==================== block 1
block_1/clock_nets.png
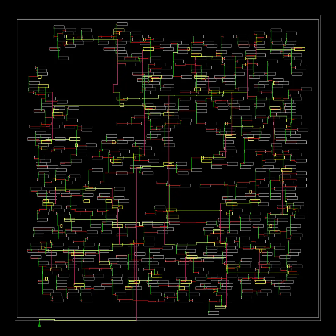

### src/rtl/matrix_result_serializer.sv
`timescale 1ns/1ps
`default_nettype none
// ============================================================================
// Module      : matrix_result_serializer
// Description : Snapshots a packed 4x4 result matrix on load and streams it
//               out one element per valid/ready transfer.
//               Define RESULT_TRANSPOSE_EN for column-major (transposed) order.
// Revision    : 1.0 - initial release
// ============================================================================
module matrix_result_serializer #(
    parameter int ELEM_W = 32
) (
    input  logic                  clk,
    input  logic                  reset,
    input  logic [16*ELEM_W-1:0]  result,
    input  logic                  load,
    output logic                  busy,
    output logic [ELEM_W-1:0]     out_data,
    output logic                  out_valid,
    input  logic                  out_ready,
    output logic [1:0]            out_row,
    output logic [1:0]            out_col,
    output logic                  out_last,
    output logic                  done,
    output logic                  overrun
);

    typedef enum logic [0:0] {
        ST_IDLE   = 1'b0,
        ST_STREAM = 1'b1
    } state_t;

    localparam logic [3:0] c_LAST_IDX = 4'd15;

    state_t                 r_state;
    state_t                 w_state_nxt;
    logic [3:0]             r_idx;
    logic [3:0]             w_idx_nxt;
    logic [3:0]             w_pos_nxt;
    logic [16*ELEM_W-1:0]   r_shadow;
    logic [16*ELEM_W-1:0]   w_shadow_nxt;
    logic [ELEM_W-1:0]      w_elem_nxt;
    logic                   w_xfer;
    logic                   w_final;
    logic                   w_accept;
    logic                   w_overrun_nxt;

    // Outputs are registered from next-state values so a reload on the final
    // handshake presents the new element 0 without a bubble.
    always_comb begin
        w_xfer        = out_valid & out_ready;
        w_final       = w_xfer && (r_idx == c_LAST_IDX);
        w_accept      = load && ((r_state == ST_IDLE) || w_final);
        w_state_nxt   = r_state;
        w_idx_nxt     = r_idx;
        w_shadow_nxt  = r_shadow;
        w_overrun_nxt = overrun;
        if (w_accept) begin
            w_state_nxt   = ST_STREAM;
            w_idx_nxt     = 4'd0;
            w_shadow_nxt  = result;
            w_overrun_nxt = 1'b0;
        end else if (w_final) begin
            w_state_nxt = ST_IDLE;
            w_idx_nxt   = 4'd0;
        end else if (w_xfer) begin
            w_idx_nxt = r_idx + 4'd1;
        end
        if (load && !w_accept) begin
            w_overrun_nxt = 1'b1;
        end
    end

`ifdef RESULT_TRANSPOSE_EN
    assign w_pos_nxt = {w_idx_nxt[1:0], w_idx_nxt[3:2]};
`else
    assign w_pos_nxt = w_idx_nxt;
`endif

    always_comb begin
        w_elem_nxt = '0;
        for (int i = 0; i < 16; i++) begin
            if (w_pos_nxt == 4'(i)) begin
                w_elem_nxt = w_shadow_nxt[i*ELEM_W +: ELEM_W];
            end
        end
    end

    always_ff @(posedge clk or negedge reset) begin
        if (!reset) begin
            r_state   <= ST_IDLE;
            r_idx     <= 4'd0;
            r_shadow  <= '0;
            out_valid <= 1'b0;
            busy      <= 1'b0;
            out_data  <= '0;
            out_row   <= 2'd0;
            out_col   <= 2'd0;
            out_last  <= 1'b0;
            done      <= 1'b0;
            overrun   <= 1'b0;
        end else begin
            r_state   <= w_state_nxt;
            r_idx     <= w_idx_nxt;
            r_shadow  <= w_shadow_nxt;
            out_valid <= (w_state_nxt == ST_STREAM);
            busy      <= (w_state_nxt == ST_STREAM);
            done      <= w_final;
            overrun   <= w_overrun_nxt;
            if (w_state_nxt == ST_STREAM) begin
                out_data <= w_elem_nxt;
                out_row  <= w_pos_nxt[3:2];
                out_col  <= w_pos_nxt[1:0];
                out_last <= (w_idx_nxt == c_LAST_IDX);
            end else begin
                out_data <= '0;
                out_row  <= 2'd0;
                out_col  <= 2'd0;
                out_last <= 1'b0;
            end
        end
    end

endmodule
`default_nettype wire

### config.mk
export PLATFORM = sky130hd
export DESIGN_NAME = matrix_result_serializer
export DESIGN_NICKNAME = d
export VERILOG_FILES = /design/src/rtl/matrix_result_serializer.sv
export SDC_FILE = /design/constraint.sdc
export NUM_CORES = 1
export LEC_CHECK = 0
export CAP_MARGIN = 0
export CORE_MARGIN = 1.5
export CORE_UTILIZATION = 35
export DETAILED_ROUTE_END_ITERATION = 16
export HOLD_SLACK_MARGIN = 0.03
export PLACE_DENSITY = 0.56
export SYNTH_ARGS = -nofsm -noshare
export SYNTH_HDL_FRONTEND = slang
export SYNTH_SLANG_ARGS = --single-unit
### constraint.sdc
create_clock -name clk -period 3.4 [get_ports clk]
set_input_delay 1.02 -clock clk [delete_from_list [all_inputs] [get_ports clk]]
set_output_delay 1.02 -clock clk [all_outputs]
set_load 0.005 [all_outputs]
==================== block 2
**config.mk**
```make
export PLATFORM = sky130hd
export DESIGN_NAME = nibble_serial_addsub_ctrl
export DESIGN_NICKNAME = d
export VERILOG_FILES = /design/src/rtl/nibble_serial_addsub_ctrl.sv
export SDC_FILE = /design/constraint.sdc
export NUM_CORES = 1
export LEC_CHECK = 0
export ABC_AREA = 1
export CORE_UTILIZATION = 47
export DETAILED_ROUTE_END_ITERATION = 6
export PLACE_DENSITY = 0.85
export SLEW_MARGIN = 20
export SYNTH_ARGS = -nofsm -noshare
export SYNTH_HDL_FRONTEND = slang
export SYNTH_SLANG_ARGS = --single-unit
```
**constraint.sdc**
```tcl
create_clock -name CLK -period 1.7 [get_ports CLK]
set_input_delay 0.17 -clock CLK [delete_from_list [all_inputs] [get_ports CLK]]
set_output_delay 0.17 -clock CLK [all_outputs]
set_load 0.01 [all_outputs]
```
**src/rtl/nibble_serial_addsub_ctrl.sv**
```systemverilog
// nibble_serial_addsub_ctrl
// WIDTH-bit add/subtract built from one 4-bit slice that is stepped across
// the operands one nibble per clock. The carry/borrow is held in a flop
// between nibbles. START/BUSY/DONE handshake towards the sequencer.
//
// state  | meaning
// -------+-----------------------------------------------------------------
// IDLE   | waiting for START; MODO decides RUN (add/sub) or FIN (nop/clear)
// RUN    | one nibble per edge; last nibble commits Q/RCO and goes to FIN
// FIN    | DONE pulse for exactly one cycle, then back to IDLE
//
// Operands are captured into shift registers and shifted right by one
// nibble per RUN edge, so the slice always reads bits [3:0]; the partial
// result is shifted in from the top, which leaves it aligned after NIB steps.
// Q/RCO live in their own registers so a partial or aborted run never
// disturbs the previously published result.

module nibble_serial_addsub_ctrl #(
  parameter int WIDTH = 32
) (
  input  logic             CLK,
  input  logic             RST_N,
  input  logic             START,
  input  logic [1:0]       MODO,
  input  logic [WIDTH-1:0] A,
  input  logic [WIDTH-1:0] B,
  input  logic             Cin,
  input  logic             ABORT,
  output logic             BUSY,
  output logic             DONE,
  output logic [WIDTH-1:0] Q,
  output logic             RCO
);

  localparam int NIB = WIDTH / 4;
  localparam int KW  = (NIB > 1) ? $clog2(NIB) : 1;
  localparam logic [KW-1:0] K_LAST = KW'(NIB - 1);

  typedef enum logic [1:0] {
    S_IDLE = 2'd0,
    S_RUN  = 2'd1,
    S_FIN  = 2'd2
  } state_t;

  localparam logic [1:0] OP_NOP   = 2'b00;
  localparam logic [1:0] OP_ADD   = 2'b01;
  localparam logic [1:0] OP_SUB   = 2'b10;
  localparam logic [1:0] OP_CLEAR = 2'b11;

  state_t           state_q,  state_d;
  logic [WIDTH-1:0] a_q,      a_d;
  logic [WIDTH-1:0] b_q,      b_d;
  logic             sub_q,    sub_d;
  logic             c_q,      c_d;
  logic [KW-1:0]    k_q,      k_d;
  logic [WIDTH-1:0] shadow_q, shadow_d;
  logic [WIDTH-1:0] q_q,      q_d;
  logic             rco_q,    rco_d;
  logic             busy_q,   busy_d;
  logic             done_q,   done_d;

  logic [4:0]       slice_res;

  // 4-bit add/subtract slice on the low nibble of the captured operands;
  // bit 4 is the carry (add) or borrow (subtract, modulo-32 wrap).
  always_comb begin
    if (sub_q) begin
      slice_res = {1'b0, a_q[3:0]} - {1'b0, b_q[3:0]} - {4'b0000, c_q};
    end else begin
      slice_res = {1'b0, a_q[3:0]} + {1'b0, b_q[3:0]} + {4'b0000, c_q};
    end
  end

  // Next-state, datapath and registered-output decode.
  always_comb begin
    state_d  = state_q;
    a_d      = a_q;
    b_d      = b_q;
    sub_d    = sub_q;
    c_d      = c_q;
    k_d      = k_q;
    shadow_d = shadow_q;
    q_d      = q_q;
    rco_d    = rco_q;
    busy_d   = 1'b0;
    done_d   = 1'b0;

    case (state_q)
      S_IDLE: begin
        if (START) begin
          case (MODO)
            OP_ADD, OP_SUB: begin
              a_d     = A;
              b_d     = B;
              sub_d   = MODO[1];
              c_d     = Cin;
              k_d     = '0;
              state_d = S_RUN;
              busy_d  = 1'b1;
            end
            OP_CLEAR: begin
              q_d     = '0;
              rco_d   = 1'b0;
              state_d = S_FIN;
              done_d  = 1'b1;
            end
            default: begin
              // OP_NOP: handshake only, result untouched
              state_d = S_FIN;
              done_d  = 1'b1;
            end
          endcase
        end
      end

      S_RUN: begin
        if (ABORT) begin
          // abort beats the last-nibble commit; published result untouched
          state_d = S_IDLE;
        end else begin
          a_d      = a_q >> 4;
          b_d      = b_q >> 4;
          c_d      = slice_res[4];
          k_d      = k_q + KW'(1);
          shadow_d = {slice_res[3:0], shadow_q[WIDTH-1:4]};
          if (k_q == K_LAST) begin
            q_d     = shadow_d;
            rco_d   = slice_res[4];
            state_d = S_FIN;
            done_d  = 1'b1;
          end else begin
            busy_d  = 1'b1;
          end
        end
      end

      S_FIN: begin
        state_d = S_IDLE;
      end

      default: begin
        state_d = S_IDLE;
      end
    endcase
  end

  // State and datapath registers with synchronous active-low reset.
  always_ff @(posedge CLK) begin
    if (!RST_N) begin
      state_q  <= S_IDLE;
      a_q      <= '0;
      b_q      <= '0;
      sub_q    <= 1'b0;
      c_q      <= 1'b0;
      k_q      <= '0;
      shadow_q <= '0;
      q_q      <= '0;
      rco_q    <= 1'b0;
      busy_q   <= 1'b0;
      done_q   <= 1'b0;
    end else begin
      state_q  <= state_d;
      a_q      <= a_d;
      b_q      <= b_d;
      sub_q    <= sub_d;
      c_q      <= c_d;
      k_q      <= k_d;
      shadow_q <= shadow_d;
      q_q      <= q_d;
      rco_q    <= rco_d;
      busy_q   <= busy_d;
      done_q   <= done_d;
    end
  end

  assign BUSY = busy_q;
  assign DONE = done_q;
  assign Q    = q_q;
  assign RCO  = rco_q;

endmodule
```
==================== block 3
$ cat config.mk
export PLATFORM = sky130hd
export DESIGN_NAME = mem_subword_adapter
export DESIGN_NICKNAME = d
export VERILOG_FILES = /design/src/rtl/mem_adapter_pkg.sv /design/src/rtl/subword_lane_merge.sv /design/src/rtl/mem_subword_adapter.sv
export SDC_FILE = /design/constraint.sdc
export NUM_CORES = 1
export LEC_CHECK = 0
export CAP_MARGIN = 10
export CORE_MARGIN = 10
export CORE_UTILIZATION = 40
export CTS_BUF_LIST = sky130_fd_sc_hd__clkbuf_8
export DETAILED_ROUTE_END_ITERATION = 8
export PLACE_DENSITY = 0.77
export SYNTH_ARGS = -nofsm -noshare
export SYNTH_HDL_FRONTEND = slang
export SYNTH_SLANG_ARGS = --single-unit
export TNS_END_PERCENT = 20
$ cat constraint.sdc
create_clock -name CLK -period 12.1 [get_ports CLK]
set_clock_uncertainty 0.2 [all_clocks]
set_input_delay 1.21 -clock CLK [delete_from_list [all_inputs] [get_ports CLK]]
set_output_delay 1.21 -clock CLK [all_outputs]
set_load 0.005 [all_outputs]
$ cat src/rtl/mem_adapter_pkg.sv
// mem_adapter_pkg: shared types and helpers for the sub-word memory adapter
package mem_adapter_pkg;
  typedef enum logic [1:0] {
    SIZE_B = 2'd0,
    SIZE_H = 2'd1,
    SIZE_W = 2'd2,
    SIZE_X = 2'd3
  } mem_size_t;
  typedef enum logic [2:0] {
    IDLE = 3'd0,
    RD0  = 3'd1,
    RD1  = 3'd2,
    WR0  = 3'd3,
    WR1  = 3'd4,
    RESP = 3'd5
  } mem_adapt_state_t;
  function automatic logic [2:0] size_bytes(input mem_size_t size);
    return size == SIZE_B ? 3'd1 : size == SIZE_H ? 3'd2 : size == SIZE_W ? 3'd4 : 3'd0;
  endfunction
endpackage

$ cat src/rtl/subword_lane_merge.sv
// subword_lane_merge: byte-lane enables, store merge and load extract/extend over a two-word window
module subword_lane_merge
  import mem_adapter_pkg::*;
(
  input  logic [1:0]  off_i,
  input  mem_size_t   size_i,
  input  logic        signed_i,
  input  logic [31:0] store_data_i,
  input  logic [31:0] word0_i,
  input  logic [31:0] word1_i,
  output logic [31:0] merged0_o,
  output logic [31:0] merged1_o,
  output logic [31:0] load_data_o
);
  logic [2:0]  nbytes;
  logic [7:0]  lane_en;
  logic [63:0] byte_mask, window, store_shifted, merged;
  logic [31:0] extracted;
  assign nbytes = size_bytes(size_i);
  assign lane_en = (nbytes == 3'd1 ? 8'h01 : nbytes == 3'd2 ? 8'h03 : nbytes == 3'd4 ? 8'h0f : 8'h00) << off_i;
  for (genvar i = 0; i < 8; i++) begin : g_mask
    assign byte_mask[8*i +: 8] = {8{lane_en[i]}};
  end
  assign window = {word1_i, word0_i};
  assign store_shifted = {32'd0, store_data_i} << {off_i, 3'b000};
  assign merged = (window & ~byte_mask) | (store_shifted & byte_mask);
  assign merged0_o = merged[31:0];
  assign merged1_o = merged[63:32];
  assign extracted = 32'(window >> {off_i, 3'b000});
  assign load_data_o = nbytes == 3'd1 ? {{24{signed_i & extracted[7]}}, extracted[7:0]} :
                       nbytes == 3'd2 ? {{16{signed_i & extracted[15]}}, extracted[15:0]} : extracted;
endmodule

$ cat src/rtl/mem_subword_adapter.sv
// mem_subword_adapter: turns byte/half/word accesses at any address into aligned 32-bit word reads and writes
module mem_subword_adapter
  import mem_adapter_pkg::*;
#(
  parameter int XLEN = 32
) (
  input  logic            CLK,
  input  logic            RESET,
  input  logic            in_req_valid,
  output logic            out_req_ready,
  input  logic            in_req_store,
  input  logic [1:0]      in_req_size,
  input  logic            in_req_signed,
  input  logic [XLEN-1:0] in_req_address,
  input  logic [XLEN-1:0] in_req_data,
  output logic            out_resp_valid,
  input  logic            in_resp_ready,
  output logic [XLEN-1:0] out_resp_data,
  output logic            out_resp_exception,
  output logic [XLEN-1:0] out_mem_read_address,
  output logic [XLEN-1:0] out_mem_write_address,
  output logic [XLEN-1:0] out_mem_write_data,
  output logic            out_mem_write_enable,
  input  logic [XLEN-1:0] in_mem_read_data,
  input  logic            in_mem_read_exception,
  input  logic            in_mem_write_exception
);
  mem_adapt_state_t state_q, state_d;
  mem_size_t        size_q, size_d, req_size;
  logic             store_q, store_d, signed_q, signed_d, cross_q, cross_d, exc_q, exc_d;
  logic [XLEN-1:0]  addr_q, addr_d, data_q, data_d, word0_q, word0_d, word1_q, word1_d;
  logic [XLEN-1:0]  w0, w1, merged0, merged1, load_data;
  logic             illegal, aligned_word;
  assign req_size = mem_size_t'(in_req_size);
  assign illegal = req_size == SIZE_X;
  assign aligned_word = req_size == SIZE_W && in_req_address[1:0] == 2'b00;
  assign w0 = {addr_q[XLEN-1:2], 2'b00};
  assign w1 = w0 + XLEN'(4);
  subword_lane_merge u_merge (
    .off_i        (addr_q[1:0]),
    .size_i       (size_q),
    .signed_i     (signed_q),
    .store_data_i (data_q),
    .word0_i      (word0_q),
    .word1_i      (word1_q),
    .merged0_o    (merged0),
    .merged1_o    (merged1),
    .load_data_o  (load_data)
  );
  // next-state: accept and latch, read word(s), write merged word(s), hold response
  always_comb begin
    state_d  = state_q;
    store_d  = store_q;
    signed_d = signed_q;
    size_d   = size_q;
    cross_d  = cross_q;
    addr_d   = addr_q;
    data_d   = data_q;
    word0_d  = word0_q;
    word1_d  = word1_q;
    exc_d    = exc_q;
    case (state_q)
      IDLE: if (in_req_valid) begin
        store_d  = in_req_store;
        signed_d = in_req_signed;
        size_d   = req_size;
        addr_d   = in_req_address;
        data_d   = in_req_data;
        cross_d  = {1'b0, in_req_address[1:0]} + size_bytes(req_size) > 3'd4;
        exc_d    = illegal;
        state_d  = illegal ? RESP : (in_req_store && aligned_word) ? WR0 : RD0;
      end
      RD0: begin
        word0_d = in_mem_read_data;
        exc_d   = exc_q | in_mem_read_exception;
        state_d = cross_q ? RD1 : (store_q && !exc_d) ? WR0 : RESP;
      end
      RD1: begin
        word1_d = in_mem_read_data;
        exc_d   = exc_q | in_mem_read_exception;
        state_d = (store_q && !exc_d) ? WR0 : RESP;
      end
      WR0: begin
        exc_d   = exc_q | in_mem_write_exception;
        state_d = (cross_q && !in_mem_write_exception) ? WR1 : RESP;
      end
      WR1: begin
        exc_d   = exc_q | in_mem_write_exception;
        state_d = RESP;
      end
      RESP: state_d = in_resp_ready ? IDLE : RESP;
      default: state_d = IDLE;
    endcase
  end
  // state and latched request registers, cleared asynchronously
  always_ff @(posedge CLK or posedge RESET) begin
    if (RESET) begin
      state_q  <= IDLE;
      store_q  <= 1'b0;
      signed_q <= 1'b0;
      size_q   <= SIZE_B;
      cross_q  <= 1'b0;
      addr_q   <= '0;
      data_q   <= '0;
      word0_q  <= '0;
      word1_q  <= '0;
      exc_q    <= 1'b0;
    end else begin
      state_q  <= state_d;
      store_q  <= store_d;
      signed_q <= signed_d;
      size_q   <= size_d;
      cross_q  <= cross_d;
      addr_q   <= addr_d;
      data_q   <= data_d;
      word0_q  <= word0_d;
      word1_q  <= word1_d;
      exc_q    <= exc_d;
    end
  end
  assign out_req_ready         = state_q == IDLE;
  assign out_resp_valid        = state_q == RESP;
  assign out_resp_exception    = out_resp_valid && exc_q;
  assign out_resp_data         = (out_resp_valid && !store_q && !exc_q) ? load_data : '0;
  assign out_mem_read_address  = state_q == RD0 ? w0 : state_q == RD1 ? w1 : '0;
  assign out_mem_write_address = state_q == WR0 ? w0 : state_q == WR1 ? w1 : '0;
  assign out_mem_write_data    = state_q == WR0 ? merged0 : state_q == WR1 ? merged1 : '0;
  assign out_mem_write_enable  = state_q == WR0 || state_q == WR1;
endmodule

==================== block 4
`src/rtl/hpdl_scan_controller.sv`:
```
// hpdl_scan_controller
// Scans the 16-slot character memory through its registered read port and
// refreshes four HPDL1414 displays, one character per prescaler tick.
// Also produces the caret blink phase that the memory uses to overlay the caret.
//
// Handshake/timing contract with the character memory:
//   o_mem_read_enable is a single-cycle pulse with o_mem_read_address = slot;
//   i_mem_read_data must be valid in the following cycle, where it is sampled.
// Display write cycle: data/addr settle (SETUP_CYC), one o_hpdl_wr_n bit low
// (WR_CYC), then data/addr held (HOLD_CYC) before the next slot may start.

module hpdl_scan_controller #(
    parameter int CLK_DIV      = 64,
    parameter int SETUP_CYC    = 2,
    parameter int WR_CYC       = 4,
    parameter int HOLD_CYC     = 1,
    parameter int BLINK_FRAMES = 32
) (
    input  logic       i_clk,
    input  logic       i_rst_n,
    input  logic       i_enable,
    output logic       o_mem_read_enable,
    output logic [3:0] o_mem_read_address,
    input  logic [7:0] i_mem_read_data,
    output logic       o_caret_strobe,
    output logic [6:0] o_hpdl_data,
    output logic [1:0] o_hpdl_addr,
    output logic [3:0] o_hpdl_wr_n,
    output logic       o_frame_done
);

    // Counter widths sized from the parameters.
    localparam int PW     = $clog2(CLK_DIV);
    localparam int PH_MAX = (SETUP_CYC > WR_CYC)
                          ? ((SETUP_CYC > HOLD_CYC) ? SETUP_CYC : HOLD_CYC)
                          : ((WR_CYC > HOLD_CYC) ? WR_CYC : HOLD_CYC);
    localparam int PHW    = $clog2(PH_MAX + 1);
    localparam int FW     = $clog2(BLINK_FRAMES + 1);

    localparam logic [PW-1:0]  PRESC_LAST = PW'(CLK_DIV - 1);
    localparam logic [PHW-1:0] SETUP_LAST = PHW'(SETUP_CYC - 1);
    localparam logic [PHW-1:0] WR_LAST    = PHW'(WR_CYC - 1);
    localparam logic [PHW-1:0] HOLD_LAST  = PHW'(HOLD_CYC - 1);
    localparam logic [FW-1:0]  BLINK_LAST = FW'(BLINK_FRAMES - 1);

    typedef enum logic [2:0] {
        S_IDLE      = 3'd0,
        S_WAIT_TICK = 3'd1,
        S_READ      = 3'd2,
        S_LATCH     = 3'd3,
        S_SETUP     = 3'd4,
        S_STROBE    = 3'd5,
        S_HOLD      = 3'd6
    } state_t;

    state_t         r_state;
    state_t         w_state_nxt;
    logic [PW-1:0]  r_presc;
    logic           w_tick;
    logic [PHW-1:0] r_ph_cnt;
    logic           w_ph_clr;
    logic [3:0]     r_idx;
    logic [3:0]     w_idx_nxt;
    logic           w_latch;
    logic           w_frame_wrap;
    logic [3:0]     w_wr_n_nxt;
    logic [3:0]     r_wr_n;
    logic [6:0]     r_data;
    logic [1:0]     r_addr;
    logic           r_frame_done;
    logic [FW-1:0]  r_frame_cnt;
    logic           r_caret;

    // Map anything outside the HPDL1414 charset (0x20..0x5F) to a blank.
    function automatic logic [6:0] f_filter(input logic [7:0] c);
        if ((c >= 8'h20) && (c <= 8'h5F)) begin
            return c[6:0];
        end
        return 7'h20;
    endfunction

    // Free-running slot prescaler; held at zero while scanning is disabled.
    always_ff @(posedge i_clk or negedge i_rst_n) begin
        if (!i_rst_n) begin
            r_presc <= '0;
        end else if (!i_enable) begin
            r_presc <= '0;
        end else if (r_presc == PRESC_LAST) begin
            r_presc <= '0;
        end else begin
            r_presc <= r_presc + PW'(1);
        end
    end

    assign w_tick = i_enable && (r_presc == PRESC_LAST);

    // FSM state register plus slot index and phase counter.
    always_ff @(posedge i_clk or negedge i_rst_n) begin
        if (!i_rst_n) begin
            r_state  <= S_IDLE;
            r_idx    <= 4'd0;
            r_ph_cnt <= '0;
        end else begin
            r_state  <= w_state_nxt;
            r_idx    <= w_idx_nxt;
            r_ph_cnt <= w_ph_clr ? '0 : (r_ph_cnt + PHW'(1));
        end
    end

    // Next-state logic; enable is only honoured at slot boundaries so a
    // started write cycle always runs to the end of HOLD.
    always_comb begin
        w_state_nxt  = r_state;
        w_idx_nxt    = r_idx;
        w_ph_clr     = 1'b1;
        w_latch      = 1'b0;
        w_frame_wrap = 1'b0;
        case (r_state)
            S_IDLE: begin
                if (i_enable) begin
                    w_state_nxt = S_WAIT_TICK;
                    w_idx_nxt   = 4'd0;
                end
            end
            S_WAIT_TICK: begin
                if (!i_enable) begin
                    w_state_nxt = S_IDLE;
                    w_idx_nxt   = 4'd0;
                end else if (w_tick) begin
                    w_state_nxt = S_READ;
                end
            end
            S_READ: begin
                w_state_nxt = S_LATCH;
            end
            S_LATCH: begin
                w_latch     = 1'b1;
                w_state_nxt = S_SETUP;
            end
            S_SETUP: begin
                if (r_ph_cnt == SETUP_LAST) begin
                    w_state_nxt = S_STROBE;
                end else begin
                    w_ph_clr = 1'b0;
                end
            end
            S_STROBE: begin
                if (r_ph_cnt == WR_LAST) begin
                    w_state_nxt = S_HOLD;
                end else begin
                    w_ph_clr = 1'b0;
                end
            end
            S_HOLD: begin
                if (r_ph_cnt == HOLD_LAST) begin
                    w_frame_wrap = (r_idx == 4'd15);
                    if (i_enable) begin
                        w_state_nxt = S_WAIT_TICK;
                        w_idx_nxt   = r_idx + 4'd1;
                    end else begin
                        w_state_nxt = S_IDLE;
                        w_idx_nxt   = 4'd0;
                    end
                end else begin
                    w_ph_clr = 1'b0;
                end
            end
            default: begin
                w_state_nxt = S_IDLE;
                w_idx_nxt   = 4'd0;
            end
        endcase
    end

    // Write strobe decode for the coming cycle: exactly one display while
    // in STROBE, all high otherwise.
    always_comb begin
        w_wr_n_nxt = 4'b1111;
        if (w_state_nxt == S_STROBE) begin
            w_wr_n_nxt = ~(4'b0001 << w_idx_nxt[3:2]);
        end
    end

    // Registered write strobes so the HPDL WR lines never glitch; async reset
    // releases any active strobe immediately.
    always_ff @(posedge i_clk or negedge i_rst_n) begin
        if (!i_rst_n) begin
            r_wr_n <= 4'b1111;
        end else begin
            r_wr_n <= w_wr_n_nxt;
        end
    end

    // Capture filtered character and digit address; only updated in LATCH.
    always_ff @(posedge i_clk or negedge i_rst_n) begin
        if (!i_rst_n) begin
            r_data <= 7'h20;
            r_addr <= 2'd0;
        end else if (w_latch) begin
            r_data <= f_filter(i_mem_read_data);
            r_addr <= ~r_idx[1:0];
        end
    end

    // Frame-done pulse and caret blink phase, advanced once per completed frame.
    always_ff @(posedge i_clk or negedge i_rst_n) begin
        if (!i_rst_n) begin
            r_frame_done <= 1'b0;
            r_frame_cnt  <= '0;
            r_caret      <= 1'b1;
        end else begin
            r_frame_done <= w_frame_wrap;
            if (w_frame_wrap) begin
                if (r_frame_cnt == BLINK_LAST) begin
                    r_frame_cnt <= '0;
                    r_caret     <= ~r_caret;
                end else begin
                    r_frame_cnt <= r_frame_cnt + FW'(1);
                end
            end
        end
    end

    assign o_mem_read_enable  = (r_state == S_READ);
    assign o_mem_read_address = r_idx;
    assign o_caret_strobe     = r_caret;
    assign o_hpdl_data        = r_data;
    assign o_hpdl_addr        = r_addr;
    assign o_hpdl_wr_n        = r_wr_n;
    assign o_frame_done       = r_frame_done;

endmodule

```
`config.mk`:
```
export PLATFORM = sky130hd
export DESIGN_NAME = hpdl_scan_controller
export DESIGN_NICKNAME = d
export VERILOG_FILES = /design/src/rtl/hpdl_scan_controller.sv
export SDC_FILE = /design/constraint.sdc
export NUM_CORES = 1
export LEC_CHECK = 0
export CORE_MARGIN = 5
export CORE_UTILIZATION = 40
export CTS_BUF_LIST = sky130_fd_sc_hd__clkbuf_8
export DETAILED_ROUTE_END_ITERATION = 7
export PLACE_DENSITY_LB_ADDON = 0.08
export REMOVE_ABC_BUFFERS = 1
export SYNTH_ARGS = -nofsm -noshare
export SYNTH_HDL_FRONTEND = slang
export SYNTH_SLANG_ARGS = --single-unit
```
`constraint.sdc`:
```
create_clock -name i_clk -period 2.25 [get_ports i_clk]
set_input_delay 0.45 -clock i_clk [delete_from_list [all_inputs] [get_ports i_clk]]
set_output_delay 0.45 -clock i_clk [all_outputs]
set_load 0.05 [all_outputs]
```
block_1/class_map.png
The bar under the picture is 100 um long.
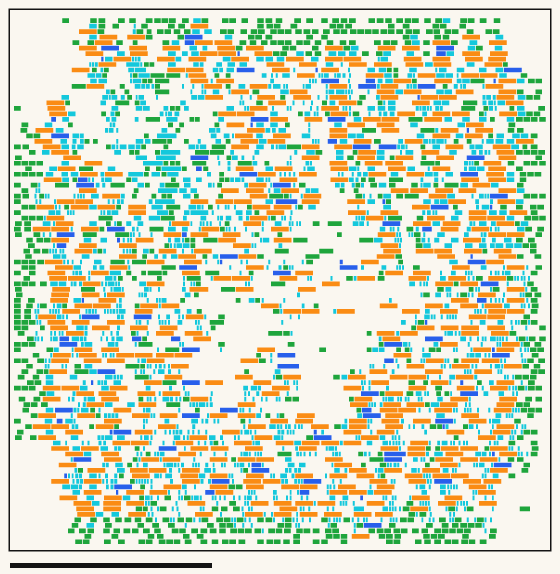
remaining logic cells: shown in cyan, cells 1682, share of their area 29%. registers: shown in orange, cells 556, share of their area 41%. remaining buffers and delay cells: shown in green, cells 837, share of their area 25%. clock drivers and dummy loads: shown in blue, cells 107, share of their area 5.6%.

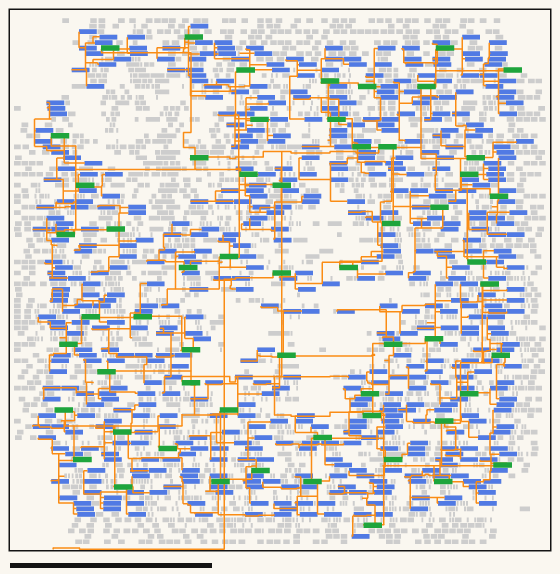
block_1/clock_wires.png
The bar under the picture is 100 um long.
clock wires: shown in orange, length 7250 um. clock-net drivers: shown in green, count 58. flip-flops: shown in blue, count 556.
There are 59 routed clock nets.

Notes on block_1/clock_nets.png above:
clock sink count: 556
flop count: 556

==> run summary, block 1 <==
status: complete, no violations
top layer in use: met5
depth of the CTS H-tree: 2
Slew HR: 0.5513
endpoint type of the worst setup path: flip-flop
crit path buf inv count: 5
post-route setup slack: 0.07815 ns
Clock Latency Late Sink: 0.63 ns
largest net degree at the start of global routing: 102
Top cell excl fill/tap: nand2_1
dpl hpwl: 74090 um
Taps Inserted: 931
crit path DAT: 3.80 ns
clock network share of area: 0.05428
count of tool warnings: 29
largest area contributor in the netlist: dfrtp_1
Core Region: 68950 um2
final WL: 96550 um
top cell category: sequential cells
dpl ws: -0.7479 ns
Hold Slack: 0.3486 ns
Worst Setup SP: out_ready
Synth top cell by count: nand2_1
IO Count: 557
Root Driver: clkbuf_16
R2R Setup Slk: 0.33 ns
gp weighted congestion: 0.8865
pins over their slew limit: 0
-- block 1: power by group --
group          switching, uW  total (uW)  internal [uW]
sequential               932       10600           9720
combinational           6970       12900           5910
clock                   2700        6460           3750
total                  10600       30000          19400
-- block 1: worst max path at each step --
stage | end | cells after the start
after global placement | out_data[1] | 12
after CTS | out_data[14] | 13
after global routing | out_data[3] | 13
after floorplan | out_data[10] | 10
final | out_data[1] | 12
after detailed placement | out_data[1] | 12
-- block 1: per-layer routing --
layer / global-route usage / vias up
met2: 0.4290 / 827
met1: 0.3392 / 10330
li1: - / 9664
met5: 0 / -
met4: 0.1031 / 14
met3: 0.07019 / 156
-- block 1: registers in the layout (all words and copies together), names as in the netlist --
register / count
out_row: 2
overrun: 1
r_shadow: 512
out_data: 32
r_idx: 4
out_last: 1
r_state: 1
done: 1
out_col: 2
-- block 1: timing repair --
item,CTS,global route
resized,5,14
pin swaps,1,2
setup endpoints to repair,6,14
buffers inserted,0,5
-- block 1: cell families after synthesis --
group,count (synthesis)
AND-OR/OR-AND,312
flip-flops,556
XOR/XNOR,4
AND/OR/NAND/NOR,1118
adder cells (fa/ha/maj),1
multiplexers,237
buffers and inverters,171
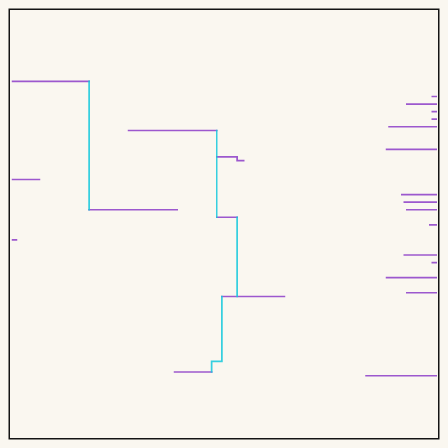
block_4/layers.png
Only two layers are drawn.
M3: shown in purple, wire length 155 um. M4: shown in cyan, wire length 68.5 um.

==> run summary, block 4 <==
multi-input gate share of total cell area: 0.3504
Iter 0 DRT Violations: 61
Crit Path Class: flip-flop to flip-flop
status: complete, no violations
share of layout cells above drive strength 1: 0.1190
routed len/inst: 12.94 um
largest area contributor in the netlist: dfrtp_1
vias in the first global route: 1286
Root Driver: clkbuf_8
Synth Cell Area: 1803 um2
synthesis area per yosys: 1803 um2
clk_skew: 0.002669 ns
Req. time, crit path: 2.46 ns
FA/HA/MAJ Cells, Area Fraction: 0.04858
die width: 77.14 um
Yosys warning total: 0
Resized Gates After CTS: 0
sequential share of power: 0.510
post-route setup slack: 0.1575 ns
DP Cell Count: 254
xor/xnor share: 0.03886
number of flip-flops in the largest register: 7
total congestion overflow: 0
pins over their slew limit: 0
# DRC: 0
block 4: power by group through the flow:
stage	logic [uW]	registers, uW	clock network (uW)
floorplan	33.1	697	0
global placement	76.4	697	0
detailed placement	79.9	697	0
CTS	80.1	685	604
global route	87.5	686	637
finish	78.4	685	581
block 4: worst max-delay path by stage:
stage	slack [ns]	depth (start not counted)	endpoint	start
2_1_floorplan	0.25	6	o_hpdl_wr_n[0]	r_ph_cnt[0]
3_3_place_gp	0.05	6	o_hpdl_wr_n[0]	i_enable
3_5_place_dp	-0.06	6	o_hpdl_wr_n[0]	i_enable
4_1_cts	0.14	6	o_hpdl_wr_n[0]	r_ph_cnt[0]
5_1_grt	0.07	6	o_hpdl_wr_n[0]	r_ph_cnt[0]
6_report	0.16	6	o_hpdl_wr_n[0]	r_ph_cnt[0]
block 4: per-layer routing:
layer,up-vias,track usage,share of wire
met3,9,0.03981,0.045
met2,23,0.1978,0.49
li1,673,-,-
met1,615,0.1507,0.45
met4,0,0.05670,0.020
met5,-,0,0
block 4: critical path: stages, from the launching register on:
cell	delay, ns
dfrtp_1	0.40
ha_1	0.20
ha_1	0.20
or4bb_1	0.48
o311ai_1	0.11
nor3b_4	0.26
or3b_1	0.36
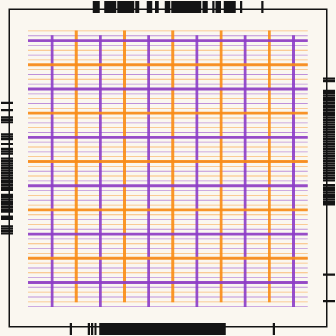
block_3/floorplan.png
Pins as bars on the die edge.
VDD: shown in orange. VSS: shown in purple.
The core has 57 rows. 11 straps on met4. 238 signal pins sit on the boundary. 11 straps on met5.
Core Region: 24390 um2
Vert. Die Dim: 177.7 um
die width: 177.7 um

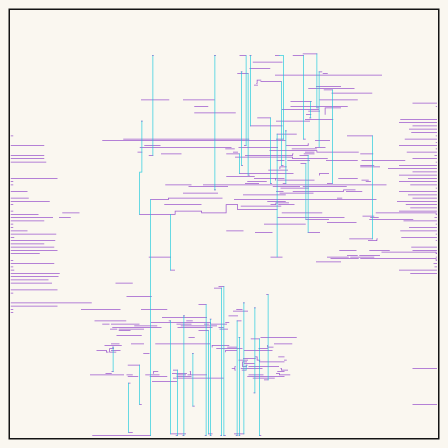
block_3/layers.png
Only two layers are drawn.
M4: shown in cyan, wire length 1530 um. M3: shown in purple, wire length 3100 um.
routed len/inst: 22.76 um
via count: 9911
final WL: 37450 um
gr usage total: 0.2293

==> run summary, block 3 <==
Pre-Repair DR Iteration Count: 6
IO Count: 238
Hold Slack: 0.2810 ns
Reg-to-Reg End: addr_q[27]
clk slew on worst S/H paths: 0.09 ns
max capacitance violation total: 0
vias in the first global route: 9497
FP Core Util: 0.4078
clock buf count: 17
number of port buffers: 233
status: complete, no violations
met2 Usage GRT: 0.3503
largest area contributor in the netlist: dfrtp_1
gp weighted congestion: 0.9771
clock sink count: 137
mux share: 0.1981
# diodes: 1
multi-input gate share of total cell area: 0.4694
-- block 3: report_power, final --
group	switching, uW	total [uW]	internal [uW]
registers	441	1120	679
clock network	208	395	188
logic	926	1860	936
-- block 3: worst min-delay path by stage --
stage                     start     endpoint  slack, ns
CTS                 word1_q[25]  word1_q[25]       0.28
floorplan           word1_q[24]  word1_q[24]       0.25
global route        word1_q[29]  word1_q[29]       0.31
finish              word1_q[26]  word1_q[26]       0.28
detailed placement  word1_q[24]  word1_q[24]       0.26
global placement    word1_q[29]  word1_q[29]       0.26
-- block 3: kinds of logic (layout without fill, tap and decap cells) --
logic type / count (synthesis) / in the layout
other: 1 / 5
adders and majority gates: 7 / 7
muxes: 175 / 175
DFF: 137 / 137
buffers and inverters: 122 / 291
AOI/OAI and AO/OA: 279 / 279
xor gates and xnor gates: 1 / 1
and+or+nand+nor: 426 / 426
-- block 3: worst max-delay path, cell delays in order, from the launching register on --
cell	delay, ns
dfrtp_4	0.40
buf_4	0.82
nor2b_1	0.66
and2_0	0.50
nor3_1	0.08
o32ai_1	0.37
clkdlybuf4s50_1	0.58
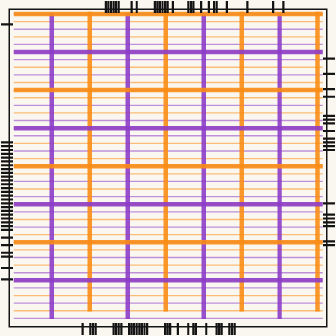
block_2/floorplan.png
Pins as bars on the die edge.
VDD: shown in orange. VSS: shown in purple.
8 straps on met4. 106 signal pins sit on the boundary. 8 straps on met5.

==> run summary, block 2 <==
status: finished with violations
failing checks: negative setup slack
# DRC: 0
via count: 5320
Total Power: 8785 uW
final WL: 13990 um
CTS tree: yes
# setup viols final: 8
crit path DAT: 2.15 ns
share of layout cells above drive strength 1: 0.09889
Synth flops: 134
synthesis area per yosys: 5786 um2
top layer in use: met4
bufs w/o clock: 133
P_seq: 3530 uW
Pre-Repair DR Iteration Count: 5
FILL cells: 1002
post-route setup slack: -0.1387 ns
DP Cell Count: 1013
final hold viol count: 0
crit path buf inv count: 2
clock network share of area: 0.07852
block 2: cell usage after synthesis (all sizes together):
cell	instances	area share
buf	32	0.036
inv	72	0.047
nand2	169	0.11
xnor2	1	0.0015
nor2	78	0.056
fa	4	0.014
nand3	18	0.016
clkinv	1	0.00065
o21ai	137	0.12
ha	12	0.026
clkbuf	19	0.012
dfxtp	134	0.46
xor2	1	0.0015
a21oi	108	0.093
block 2: placed cells by master, fill, tap and decap left out, types with 3 or more instances in the layout:
| cell | netlist | layout |
|---|---|---|
| clkdlybuf4s50_1 | 0 | 104 |
| dfxtp_2 | 0 | 3 |
| nor2_2 | 4 | 5 |
| nand2_1 | 166 | 165 |
| buf_4 | 12 | 20 |
| inv_1 | 71 | 69 |
| bufinv_16 | 0 | 3 |
| a21oi_2 | 0 | 6 |
| ha_1 | 12 | 11 |
| a21oi_1 | 108 | 102 |
| clkinvlp_4 | 0 | 6 |
| nor2_1 | 72 | 71 |
| dfxtp_1 | 134 | 130 |
| o21ai_0 | 133 | 128 |
| o21ai_1 | 4 | 8 |
| buf_12 | 0 | 7 |
| clkbuf_16 | 0 | 18 |
| nand3_1 | 18 | 18 |

==================== block 5
[config.mk]
export PLATFORM = sky130hd
export DESIGN_NAME = ball_paddle_engine
export DESIGN_NICKNAME = d
export VERILOG_FILES = /design/src/rtl/ball_paddle_engine.sv
export SDC_FILE = /design/constraint.sdc
export NUM_CORES = 1
export LEC_CHECK = 0
export ABC_AREA = 1
export CORE_MARGIN = 2
export CORE_UTILIZATION = 60
export DETAILED_ROUTE_END_ITERATION = 10
export HOLD_SLACK_MARGIN = 0.1
export PLACE_DENSITY = 0.82
export SYNTH_ARGS = -nofsm -noshare
export SYNTH_HDL_FRONTEND = slang
export SYNTH_SLANG_ARGS = --single-unit
export TNS_END_PERCENT = 5
[constraint.sdc]
create_clock -name VGA_clk -period 3.67 [get_ports VGA_clk]
set_clock_uncertainty 0.2 [all_clocks]
set_input_delay 0.9175 -clock VGA_clk [delete_from_list [all_inputs] [get_ports VGA_clk]]
set_output_delay 0.9175 -clock VGA_clk [all_outputs]
set_load 0.05 [all_outputs]
[src/rtl/ball_paddle_engine.sv]
// Ball/paddle game stage fed by the VGA timing generator: owns the paddle, ball and
// play state, updates them once per frame at the start of vertical blank, and paints RGB.
`timescale 1ns/1ps
module ball_paddle_engine #(
  parameter int PADDLE_W     = 64,
  parameter int PADDLE_H     = 8,
  parameter int PADDLE_Y     = 440,
  parameter int PADDLE_SPEED = 4,
  parameter int BALL_SIZE    = 8,
  parameter int BALL_SPEED   = 2,
  parameter int LOST_FRAMES  = 60
) (
  input  logic       VGA_clk,
  input  logic       rst_n,
  input  logic [9:0] xCount,
  input  logic [9:0] yCount,
  input  logic       displayArea,
  input  logic       btn_left,
  input  logic       btn_right,
  input  logic       launch,
  output logic [7:0] VGA_R,
  output logic [7:0] VGA_G,
  output logic [7:0] VGA_B,
  output logic       ball_lost,
  output logic [1:0] play_state
);

  typedef enum logic [1:0] {IDLE = 2'd0, PLAY = 2'd1, LOST = 2'd2} state_t;

  localparam int CNT_W     = (LOST_FRAMES > 2) ? $clog2(LOST_FRAMES) : 1;
  localparam int PADDLE_X0 = (640 - PADDLE_W) / 2;
  localparam int GLUE_OFF  = PADDLE_W / 2 - BALL_SIZE / 2;

  localparam logic [10:0] PW   = 11'(PADDLE_W);
  localparam logic [10:0] PH   = 11'(PADDLE_H);
  localparam logic [10:0] PY   = 11'(PADDLE_Y);
  localparam logic [10:0] PS   = 11'(PADDLE_SPEED);
  localparam logic [10:0] BSZ  = 11'(BALL_SIZE);
  localparam logic [10:0] BS   = 11'(BALL_SPEED);
  localparam logic [10:0] PMAX = 11'(640 - PADDLE_W);
  localparam logic [10:0] BXMAX = 11'(640 - BALL_SIZE);
  localparam logic [10:0] BYLOST = 11'(480 - BALL_SIZE);
  localparam logic [CNT_W-1:0] CNT_LAST = CNT_W'(LOST_FRAMES - 1);

  state_t           state, stateNext;
  logic [9:0]       prevY;
  logic [9:0]       paddleX, paddleXNext;
  logic [9:0]       ballX, ballXNext, ballY, ballYNext;
  logic             dxRight, dxRightNext, dyDown, dyDownNext;
  logic [CNT_W-1:0] lostCnt, lostCntNext;
  logic             lostPulseNext, frameTick, paddleHit;
  logic [10:0]      x11, y11, px11, bx11, by11;
  logic             ballPix, paddlePix;
  logic [23:0]      rgbNext;

  assign x11  = {1'b0, xCount};
  assign y11  = {1'b0, yCount};
  assign px11 = {1'b0, paddleX};
  assign bx11 = {1'b0, ballX};
  assign by11 = {1'b0, ballY};

  assign frameTick = (prevY == 10'd479) && (yCount == 10'd480);
  assign paddleHit = dyDown && (by11 + BSZ <= PY) && (by11 + BSZ + BS >= PY) &&
                     (bx11 + BSZ > px11) && (bx11 < px11 + PW);

  always_comb begin
    stateNext     = state;
    paddleXNext   = paddleX;
    ballXNext     = ballX;
    ballYNext     = ballY;
    dxRightNext   = dxRight;
    dyDownNext    = dyDown;
    lostCntNext   = lostCnt;
    lostPulseNext = 1'b0;
    if (frameTick) begin
      if (btn_left && !btn_right)
        paddleXNext = (px11 < PS) ? 10'd0 : paddleX - 10'(PADDLE_SPEED);
      else if (btn_right && !btn_left)
        paddleXNext = (px11 + PS > PMAX) ? 10'(640 - PADDLE_W) : paddleX + 10'(PADDLE_SPEED);

      case (state)
        IDLE: begin
          ballXNext = paddleXNext + 10'(GLUE_OFF);
          ballYNext = 10'(PADDLE_Y - BALL_SIZE);
          if (launch) begin
            stateNext   = PLAY;
            dxRightNext = 1'b1;
            dyDownNext  = 1'b0;
          end
        end
        PLAY: begin
          if (!dxRight && bx11 < BS) begin
            ballXNext   = 10'd0;
            dxRightNext = 1'b1;
          end else if (dxRight && bx11 + BS > BXMAX) begin
            ballXNext   = 10'(640 - BALL_SIZE);
            dxRightNext = 1'b0;
          end else begin
            ballXNext = dxRight ? ballX + 10'(BALL_SPEED) : ballX - 10'(BALL_SPEED);
          end

          if (!dyDown && by11 < BS) begin
            ballYNext  = 10'd0;
            dyDownNext = 1'b1;
          end else if (paddleHit) begin
            ballYNext  = 10'(PADDLE_Y - BALL_SIZE);
            dyDownNext = 1'b0;
          end else begin
            ballYNext = dyDown ? ballY + 10'(BALL_SPEED) : ballY - 10'(BALL_SPEED);
          end

          if ({1'b0, ballYNext} >= BYLOST) begin
            stateNext     = LOST;
            lostCntNext   = '0;
            lostPulseNext = 1'b1;
          end
        end
        LOST: begin
          if (lostCnt == CNT_LAST) begin
            stateNext   = IDLE;
            lostCntNext = '0;
            ballXNext   = paddleXNext + 10'(GLUE_OFF);
            ballYNext   = 10'(PADDLE_Y - BALL_SIZE);
          end else begin
            lostCntNext = lostCnt + 1'b1;
          end
        end
        default: stateNext = IDLE;
      endcase
    end
  end

  // Pixel colour is judged against the positions held this cycle; it lands one clock later.
  always_comb begin
    ballPix   = (state != LOST) && (x11 >= bx11) && (x11 < bx11 + BSZ) &&
                (y11 >= by11) && (y11 < by11 + BSZ);
    paddlePix = (x11 >= px11) && (x11 < px11 + PW) && (y11 >= PY) && (y11 < PY + PH);
    rgbNext   = 24'h000040;
    if (!displayArea)   rgbNext = 24'h000000;
    else if (ballPix)   rgbNext = 24'hFFFFFF;
    else if (paddlePix) rgbNext = 24'h00FF00;
  end

  always_ff @(posedge VGA_clk or negedge rst_n) begin
    if (!rst_n) begin
      prevY     <= '0;
      state     <= IDLE;
      paddleX   <= 10'(PADDLE_X0);
      ballX     <= 10'(PADDLE_X0 + GLUE_OFF);
      ballY     <= 10'(PADDLE_Y - BALL_SIZE);
      dxRight   <= 1'b1;
      dyDown    <= 1'b0;
      lostCnt   <= '0;
      ball_lost <= 1'b0;
      VGA_R     <= '0;
      VGA_G     <= '0;
      VGA_B     <= '0;
    end else begin
      prevY     <= yCount;
      state     <= stateNext;
      paddleX   <= paddleXNext;
      ballX     <= ballXNext;
      ballY     <= ballYNext;
      dxRight   <= dxRightNext;
      dyDown    <= dyDownNext;
      lostCnt   <= lostCntNext;
      ball_lost <= lostPulseNext;
      {VGA_R, VGA_G, VGA_B} <= rgbNext;
    end
  end

  assign play_state = state;

endmodule

==================== block 6
[src/rtl/reg_sweep_pkg.sv]
// Shared types and constants for the sweep-tracking register file.
package reg_sweep_pkg;

  typedef enum logic [1:0] {IDLE, ACTIVE, COMPLETE} state_e;

  localparam logic [4:0] REG_ZERO = 5'd0;
  localparam int         NREGS    = 32;

  // Sweep length counter: add one, hold at 15.
  function automatic logic [3:0] len_inc(input logic [3:0] len, input logic en);
    return (en && len != 4'hF) ? len + 4'd1 : len;
  endfunction

endpackage

[src/rtl/regfile_2r1w.sv]
// 32-entry storage, one write port, two combinational read ports; entry 0 reads as zero.
module regfile_2r1w
  import reg_sweep_pkg::*;
#(
  parameter int WIDTH = 32
) (
  input  logic             clock,
  input  logic             reset,
  input  logic             we_i,
  input  logic [4:0]       waddr_i,
  input  logic [WIDTH-1:0] wdata_i,
  input  logic [4:0]       raddr_a_i,
  input  logic [4:0]       raddr_b_i,
  output logic [WIDTH-1:0] rdata_a_o,
  output logic [WIDTH-1:0] rdata_b_o
);

  logic [WIDTH-1:0] mem_q [NREGS];

  always_ff @(posedge clock or posedge reset) begin
    if (reset) begin
      for (int i = 0; i < NREGS; i++) mem_q[i] <= '0;
    end else if (we_i && waddr_i != REG_ZERO) begin
      mem_q[waddr_i] <= wdata_i;
    end
  end

  // No write bypass: a same-cycle read sees the pre-edge contents.
  assign rdata_a_o = (raddr_a_i == REG_ZERO) ? '0 : mem_q[raddr_a_i];
  assign rdata_b_o = (raddr_b_i == REG_ZERO) ? '0 : mem_q[raddr_b_i];

endmodule

[src/rtl/reg_sweep_file.sv]
// Register file fed by the regnum sequencer: tracks touched registers, write counts and sweeps.
module reg_sweep_file
  import reg_sweep_pkg::*;
#(
  parameter int WIDTH   = 32,
  parameter int EXP_LEN = 5,
  parameter int CNT_W   = 8
) (
  input  logic             clock,
  input  logic             reset,
  input  logic [4:0]       regnum,
  input  logic             wr_en,
  input  logic [WIDTH-1:0] wr_data,
  input  logic             done,
  input  logic             clear_mask,
  input  logic [4:0]       rs_addr,
  input  logic [4:0]       rt_addr,
  output logic [WIDTH-1:0] rs_data,
  output logic [WIDTH-1:0] rt_data,
  output logic [31:0]      written_mask,
  output logic [CNT_W-1:0] write_count,
  output logic             sweep_done,
  output logic [3:0]       sweep_len,
  output logic             sweep_ok
);

  state_e           state_q, state_d;
  logic [3:0]       len_q, len_d;
  logic [3:0]       sweep_len_q, sweep_len_d;
  logic             sweep_ok_q, sweep_ok_d;
  logic             sweep_done_q, sweep_done_d;
  logic             done_q;
  logic [31:0]      mask_q, mask_d;
  logic [CNT_W-1:0] count_q, count_d;
  logic             acc, rise;

  assign acc  = wr_en && (regnum != REG_ZERO);
  assign rise = done && !done_q;

  regfile_2r1w #(.WIDTH(WIDTH)) u_rf (
    .clock     (clock),
    .reset     (reset),
    .we_i      (acc),
    .waddr_i   (regnum),
    .wdata_i   (wr_data),
    .raddr_a_i (rs_addr),
    .raddr_b_i (rt_addr),
    .rdata_a_o (rs_data),
    .rdata_b_o (rt_data)
  );

  always_comb begin
    mask_d = clear_mask ? '0 : mask_q;
    if (acc) mask_d[regnum] = 1'b1;
    count_d = (acc && count_q != '1) ? count_q + 1'b1 : count_q;
  end

  always_comb begin
    state_d      = state_q;
    len_d        = len_q;
    sweep_len_d  = sweep_len_q;
    sweep_ok_d   = sweep_ok_q;
    sweep_done_d = 1'b0;
    unique case (state_q)
      IDLE: begin
        if (acc) begin
          state_d = ACTIVE;
          len_d   = 4'd1;
        end
      end
      ACTIVE: begin
        len_d = len_inc(len_q, acc);
        if (rise) begin
          // A write landing on the completing edge still belongs to this sweep.
          state_d      = COMPLETE;
          sweep_len_d  = len_inc(len_q, acc);
          sweep_ok_d   = (len_inc(len_q, acc) == 4'(EXP_LEN));
          sweep_done_d = 1'b1;
        end
      end
      COMPLETE: begin
        state_d = acc ? ACTIVE : IDLE;
        len_d   = acc ? 4'd1 : 4'd0;
      end
      default: begin
        state_d = IDLE;
        len_d   = 4'd0;
      end
    endcase
  end

  always_ff @(posedge clock or posedge reset) begin
    if (reset) begin
      state_q      <= IDLE;
      len_q        <= '0;
      sweep_len_q  <= '0;
      sweep_ok_q   <= 1'b0;
      sweep_done_q <= 1'b0;
      done_q       <= 1'b0;
      mask_q       <= '0;
      count_q      <= '0;
    end else begin
      state_q      <= state_d;
      len_q        <= len_d;
      sweep_len_q  <= sweep_len_d;
      sweep_ok_q   <= sweep_ok_d;
      sweep_done_q <= sweep_done_d;
      done_q       <= done;
      mask_q       <= mask_d;
      count_q      <= count_d;
    end
  end

  assign written_mask = mask_q;
  assign write_count  = count_q;
  assign sweep_done   = sweep_done_q;
  assign sweep_len    = sweep_len_q;
  assign sweep_ok     = sweep_ok_q;

endmodule

[config.mk]
export PLATFORM = sky130hd
export DESIGN_NAME = reg_sweep_file
export DESIGN_NICKNAME = d
export VERILOG_FILES = /design/src/rtl/reg_sweep_pkg.sv /design/src/rtl/regfile_2r1w.sv /design/src/rtl/reg_sweep_file.sv
export SDC_FILE = /design/constraint.sdc
export NUM_CORES = 2
export LEC_CHECK = 0
export CORE_ASPECT_RATIO = 1.75
export CORE_MARGIN = 3
export CORE_UTILIZATION = 45
export DETAILED_ROUTE_END_ITERATION = 6
export PLACE_DENSITY = 0.7
export SLEW_MARGIN = 20
export SYNTH_ARGS = -nofsm -noshare
export SYNTH_HDL_FRONTEND = slang
export SYNTH_SLANG_ARGS = --single-unit
[constraint.sdc]
create_clock -name clock -period 57.6 [get_ports clock]
set_input_delay 8.64 -clock clock [delete_from_list [all_inputs] [get_ports clock]]
set_output_delay 8.64 -clock clock [all_outputs]
set_load 0.05 [all_outputs]
==================== block 7
$ cat src/rtl/cpu_types_pkg.sv
// cpu_types_pkg: shared datapath types.
//   word_t      - 32-bit datapath word
//   aluop_t     - ALU operation encoding carried on alu_if.aluop
//   multstate_t - state of the iterative multiplier (alu_mult_seq)
//   MULT_ITER   - multiplier iteration count (one per word bit)
package cpu_types_pkg;

    typedef logic [31:0] word_t;

    typedef enum logic [3:0] {
        ALU_SLL  = 4'd0,
        ALU_SRL  = 4'd1,
        ALU_ADD  = 4'd2,
        ALU_SUB  = 4'd3,
        ALU_AND  = 4'd4,
        ALU_OR   = 4'd5,
        ALU_XOR  = 4'd6,
        ALU_NOR  = 4'd7,
        ALU_SLT  = 4'd8,
        ALU_SLTU = 4'd9
    } aluop_t;

    typedef enum logic [1:0] {MS_IDLE, MS_RUN, MS_DONE} multstate_t;

    localparam int MULT_ITER = 32;

endpackage

$ cat src/rtl/alu_if.sv
// alu_if: connection between an ALU requester and the datapath ALU.
//   portA, portB, aluop  - operands and operation, driven by the requester (tb modport)
//   result, neg, ovf, zero - combinational ALU response (alu modport)
interface alu_if;
    import cpu_types_pkg::*;

    word_t  portA;
    word_t  portB;
    aluop_t aluop;
    word_t  result;
    logic   neg;
    logic   ovf;
    logic   zero;

    modport tb  (output portA, portB, aluop, input result, neg, ovf, zero);
    modport alu (input portA, portB, aluop, output result, neg, ovf, zero);
endinterface

$ cat src/rtl/alu.sv
// alu: combinational datapath ALU sitting behind alu_if.alu.
//   a.portA/a.portB/a.aluop in; a.result, a.neg (result sign), a.zero,
//   a.ovf (signed overflow for ADD/SUB) out. No carry flag is exposed.
module alu
    import cpu_types_pkg::*;
(
    alu_if.alu a
);
    word_t res;

    always_comb begin
        res = '0;
        case (a.aluop)
            ALU_SLL:  res = a.portA << a.portB[4:0];
            ALU_SRL:  res = a.portA >> a.portB[4:0];
            ALU_ADD:  res = a.portA + a.portB;
            ALU_SUB:  res = a.portA - a.portB;
            ALU_AND:  res = a.portA & a.portB;
            ALU_OR:   res = a.portA | a.portB;
            ALU_XOR:  res = a.portA ^ a.portB;
            ALU_NOR:  res = ~(a.portA | a.portB);
            ALU_SLT:  res = {31'b0, $signed(a.portA) < $signed(a.portB)};
            ALU_SLTU: res = {31'b0, a.portA < a.portB};
            default:  res = '0;
        endcase
    end

    always_comb begin
        a.result = res;
        a.neg    = res[31];
        a.zero   = (res == '0);
        a.ovf    = 1'b0;
        if (a.aluop == ALU_ADD)
            a.ovf = (a.portA[31] == a.portB[31]) && (res[31] != a.portA[31]);
        else if (a.aluop == ALU_SUB)
            a.ovf = (a.portA[31] != a.portB[31]) && (res[31] != a.portA[31]);
    end
endmodule

$ cat src/rtl/alu_mult_seq_carry_gen.sv
// alu_carry_gen: recovers the unsigned carry-out of A+B from the operand
// and result sign bits, since the ALU exposes no carry flag.
//   a, b   - adder operands
//   result - 32-bit sum from the ALU
//   carry  - carry out of bit 31
module alu_carry_gen
    import cpu_types_pkg::*;
(
    input  word_t a,
    input  word_t b,
    input  word_t result,
    output logic  carry
);
    // Both tops set -> carry; exactly one set -> carry iff the sum top bit cleared.
    assign carry = (a[31] & b[31]) | ((a[31] ^ b[31]) & ~result[31]);
endmodule

$ cat src/rtl/alu_mult_seq.sv
// alu_mult_seq: iterative 32x32->64 unsigned shift-add multiplier that
// borrows the datapath ALU for its additions.
//   CLK, RST        - clock, asynchronous active-high reset
//   start           - request, sampled only when idle
//   mcand, mplier   - operands, latched on accept
//   busy            - high while running or presenting the result
//   done            - one-cycle pulse; prod_hi/prod_lo valid
//   prod_hi/prod_lo - product, held until the next completion
//   alu             - requester side of alu_if; driven only while running
module alu_mult_seq
    import cpu_types_pkg::*;
#(
    parameter bit EARLY_EXIT = 1'b0,
    parameter int ITER       = MULT_ITER
) (
    input  logic  CLK,
    input  logic  RST,
    input  logic  start,
    input  word_t mcand,
    input  word_t mplier,
    output logic  busy,
    output logic  done,
    output word_t prod_hi,
    output word_t prod_lo,
    alu_if.tb     alu
);
    localparam int CW = $clog2(ITER);

    multstate_t   state_q, state_d;
    word_t        hi_q, hi_d, lo_q, lo_d, mc_q, mc_d;
    word_t        prod_hi_q, prod_hi_d, prod_lo_q, prod_lo_d;
    logic [CW-1:0] cnt_q, cnt_d;

    word_t        op_a, op_b, hi_n, lo_n, rem_mask;
    logic         carry;
    logic [CW-1:0] rem;
    logic [63:0]  aligned;
    logic         unused_flags;

    // ALU operands are kept separate from the state logic so the
    // ALU result feeds back without an apparent combinational loop.
    always_comb begin
        op_a = '0;
        op_b = '0;
        if (state_q == MS_RUN) begin
            op_a = hi_q;
            op_b = lo_q[0] ? mc_q : '0;
        end
    end

    assign alu.portA = op_a;
    assign alu.portB = op_b;
    assign alu.aluop = ALU_ADD;
    assign unused_flags = ^{alu.neg, alu.ovf, alu.zero};

    alu_carry_gen u_carry (
        .a      (op_a),
        .b      (op_b),
        .result (alu.result),
        .carry  (carry)
    );

    assign hi_n = {carry, alu.result[31:1]};
    assign lo_n = {alu.result[0], lo_q[31:1]};

    // Unconsumed multiplier bits sit right-aligned in lo_n. If they are all
    // zero, the remaining iterations would only shift {hi,lo} right.
    assign rem      = CW'(ITER - 1) - cnt_q;
    assign rem_mask = (word_t'(1) << rem) - word_t'(1);
    assign aligned  = {hi_n, lo_n} >> rem;

    always_comb begin
        state_d   = state_q;
        hi_d      = hi_q;
        lo_d      = lo_q;
        mc_d      = mc_q;
        cnt_d     = cnt_q;
        prod_hi_d = prod_hi_q;
        prod_lo_d = prod_lo_q;
        case (state_q)
            MS_IDLE: begin
                if (start) begin
                    mc_d    = mcand;
                    hi_d    = '0;
                    lo_d    = mplier;
                    cnt_d   = '0;
                    state_d = MS_RUN;
                end
            end
            MS_RUN: begin
                hi_d  = hi_n;
                lo_d  = lo_n;
                cnt_d = cnt_q + 1'b1;
                if (cnt_q == CW'(ITER - 1)) begin
                    state_d   = MS_DONE;
                    prod_hi_d = hi_n;
                    prod_lo_d = lo_n;
                end else if (EARLY_EXIT && ((lo_n & rem_mask) == '0)) begin
                    state_d   = MS_DONE;
                    {hi_d, lo_d} = aligned;
                    {prod_hi_d, prod_lo_d} = aligned;
                end
            end
            MS_DONE: state_d = MS_IDLE;
            default: state_d = MS_IDLE;
        endcase
    end

    always_ff @(posedge CLK or posedge RST) begin
        if (RST) begin
            state_q   <= MS_IDLE;
            hi_q      <= '0;
            lo_q      <= '0;
            mc_q      <= '0;
            cnt_q     <= '0;
            prod_hi_q <= '0;
            prod_lo_q <= '0;
        end else begin
            state_q   <= state_d;
            hi_q      <= hi_d;
            lo_q      <= lo_d;
            mc_q      <= mc_d;
            cnt_q     <= cnt_d;
            prod_hi_q <= prod_hi_d;
            prod_lo_q <= prod_lo_d;
        end
    end

    assign busy    = (state_q != MS_IDLE);
    assign done    = (state_q == MS_DONE);
    assign prod_hi = prod_hi_q;
    assign prod_lo = prod_lo_q;
endmodule
$ cat src/flat_wrapper.sv
// flat-port wrapper written by rule: the top's interface ports become plain ports
module alu_mult_seq_flat import cpu_types_pkg::*;
#(
    parameter bit EARLY_EXIT = 1'b0,
    parameter int ITER       = MULT_ITER
)
  (CLK, RST, start, mcand, mplier, busy, done, prod_hi, prod_lo, alu_portA, alu_portB, alu_aluop, alu_result, alu_neg, alu_ovf, alu_zero);
  alu_if alu_i ();
  input  logic CLK;
  input  logic RST;
  input  logic start;
  input  word_t mcand;
  input  word_t mplier;
  output logic busy;
  output logic done;
  output word_t prod_hi;
  output word_t prod_lo;
  output wire logic [$bits(alu_i.portA)-1:0] alu_portA;
  output wire logic [$bits(alu_i.portB)-1:0] alu_portB;
  output wire logic [$bits(alu_i.aluop)-1:0] alu_aluop;
  input wire logic [$bits(alu_i.result)-1:0] alu_result;
  input wire logic [$bits(alu_i.neg)-1:0] alu_neg;
  input wire logic [$bits(alu_i.ovf)-1:0] alu_ovf;
  input wire logic [$bits(alu_i.zero)-1:0] alu_zero;
  assign alu_portA = alu_i.portA;
  assign alu_portB = alu_i.portB;
  assign alu_aluop = alu_i.aluop;
  assign alu_i.result = alu_result;
  assign alu_i.neg = alu_neg;
  assign alu_i.ovf = alu_ovf;
  assign alu_i.zero = alu_zero;
  alu_mult_seq #(.EARLY_EXIT(EARLY_EXIT), .ITER(ITER)) u_core (.CLK(CLK), .RST(RST), .start(start), .mcand(mcand), .mplier(mplier), .busy(busy), .done(done), .prod_hi(prod_hi), .prod_lo(prod_lo), .alu(alu_i));
endmodule
$ cat config.mk
export PLATFORM = sky130hd
export DESIGN_NAME = alu_mult_seq_flat
export DESIGN_NICKNAME = d
export VERILOG_FILES = /design/src/rtl/cpu_types_pkg.sv /design/src/rtl/alu_if.sv /design/src/rtl/alu.sv /design/src/rtl/alu_mult_seq_carry_gen.sv /design/src/rtl/alu_mult_seq.sv /design/src/flat_wrapper.sv
export SDC_FILE = /design/constraint.sdc
export NUM_CORES = 1
export LEC_CHECK = 0
export ABC_CLOCK_PERIOD_IN_PS = 6530
export CELL_PAD_IN_SITES_DETAIL_PLACEMENT = 0
export CELL_PAD_IN_SITES_GLOBAL_PLACEMENT = 1
export CORE_ASPECT_RATIO = 0.9
export CORE_MARGIN = 10
export CORE_UTILIZATION = 36
export CTS_CLUSTER_DIAMETER = 30
export CTS_CLUSTER_SIZE = 8
export DETAILED_ROUTE_END_ITERATION = 10
export PLACE_DENSITY_LB_ADDON = 0.1
export SYNTH_ARGS = -nofsm -noshare
export SYNTH_HDL_FRONTEND = slang
export SYNTH_SLANG_ARGS = --single-unit
$ cat constraint.sdc
create_clock -name CLK -period 6.53 [get_ports CLK]
set_input_delay 1.6325 -clock CLK [delete_from_list [all_inputs] [get_ports CLK]]
set_output_delay 1.6325 -clock CLK [all_outputs]
set_load 0.01 [all_outputs]
==================== block 8
--- config.mk ---
export PLATFORM = sky130hd
export DESIGN_NAME = ka_mult_seq
export DESIGN_NICKNAME = d
export VERILOG_FILES = /design/src/rtl/ka_mult_seq.sv
export SDC_FILE = /design/constraint.sdc
export NUM_CORES = 2
export LEC_CHECK = 0
export CAP_MARGIN = 20
export CELL_PAD_IN_SITES_DETAIL_PLACEMENT = 1
export CELL_PAD_IN_SITES_GLOBAL_PLACEMENT = 2
export CORE_ASPECT_RATIO = 0.8
export CORE_MARGIN = 5
export CORE_UTILIZATION = 35
export DETAILED_ROUTE_END_ITERATION = 10
export PLACE_DENSITY_LB_ADDON = 0.1
export REMOVE_ABC_BUFFERS = 1
export SETUP_SLACK_MARGIN = 0.02
export SYNTH_ARGS = -nofsm -noshare
export SYNTH_HDL_FRONTEND = slang
export SYNTH_SLANG_ARGS = --single-unit
--- constraint.sdc ---
create_clock -name clk -period 9.4 [get_ports clk]
set_input_delay 2.35 -clock clk [delete_from_list [all_inputs] [get_ports clk]]
set_output_delay 2.35 -clock clk [all_outputs]
set_load 0.1 [all_outputs]
--- src/rtl/ka_mult_seq.sv ---
// Sequential one-level Karatsuba carry-less multiplier over GF(2)[x] with optional
// reduction modulo x^W + POLY; the three half-products share one digit-serial core.
module ka_mult_seq #(
  parameter int unsigned  W     = 163,
  parameter int unsigned  DIGIT = 8,
  parameter logic [W-1:0] POLY  = 'hC9
) (
  input  logic           clk,
  input  logic           rst_n,
  input  logic           in_valid,
  output logic           in_ready,
  input  logic [W-1:0]   a,
  input  logic [W-1:0]   b,
  input  logic           reduce,
  output logic           out_valid,
  input  logic           out_ready,
  output logic [2*W-2:0] y
);
  localparam int unsigned H  = (W + 1) / 2;
  localparam int unsigned NC = (H + DIGIT - 1) / DIGIT;
  localparam int unsigned YP = NC * DIGIT;
  localparam int unsigned PW = 2 * H - 1;
  localparam int unsigned YW = 2 * W - 1;
  localparam int unsigned CW = (NC > 1) ? $clog2(NC) : 1;

  typedef enum logic [2:0] {
    StIdle, StMulLo, StMulHi, StMulMid, StCombine, StReduce, StDone
  } state_e;

  state_e        state_q;
  logic [CW-1:0] cnt_q;
  logic [W-1:0]  a_q, b_q;
  logic          red_q;
  logic [PW-1:0] acc_q, p_lo_q, p_hi_q, p_mid_q;
  logic [YW-1:0] full_q;

  logic [H-1:0]     a_lo, a_hi, b_lo, b_hi, x_op, y_op;
  logic [YP-1:0]    y_pad;
  logic [DIGIT-1:0] digs [NC];
  logic [DIGIT-1:0] digit;
  logic [PW-1:0]    prod, acc_d, mid_x;
  logic [YW-1:0]    full_d, rem, red_y;

  // Operand selection and one MSB-first digit step of the shared core.
  always_comb begin
    a_lo = a_q[H-1:0];
    a_hi = H'(a_q[W-1:H]);
    b_lo = b_q[H-1:0];
    b_hi = H'(b_q[W-1:H]);
    case (state_q)
      StMulHi: begin
        x_op = a_hi;
        y_op = b_hi;
      end
      StMulMid: begin
        x_op = a_lo ^ a_hi;
        y_op = b_lo ^ b_hi;
      end
      default: begin
        x_op = a_lo;
        y_op = b_lo;
      end
    endcase
    y_pad = YP'(y_op);
    for (int k = 0; k < int'(NC); k++) begin
      digs[k] = y_pad[(int'(NC) - 1 - k) * int'(DIGIT) +: DIGIT];
    end
    digit = digs[cnt_q];
    prod  = '0;
    for (int i = 0; i < int'(DIGIT); i++) begin
      if (digit[i]) prod = prod ^ (PW'(x_op) << i);
    end
    acc_d = (acc_q << DIGIT) ^ prod;
  end

  // Karatsuba recombination and top-down fold using x^W == POLY.
  always_comb begin
    mid_x  = p_lo_q ^ p_hi_q ^ p_mid_q;
    full_d = YW'(p_lo_q) ^ (YW'(mid_x) << H) ^ (YW'(p_hi_q) << (2 * H));
    rem    = full_q;
    for (int i = int'(YW) - 1; i >= int'(W); i--) begin
      if (rem[i]) begin
        rem[i] = 1'b0;
        rem    = rem ^ (YW'(POLY) << (i - int'(W)));
      end
    end
    red_y = red_q ? rem : full_q;
  end

  always_ff @(posedge clk) begin
    if (!rst_n) begin
      state_q   <= StIdle;
      cnt_q     <= '0;
      a_q       <= '0;
      b_q       <= '0;
      red_q     <= 1'b0;
      acc_q     <= '0;
      p_lo_q    <= '0;
      p_hi_q    <= '0;
      p_mid_q   <= '0;
      full_q    <= '0;
      in_ready  <= 1'b1;
      out_valid <= 1'b0;
      y         <= '0;
    end else begin
      case (state_q)
        StIdle: begin
          if (in_valid) begin
            a_q      <= a;
            b_q      <= b;
            red_q    <= reduce;
            acc_q    <= '0;
            cnt_q    <= '0;
            in_ready <= 1'b0;
            state_q  <= StMulLo;
          end
        end
        StMulLo, StMulHi, StMulMid: begin
          if (cnt_q == CW'(NC - 1)) begin
            cnt_q <= '0;
            acc_q <= '0;
            if (state_q == StMulLo) begin
              p_lo_q  <= acc_d;
              state_q <= StMulHi;
            end else if (state_q == StMulHi) begin
              p_hi_q  <= acc_d;
              state_q <= StMulMid;
            end else begin
              p_mid_q <= acc_d;
              state_q <= StCombine;
            end
          end else begin
            cnt_q <= cnt_q + CW'(1);
            acc_q <= acc_d;
          end
        end
        StCombine: begin
          full_q  <= full_d;
          state_q <= StReduce;
        end
        StReduce: begin
          y         <= red_y;
          out_valid <= 1'b1;
          state_q   <= StDone;
        end
        StDone: begin
          if (out_ready) begin
            out_valid <= 1'b0;
            in_ready  <= 1'b1;
            state_q   <= StIdle;
          end
        end
        default: state_q <= StIdle;
      endcase
    end
  end

endmodule


==> gallery <==
Cells coloured by class.
(a)
The bar under the picture is 20 um long.
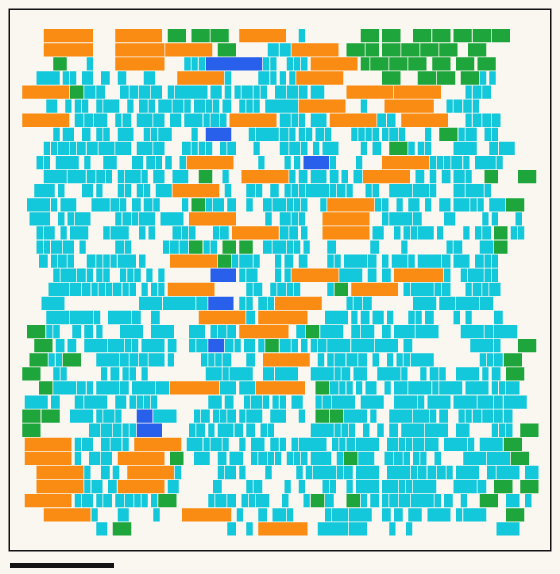
(b)
The bar under the picture is 50 um long.
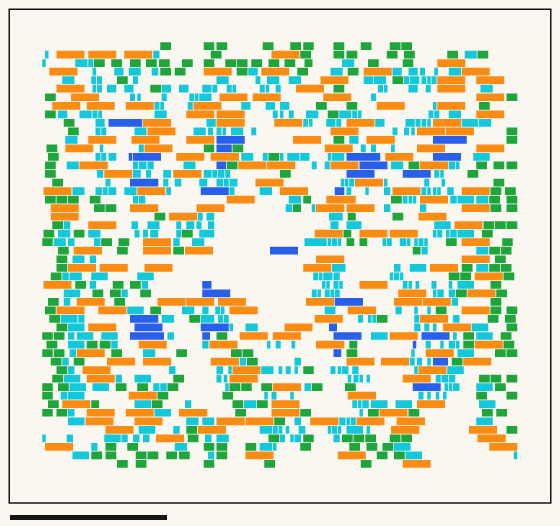
(c)
The bar under the picture is 100 um long.
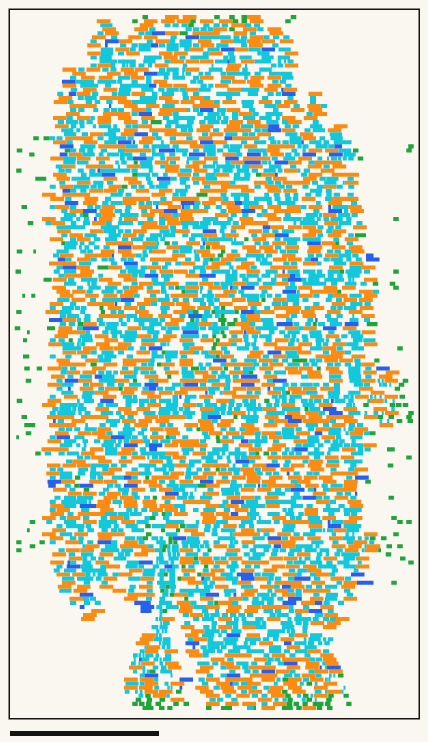
(d)
The bar under the picture is 200 um long.
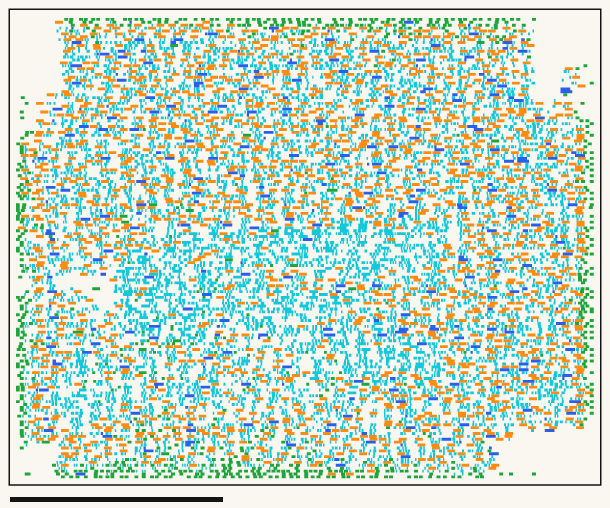
- block 7 = (b)
- block 8 = (d)
- block 5 = (a)
- block 6 = (c)
The one with the highest utilization is (a).
The one with the fewest sequential cells is (a).

Key to (d):
registers: shown in orange, cells 1630, share of their area 35%. remaining logic cells: shown in cyan, cells 7632, share of their area 50%. clock drivers and dummy loads: shown in blue, cells 331, share of their area 6.6%. remaining buffers and delay cells: shown in green, cells 761, share of their area 8.2%.

block_7/layers.png
Only two layers are drawn.
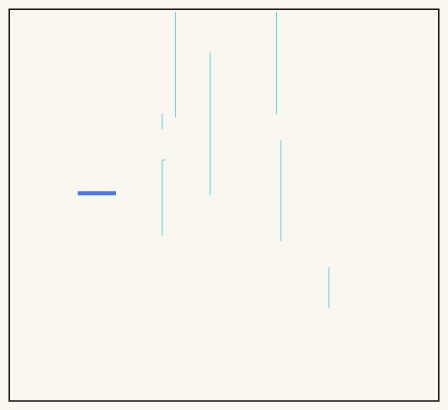
M5: shown in blue, wire length 13.8 um. M4: shown in cyan, wire length 234 um.
gr usage total: 0.1503
routed len/inst: 18.51 um
final WL: 20680 um
via count: 5438

==> run summary, block 7 <==
area fraction in compound gates: 0.08196
dominant kind of combinational cell: multiplexers
post-route minimum period: 4.245 ns
bufs w/o clock: 238
Sum Neg Setup Slack: 0 ns
count of tool warnings: 31
routing usage on met1: 0.1856
Worst Path Max Fanout: 38
worst slew pin tran: 1.189 ns
inverters: 4
crit path DAT: 4.55 ns
FP Rows: 50
Yosys warning total: 0
dpl hpwl: 14010 um
Top cells by area: dfrtp_1, mux2_4, mux2_2, nand2_1, o21ai_0
yosys cell count: 639
PwrDens: 472.2 nW/um2
leakage: 0.004695 uW
Pwr top: combinational logic
status: complete, no violations
FA/HA/MAJ Cells, Area Fraction: 0.004998
clk_skew: 0.01028 ns
largest net degree at the start of global routing: 117
Core Region: 20640 um2
FP Core Util: 0.3638
Vert. Die Dim: 157.0 um
Resized Gates After CTS: 0
[block 7: registers in the layout (all words and copies together), names as in the netlist]
signal and count:
u_core.state_q 2, u_core.lo_q 32, u_core.prod_hi 32, u_core.prod_lo 32, u_core.mc_q 32, u_core.hi_q 32
u_core.cnt_q 5
[block 7: worst max-delay path by stage]
stage               start               to  slack [ns]  cells after the start
floorplan             RST  u_core.cnt_q[0]        0.38                      1
global placement    start  u_core.mc_q[12]        1.80                      6
detailed placement  start  u_core.mc_q[17]        1.78                      6
CTS                 start  u_core.mc_q[17]        2.24                      6
global route        start  u_core.mc_q[17]        2.11                      6
finish              start  u_core.mc_q[17]        2.29                      6
[block 7: per-stage QoR]
| stage | setup WS (ns) | cells | cell area (um2) | util |
|---|---|---|---|---|
| after floorplan | 0.3791 | 641 | 7518 | - |
| after global placement | 1.800 | 1086 | 9868 | 0.4780 |
| after detailed placement | 1.780 | 1086 | 9868 | 0.4780 |
| after CTS | 2.236 | 1117 | 10500 | 0.5085 |
| after global routing | 2.109 | 1117 | 10500 | 0.5085 |
| final | 2.285 | 1117 | 10500 | 0.5085 |
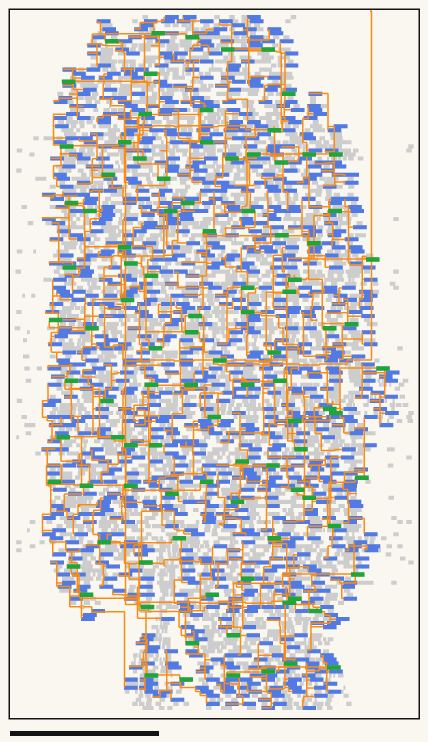
block_6/clock_wires.png
The bar under the picture is 100 um long.
flip-flops: shown in blue, count 1077. clock wires: shown in orange, length 14000 um. clock-net drivers: shown in green, count 99.
There are 100 routed clock nets.

==> run summary, block 6 <==
status: complete, no violations
Pwr top: sequential cells
Worst Hold Class: flip-flop to flip-flop
Worst Path Max Fanout: 95
vias in the first global route: 38500
final std cells w/o fill: 5431
bufs w/o clock: 243
gr usage total: 0.2734
Vert. Die Dim: 476.7 um
setup bufs post-CTS: 0
xor/xnor share: 0.001230
Yosys warning total: 0
clock sink count: 1077
simple-gate area share of the yosys netlist: 0.02299
count of tool warnings: 33
Top cell by count, worst path: buf_4
critical path depth: 8
VDD IR max: 20.54 uV
Mapped Cells: 3788
[block 6: routing by layer]
layer,track usage,wire length (um)
met4,0.1536,11590
met5,0,99
met3,0.05598,12940
met2,0.4583,88800
met1,0.3270,65220
[block 6: worst min path at each step]
stage | startpoint | to | slack [ns]
finish | u_rf.mem_q[1006] | u_rf.mem_q[1006] | 0.39
global route | u_rf.mem_q[1012] | u_rf.mem_q[1012] | 0.42
CTS | u_rf.mem_q[1015] | u_rf.mem_q[1015] | 0.40
detailed placement | u_rf.mem_q[1006] | u_rf.mem_q[1006] | 0.38
global placement | u_rf.mem_q[1004] | u_rf.mem_q[1004] | 0.38
floorplan | state_q[1] | len_q[1] | 0.43
[block 6: registers in the layout, summed over array words and instances, names as in the netlist]
name	flops
sweep_ok	1
written_mask	32
state_q	2
sweep_done	1
write_count	8
len_q	4
sweep_len	4
done_q	1
u_rf.mem_q	1024
[block 6: cell usage in the layout (no fill, tap or decap), drive strengths merged, types with 33 or more instances in the layout]
master and n:
mux4 417, dfrtp 1077, nor3 37, clkbuf 146
clkdlybuf4s50 146, o221ai 33, nand2 57, a22oi 64
mux2i 194, and3 34, a221oi 63, o21ai 56
mux2 1055, buf 96
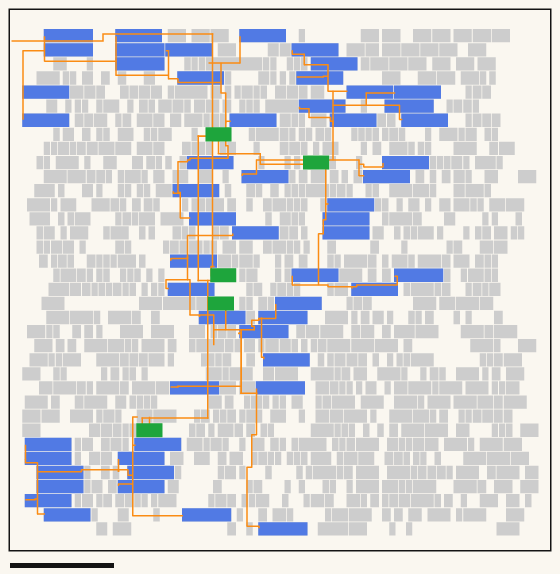
block_5/clock_wires.png
The bar under the picture is 20 um long.
clock wires: shown in orange, length 704 um. clock-net drivers: shown in green, count 5. flip-flops: shown in blue, count 54.
There are 6 routed clock nets.
Clock Latency Late Sink: 0.33 ns
clock group power: 433 uW
Clk pwr share: 0.355

==> run summary, block 5 <==
status: complete, no violations
Top cell excl fill/tap: nand2_1
FP Rows: 36
max capacitance violation total: 0
dpl hpwl: 14270 um
Worst Hold Class: flip-flop to flip-flop
cell area after layout: 6823 um2
area growth from synthesis to layout: 13.16%
Iter 0 DRT Violations: 489
Die Footprint: 10870 um2
via density per instance: 5.990
initial antenna violation count: 0
mux share: 0.003320
Yosys warning total: 0
share of layout cells above drive strength 1: 0.08578
Synth flops: 54
Flop area: 1366 um2
multi-input gate share of total cell area: 0.5931
[block 5: cells in the mapped netlist (all sizes together)]
master,number
a211oi,2
a21boi,1
a21o,3
a21oi,40
a221oi,1
a22o,1
a22oi,4
a31oi,5
a41oi,1
and2,1
buf,25
clkbuf,4
clkinv,3
dfrtp,42
dfstp,12
ha,81
inv,114
mux2i,2
nand2,197
nand3,61
nand3b,3
nand4,28
nor2,90
nor3,23
nor3b,2
nor4,16
o2111a,1
o2111ai,3
o211ai,2
o21a,1
o21ai,45
o21bai,4
o221ai,1
o22ai,6
o311ai,1
o31ai,4
o32ai,3
or2,3
xnor2,10
xor2,21
[block 5: worst min-delay path, delay by kind of cell (launching register included)]
family           cells  cell delay [ns]
AND/OR/NAND/NOR      2             0.11
flip-flops           1             0.39
[block 5: metal layers]
metal  track usage  wire length (um)  vias to the layer above
met4        0.1612               786                        0
met3       0.04073              1076                       70
met5             0                 0                        -
met2        0.5658              8729                      295
li1              -                 -                     3016
met1        0.3968              7212                     2932
[block 5: power breakdown]
part	internal [uW]	total, uW	leakage [uW]	switching [uW]
clock network	209	433	0.0000591	224
logic	71.8	183	0.00276	111
registers	602	605	0.000624	3.43
total	882	1220	0.00345	339
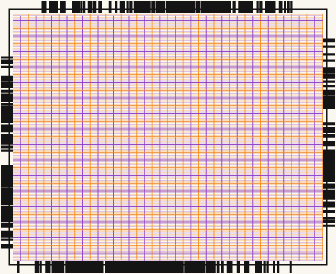
block_8/floorplan.png
Pins as bars on the die edge.
VSS: shown in purple. VDD: shown in orange.
The core has 159 rows. 31 straps on met5. 40 straps on met4.

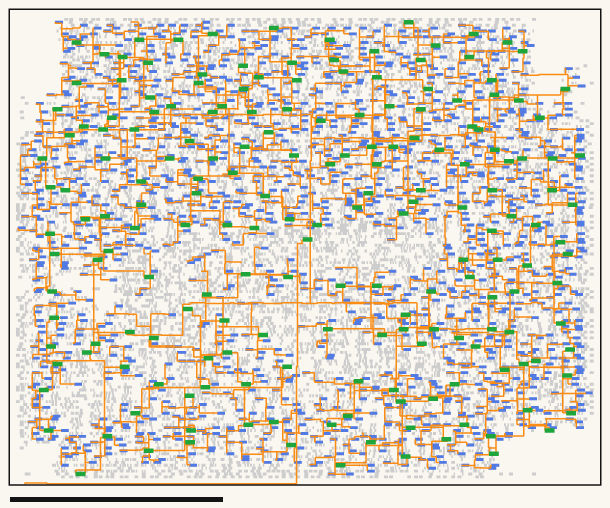
block_8/clock_wires.png
The bar under the picture is 200 um long.
flip-flops: shown in blue, count 1630. clock-net drivers: shown in green, count 189. clock wires: shown in orange, length 25.0 mm.
Position of the flops: all over the die.
clock group power: 7510 uW
Clk pwr share: 0.474
Clock Latency Late Sink: 0.89 ns
clk_skew: 0.06193 ns

==> run summary, block 8 <==
top layer in use: met5
Gate power share: 0.078
FP Core Util: 0.3527
Total Power: 15860 uW
status: complete, no violations
Hold Slack: 0.4489 ns
max capacitance violation total: 0
pins over their slew limit: 0
Iter 0 DRT Violations: 4702
Core Region: 235100 um2
wire length on met1: 155400 um
area growth from synthesis to layout: 17.04%
IO Count: 658
number of port buffers: 657
hold path depth: 2
cell area after layout: 97070 um2
syn_area_per_cell: 8.134 um2
P_seq: 7110 uW
synthesis area per yosys: 82930 um2
DP Cell Count: 13160
count of library flops with an enable pin: 0
Switching Power: 4047 uW
final std cells w/o fill: 13500
Top cells by area: dfxtp_1, xnor2_1, nand2_1, a21boi_0, nor2_1
final period utilization: 0.6155
## block 8: logic make-up after synthesis
| kind of cell | synth area share |
|---|---|
| simple gates | 0.1888 |
| compound gates | 0.1878 |
| flops | 0.3935 |
| xor+xnor | 0.1814 |
| buf+inv | 0.04727 |
| mux | 0.0008750 |
| fa+ha+maj | 0.0003017 |
## block 8: synth_stat cells, types with 34 or more instances
library cell / n
a211oi_1: 326
a21boi_0: 684
a21boi_1: 122
a21o_1: 77
a21oi_1: 490
a22o_1: 57
a22oi_1: 68
a31oi_1: 188
and2_1: 34
buf_1: 43
buf_2: 104
clkbuf_1: 751
dfxtp_1: 1630
nand2_1: 2142
nand3_1: 554
nor2_1: 821
nor2b_1: 93
o21ai_0: 176
xnor2_1: 1190
xnor3_1: 96
xor2_1: 231
## block 8: layout make-up
| type | count | area [um2] |
|---|---|---|
| fillers | 27580 | 138100 |
| multi-input cells | 7614 | 46570 |
| flip-flops and latches | 1630 | 32640 |
| repair buffers | 761 | 7637 |
| clock buffers | 283 | 5707 |
| well taps | 3139 | 3928 |
| clock inverters | 48 | 481.7 |
| inverters | 18 | 82.58 |
| diodes | 6 | 15.01 |

==================== block 9
block_9/floorplan.png
Pins as bars on the die edge.
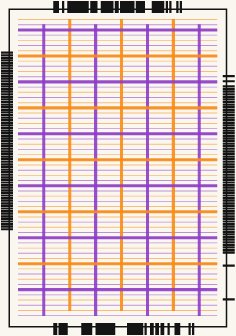
block_9/class_map.png
The bar under the picture is 20 um long.
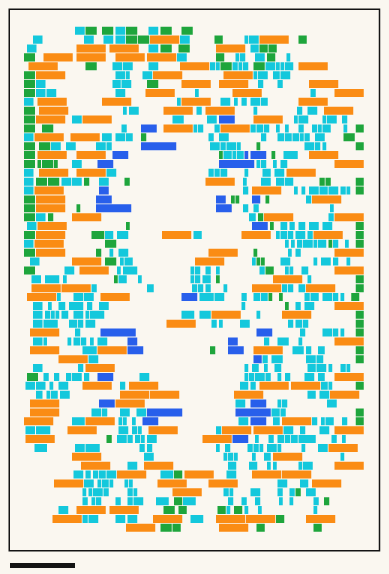
block_9/clock_wires.png
The bar under the picture is 20 um long.
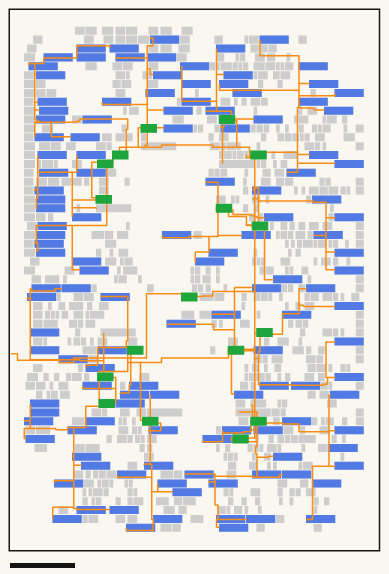
File: config.mk
export PLATFORM = sky130hd
export DESIGN_NAME = if_id_stage
export DESIGN_NICKNAME = d
export VERILOG_FILES = /design/src/rtl/if_id_stage.sv
export SDC_FILE = /design/constraint.sdc
export NUM_CORES = 1
export LEC_CHECK = 0
export CORE_ASPECT_RATIO = 1.5
export CORE_MARGIN = 4
export CORE_UTILIZATION = 39
export CTS_BUF_LIST = sky130_fd_sc_hd__clkbuf_8
export CTS_CLUSTER_SIZE = 16
export DETAILED_ROUTE_END_ITERATION = 7
export DONT_BUFFER_PORTS = 1
export GPL_TIMING_DRIVEN = 0
export PLACE_DENSITY = 0.55
export SLEW_MARGIN = 30
export SYNTH_ARGS = -nofsm -noshare
export SYNTH_HDL_FRONTEND = slang
export SYNTH_SLANG_ARGS = --single-unit
File: constraint.sdc
create_clock -name clk -period 3 [get_ports clk]
set_clock_uncertainty 0.2 [all_clocks]
set_input_delay 0.45 -clock clk [delete_from_list [all_inputs] [get_ports clk]]
set_output_delay 0.45 -clock clk [all_outputs]
set_load 0.02 [all_outputs]
File: src/rtl/if_id_stage.sv
// Instruction-fetch stage and IF/ID pipeline register for a 5-stage MIPS pipeline.
// Owns the PC, captures fetched words with their PC+4, and detects load-use
// hazards against ID/EX. Taken branches resolved in ID squash the fetched word.
// Two saturating counters (hazard stall cycles, branch flushes) aid bring-up.
module if_id_stage #(
    parameter logic [31:0] RESET_PC = 32'h0000_0000,
    parameter logic [31:0] NOP      = 32'h0000_0000
) (
    input  logic        clk,
    input  logic        rst_n,
    output logic [31:0] imem_addr_o,
    input  logic [31:0] imem_rdata_i,
    input  logic        imem_ready_i,
    input  logic        branch_i,
    input  logic [31:0] branch_target_i,
    input  logic        idex_memread_i,
    input  logic [4:0]  idex_rt_i,
    input  logic        ext_stall_i,
    output logic [31:0] pc_o,
    output logic [31:0] inst_o,
    output logic [31:0] pc_plus4_o,
    output logic        valid_o,
    output logic        hazard_o,
    output logic [15:0] stall_cnt_o,
    output logic [15:0] flush_cnt_o
);

    // Saturating increment: sticks at all-ones instead of wrapping to zero.
    function automatic logic [15:0] sat_inc(input logic [15:0] cnt);
        logic [15:0] res;
        if (cnt == 16'hFFFF) begin
            res = cnt;
        end else begin
            res = cnt + 16'd1;
        end
        return res;
    endfunction

    // True when the ID/EX load destination matches a source field of the ID instruction.
    function automatic logic load_use(input logic        memread,
                                      input logic        valid,
                                      input logic [4:0]  rt,
                                      input logic [31:0] inst);
        return memread & valid & (rt != 5'd0) &
               ((rt == inst[25:21]) | (rt == inst[20:16]));
    endfunction

    logic [31:0] pc_q,        pc_d;
    logic [31:0] inst_q,      inst_d;
    logic [31:0] pc_plus4_q,  pc_plus4_d;
    logic        valid_q,     valid_d;
    logic [15:0] stall_cnt_q, stall_cnt_d;
    logic [15:0] flush_cnt_q, flush_cnt_d;
    logic [31:0] pc_inc_s;
    logic        hazard_s;

    // Sequential PC increment wraps modulo 2^32 by construction of the 32-bit add.
    assign pc_inc_s = pc_q + 32'd4;
    assign hazard_s = load_use(idex_memread_i, valid_q, idex_rt_i, inst_q);

    // Next-state selection: first matching rule wins (stall, hazard, branch, wait, fetch).
    always_comb begin
        pc_d        = pc_q;
        inst_d      = inst_q;
        pc_plus4_d  = pc_plus4_q;
        valid_d     = valid_q;
        stall_cnt_d = stall_cnt_q;
        flush_cnt_d = flush_cnt_q;
        if (ext_stall_i) begin
            // Whole front end frozen; a held branch in ID will reassert later.
            pc_d = pc_q;
        end else if (hazard_s) begin
            // Branch is ignored: its operand may be the load result not yet available.
            stall_cnt_d = sat_inc(stall_cnt_q);
        end else if (branch_i) begin
            // Fetched word is on the wrong path; drop it and redirect.
            pc_d        = branch_target_i;
            inst_d      = NOP;
            valid_d     = 1'b0;
            flush_cnt_d = sat_inc(flush_cnt_q);
        end else if (!imem_ready_i) begin
            // Memory not ready: bubble into ID, retry same PC next cycle.
            inst_d  = NOP;
            valid_d = 1'b0;
        end else begin
            inst_d     = imem_rdata_i;
            pc_plus4_d = pc_inc_s;
            valid_d    = 1'b1;
            pc_d       = pc_inc_s;
        end
    end

    // State registers with asynchronous active-low reset.
    always_ff @(posedge clk or negedge rst_n) begin
        if (!rst_n) begin
            pc_q        <= RESET_PC;
            inst_q      <= NOP;
            pc_plus4_q  <= 32'h0000_0000;
            valid_q     <= 1'b0;
            stall_cnt_q <= 16'h0000;
            flush_cnt_q <= 16'h0000;
        end else begin
            pc_q        <= pc_d;
            inst_q      <= inst_d;
            pc_plus4_q  <= pc_plus4_d;
            valid_q     <= valid_d;
            stall_cnt_q <= stall_cnt_d;
            flush_cnt_q <= flush_cnt_d;
        end
    end

    assign imem_addr_o = pc_q;
    assign pc_o        = pc_q;
    assign inst_o      = inst_q;
    assign pc_plus4_o  = pc_plus4_q;
    assign valid_o     = valid_q;
    assign hazard_o    = hazard_s;
    assign stall_cnt_o = stall_cnt_q;
    assign flush_cnt_o = flush_cnt_q;

endmodule

==> run summary <==
synth cell count leaders: dfrtp_1, nor2_1, a21oi_1
MI comb cells: 430
Taps Inserted: 206
Pre-Repair DR Iteration Count: 4
flop share of the area: 0.4249
count of library flops with an enable pin: 0
gr usage total: 0.2078
Hold Slack: -0.5096 ns
# DRC: 0
Setup crit end: imem_addr_o[31]
GR Util met3: 0.07073
failing checks: negative hold slack
Synth top cell by count: dfrtp_1
R2R Setup Slk: 0.09 ns
first-pass GRT wire length: 30560 um
status: finished with violations
syn_area_per_cell: 10.12 um2
setup bufs post-CTS: 0
total congestion overflow: 0
final hold viol count: 129
Flop area: 3228 um2
buffering overhead: 0.1056
hold buffer count at cts: 40
Synth async-reset ratio: 1.000
Floorplan Nets: 715
clock buffer depth: 2
Slowest Stage Delay on Critical Path: 0.57 ns
routing usage on met1: 0.2285
area fraction in compound gates: 0.1667
top layer in use: met4
## Picture notes: block_9/floorplan.png
VDD: shown in orange. VSS: shown in purple.
The core has 57 rows. 11 straps on met5.
VDD IR max: 437.9 uV
die width: 113.0 um
Core Region: 16190 um2

## Picture notes: block_9/class_map.png
remaining buffers and delay cells: shown in green, cells 107, share of their area 11%. remaining logic cells: shown in cyan, cells 441, share of their area 38%. registers: shown in orange, cells 129, share of their area 44%. clock drivers and dummy loads: shown in blue, cells 31, share of their area 6.6%.

## Picture notes: block_9/clock_wires.png
clock wires: shown in orange, length 1820 um. flip-flops: shown in blue, count 129. clock-net drivers: shown in green, count 17.
There are 18 routed clock nets.
Clock Latency Late Sink: 0.45 ns
clock group power: 1840 uW

==> registers in the layout (all words and copies together), names as in the netlist <==
name and cells:
valid_o 1, imem_addr_o 32, flush_cnt_o 16, inst_o 32, stall_cnt_o 16, pc_plus4_o 32
==> power groups by stage <==
stage                     Combinational [uW]  Sequential [uW]  Clock (uW)
after global placement                   714             2600           0
after floorplan                          614             2500           0
after CTS                                777             2580        1870
final                                    769             2570        1840
after global routing                     847             2620        1950
after detailed placement                 730             2610           0
==> cells in the final DEF (no fill, tap or decap), types with 3 or more instances in the layout <==
cell type	netlist	final
a21o_1	4	4
nor4_1	6	6
dlygate4sd3_1	0	40
and4_1	5	5
nand4_1	5	5
a22oi_1	12	12
o22a_1	4	4
o2bb2ai_1	11	11
a31oi_1	4	4
buf_4	34	34
xor2_1	34	34
nand3_1	24	24
nor4_2	5	5
mux2_1	7	7
nor3_1	18	18
nor2_1	68	68
and3_1	9	9
clkbuf_1	19	19
xnor2_1	34	34
buf_2	12	12
a22o_1	33	33
clkbuf_8	0	18
a21oi_1	46	46
inv_1	11	12
o22ai_1	6	6
dfrtp_1	129	129
o21ai_0	14	14
nand2_1	33	33
ha_1	3	3
mux2i_1	3	3
o21ai_1	12	11
bufinv_16	0	6


==> layout pictures side by side <==
Clock distribution.
image #1
The bar under the picture is 50 um long.
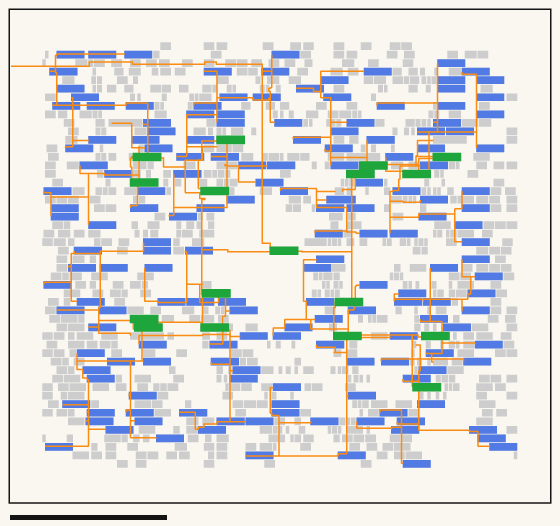
image #2
The bar under the picture is 50 um long.
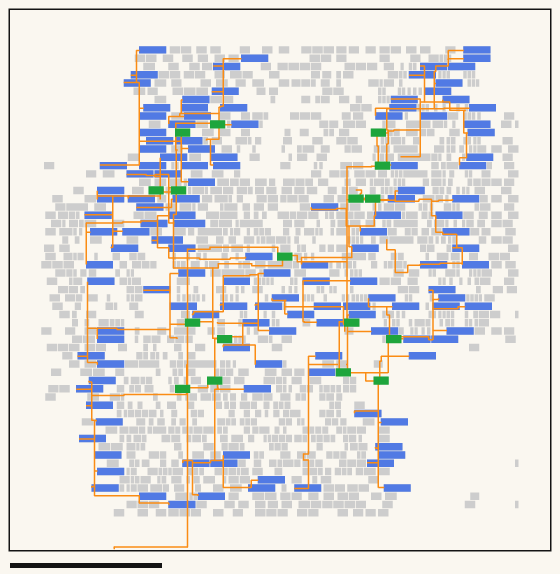
image #3
The bar under the picture is 20 um long.
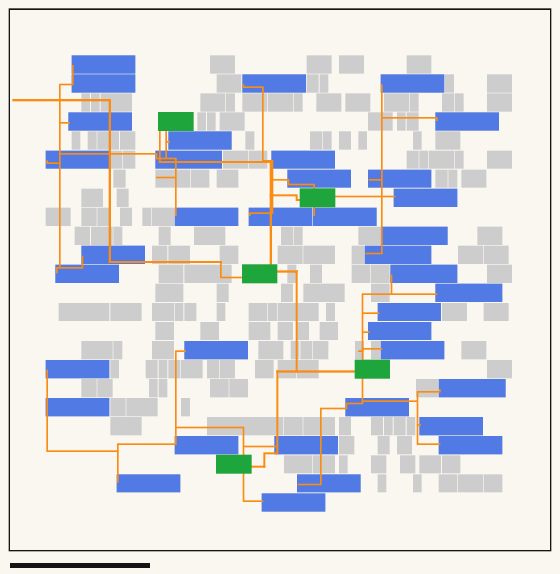
image #4
The bar under the picture is 20 um long.
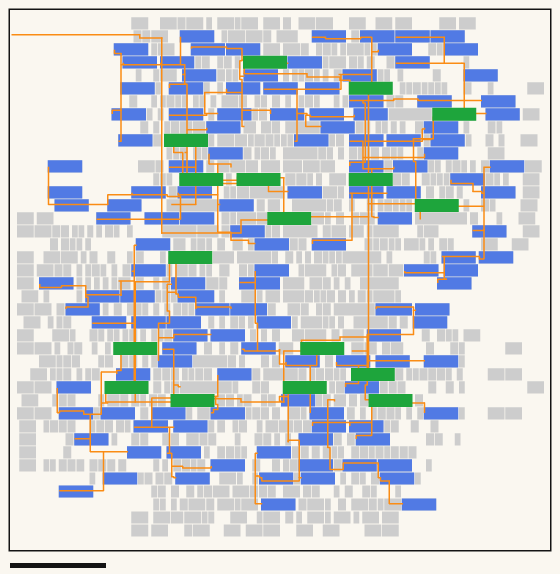
- block 4 = image #3
- block 7 = image #1
- block 2 = image #4
- block 3 = image #2

Key to image #1:
clock-net drivers: shown in green, count 17. clock wires: shown in orange, length 2230 um. flip-flops: shown in blue, count 167.
There are 18 routed clock nets. Position of the flops: all over the die.


==> notes/layouts.md <==
Pictures saved along the way, in no particular order.

Power grid.
Pins as bars on the die edge.
panel A
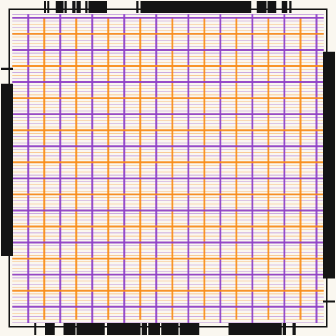
panel B
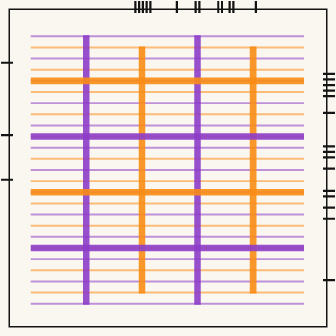
panel C
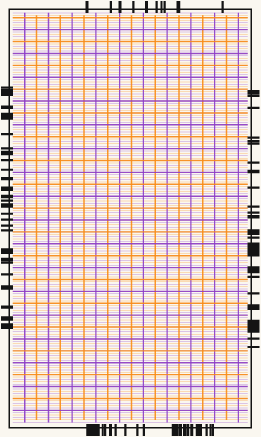
panel D
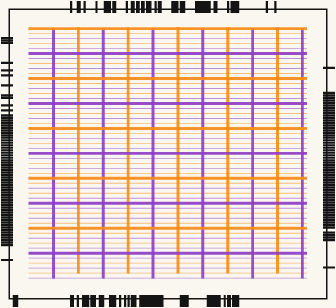
panel E
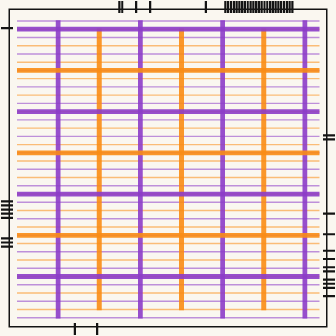
The one with the smallest die is panel B.
The one with the fewest pins is panel B.
panel D: block 7
panel C: block 6
panel B: block 4
panel E: block 5
panel A: block 1

No activity file was given, so power comes from the tool's default toggle rates.
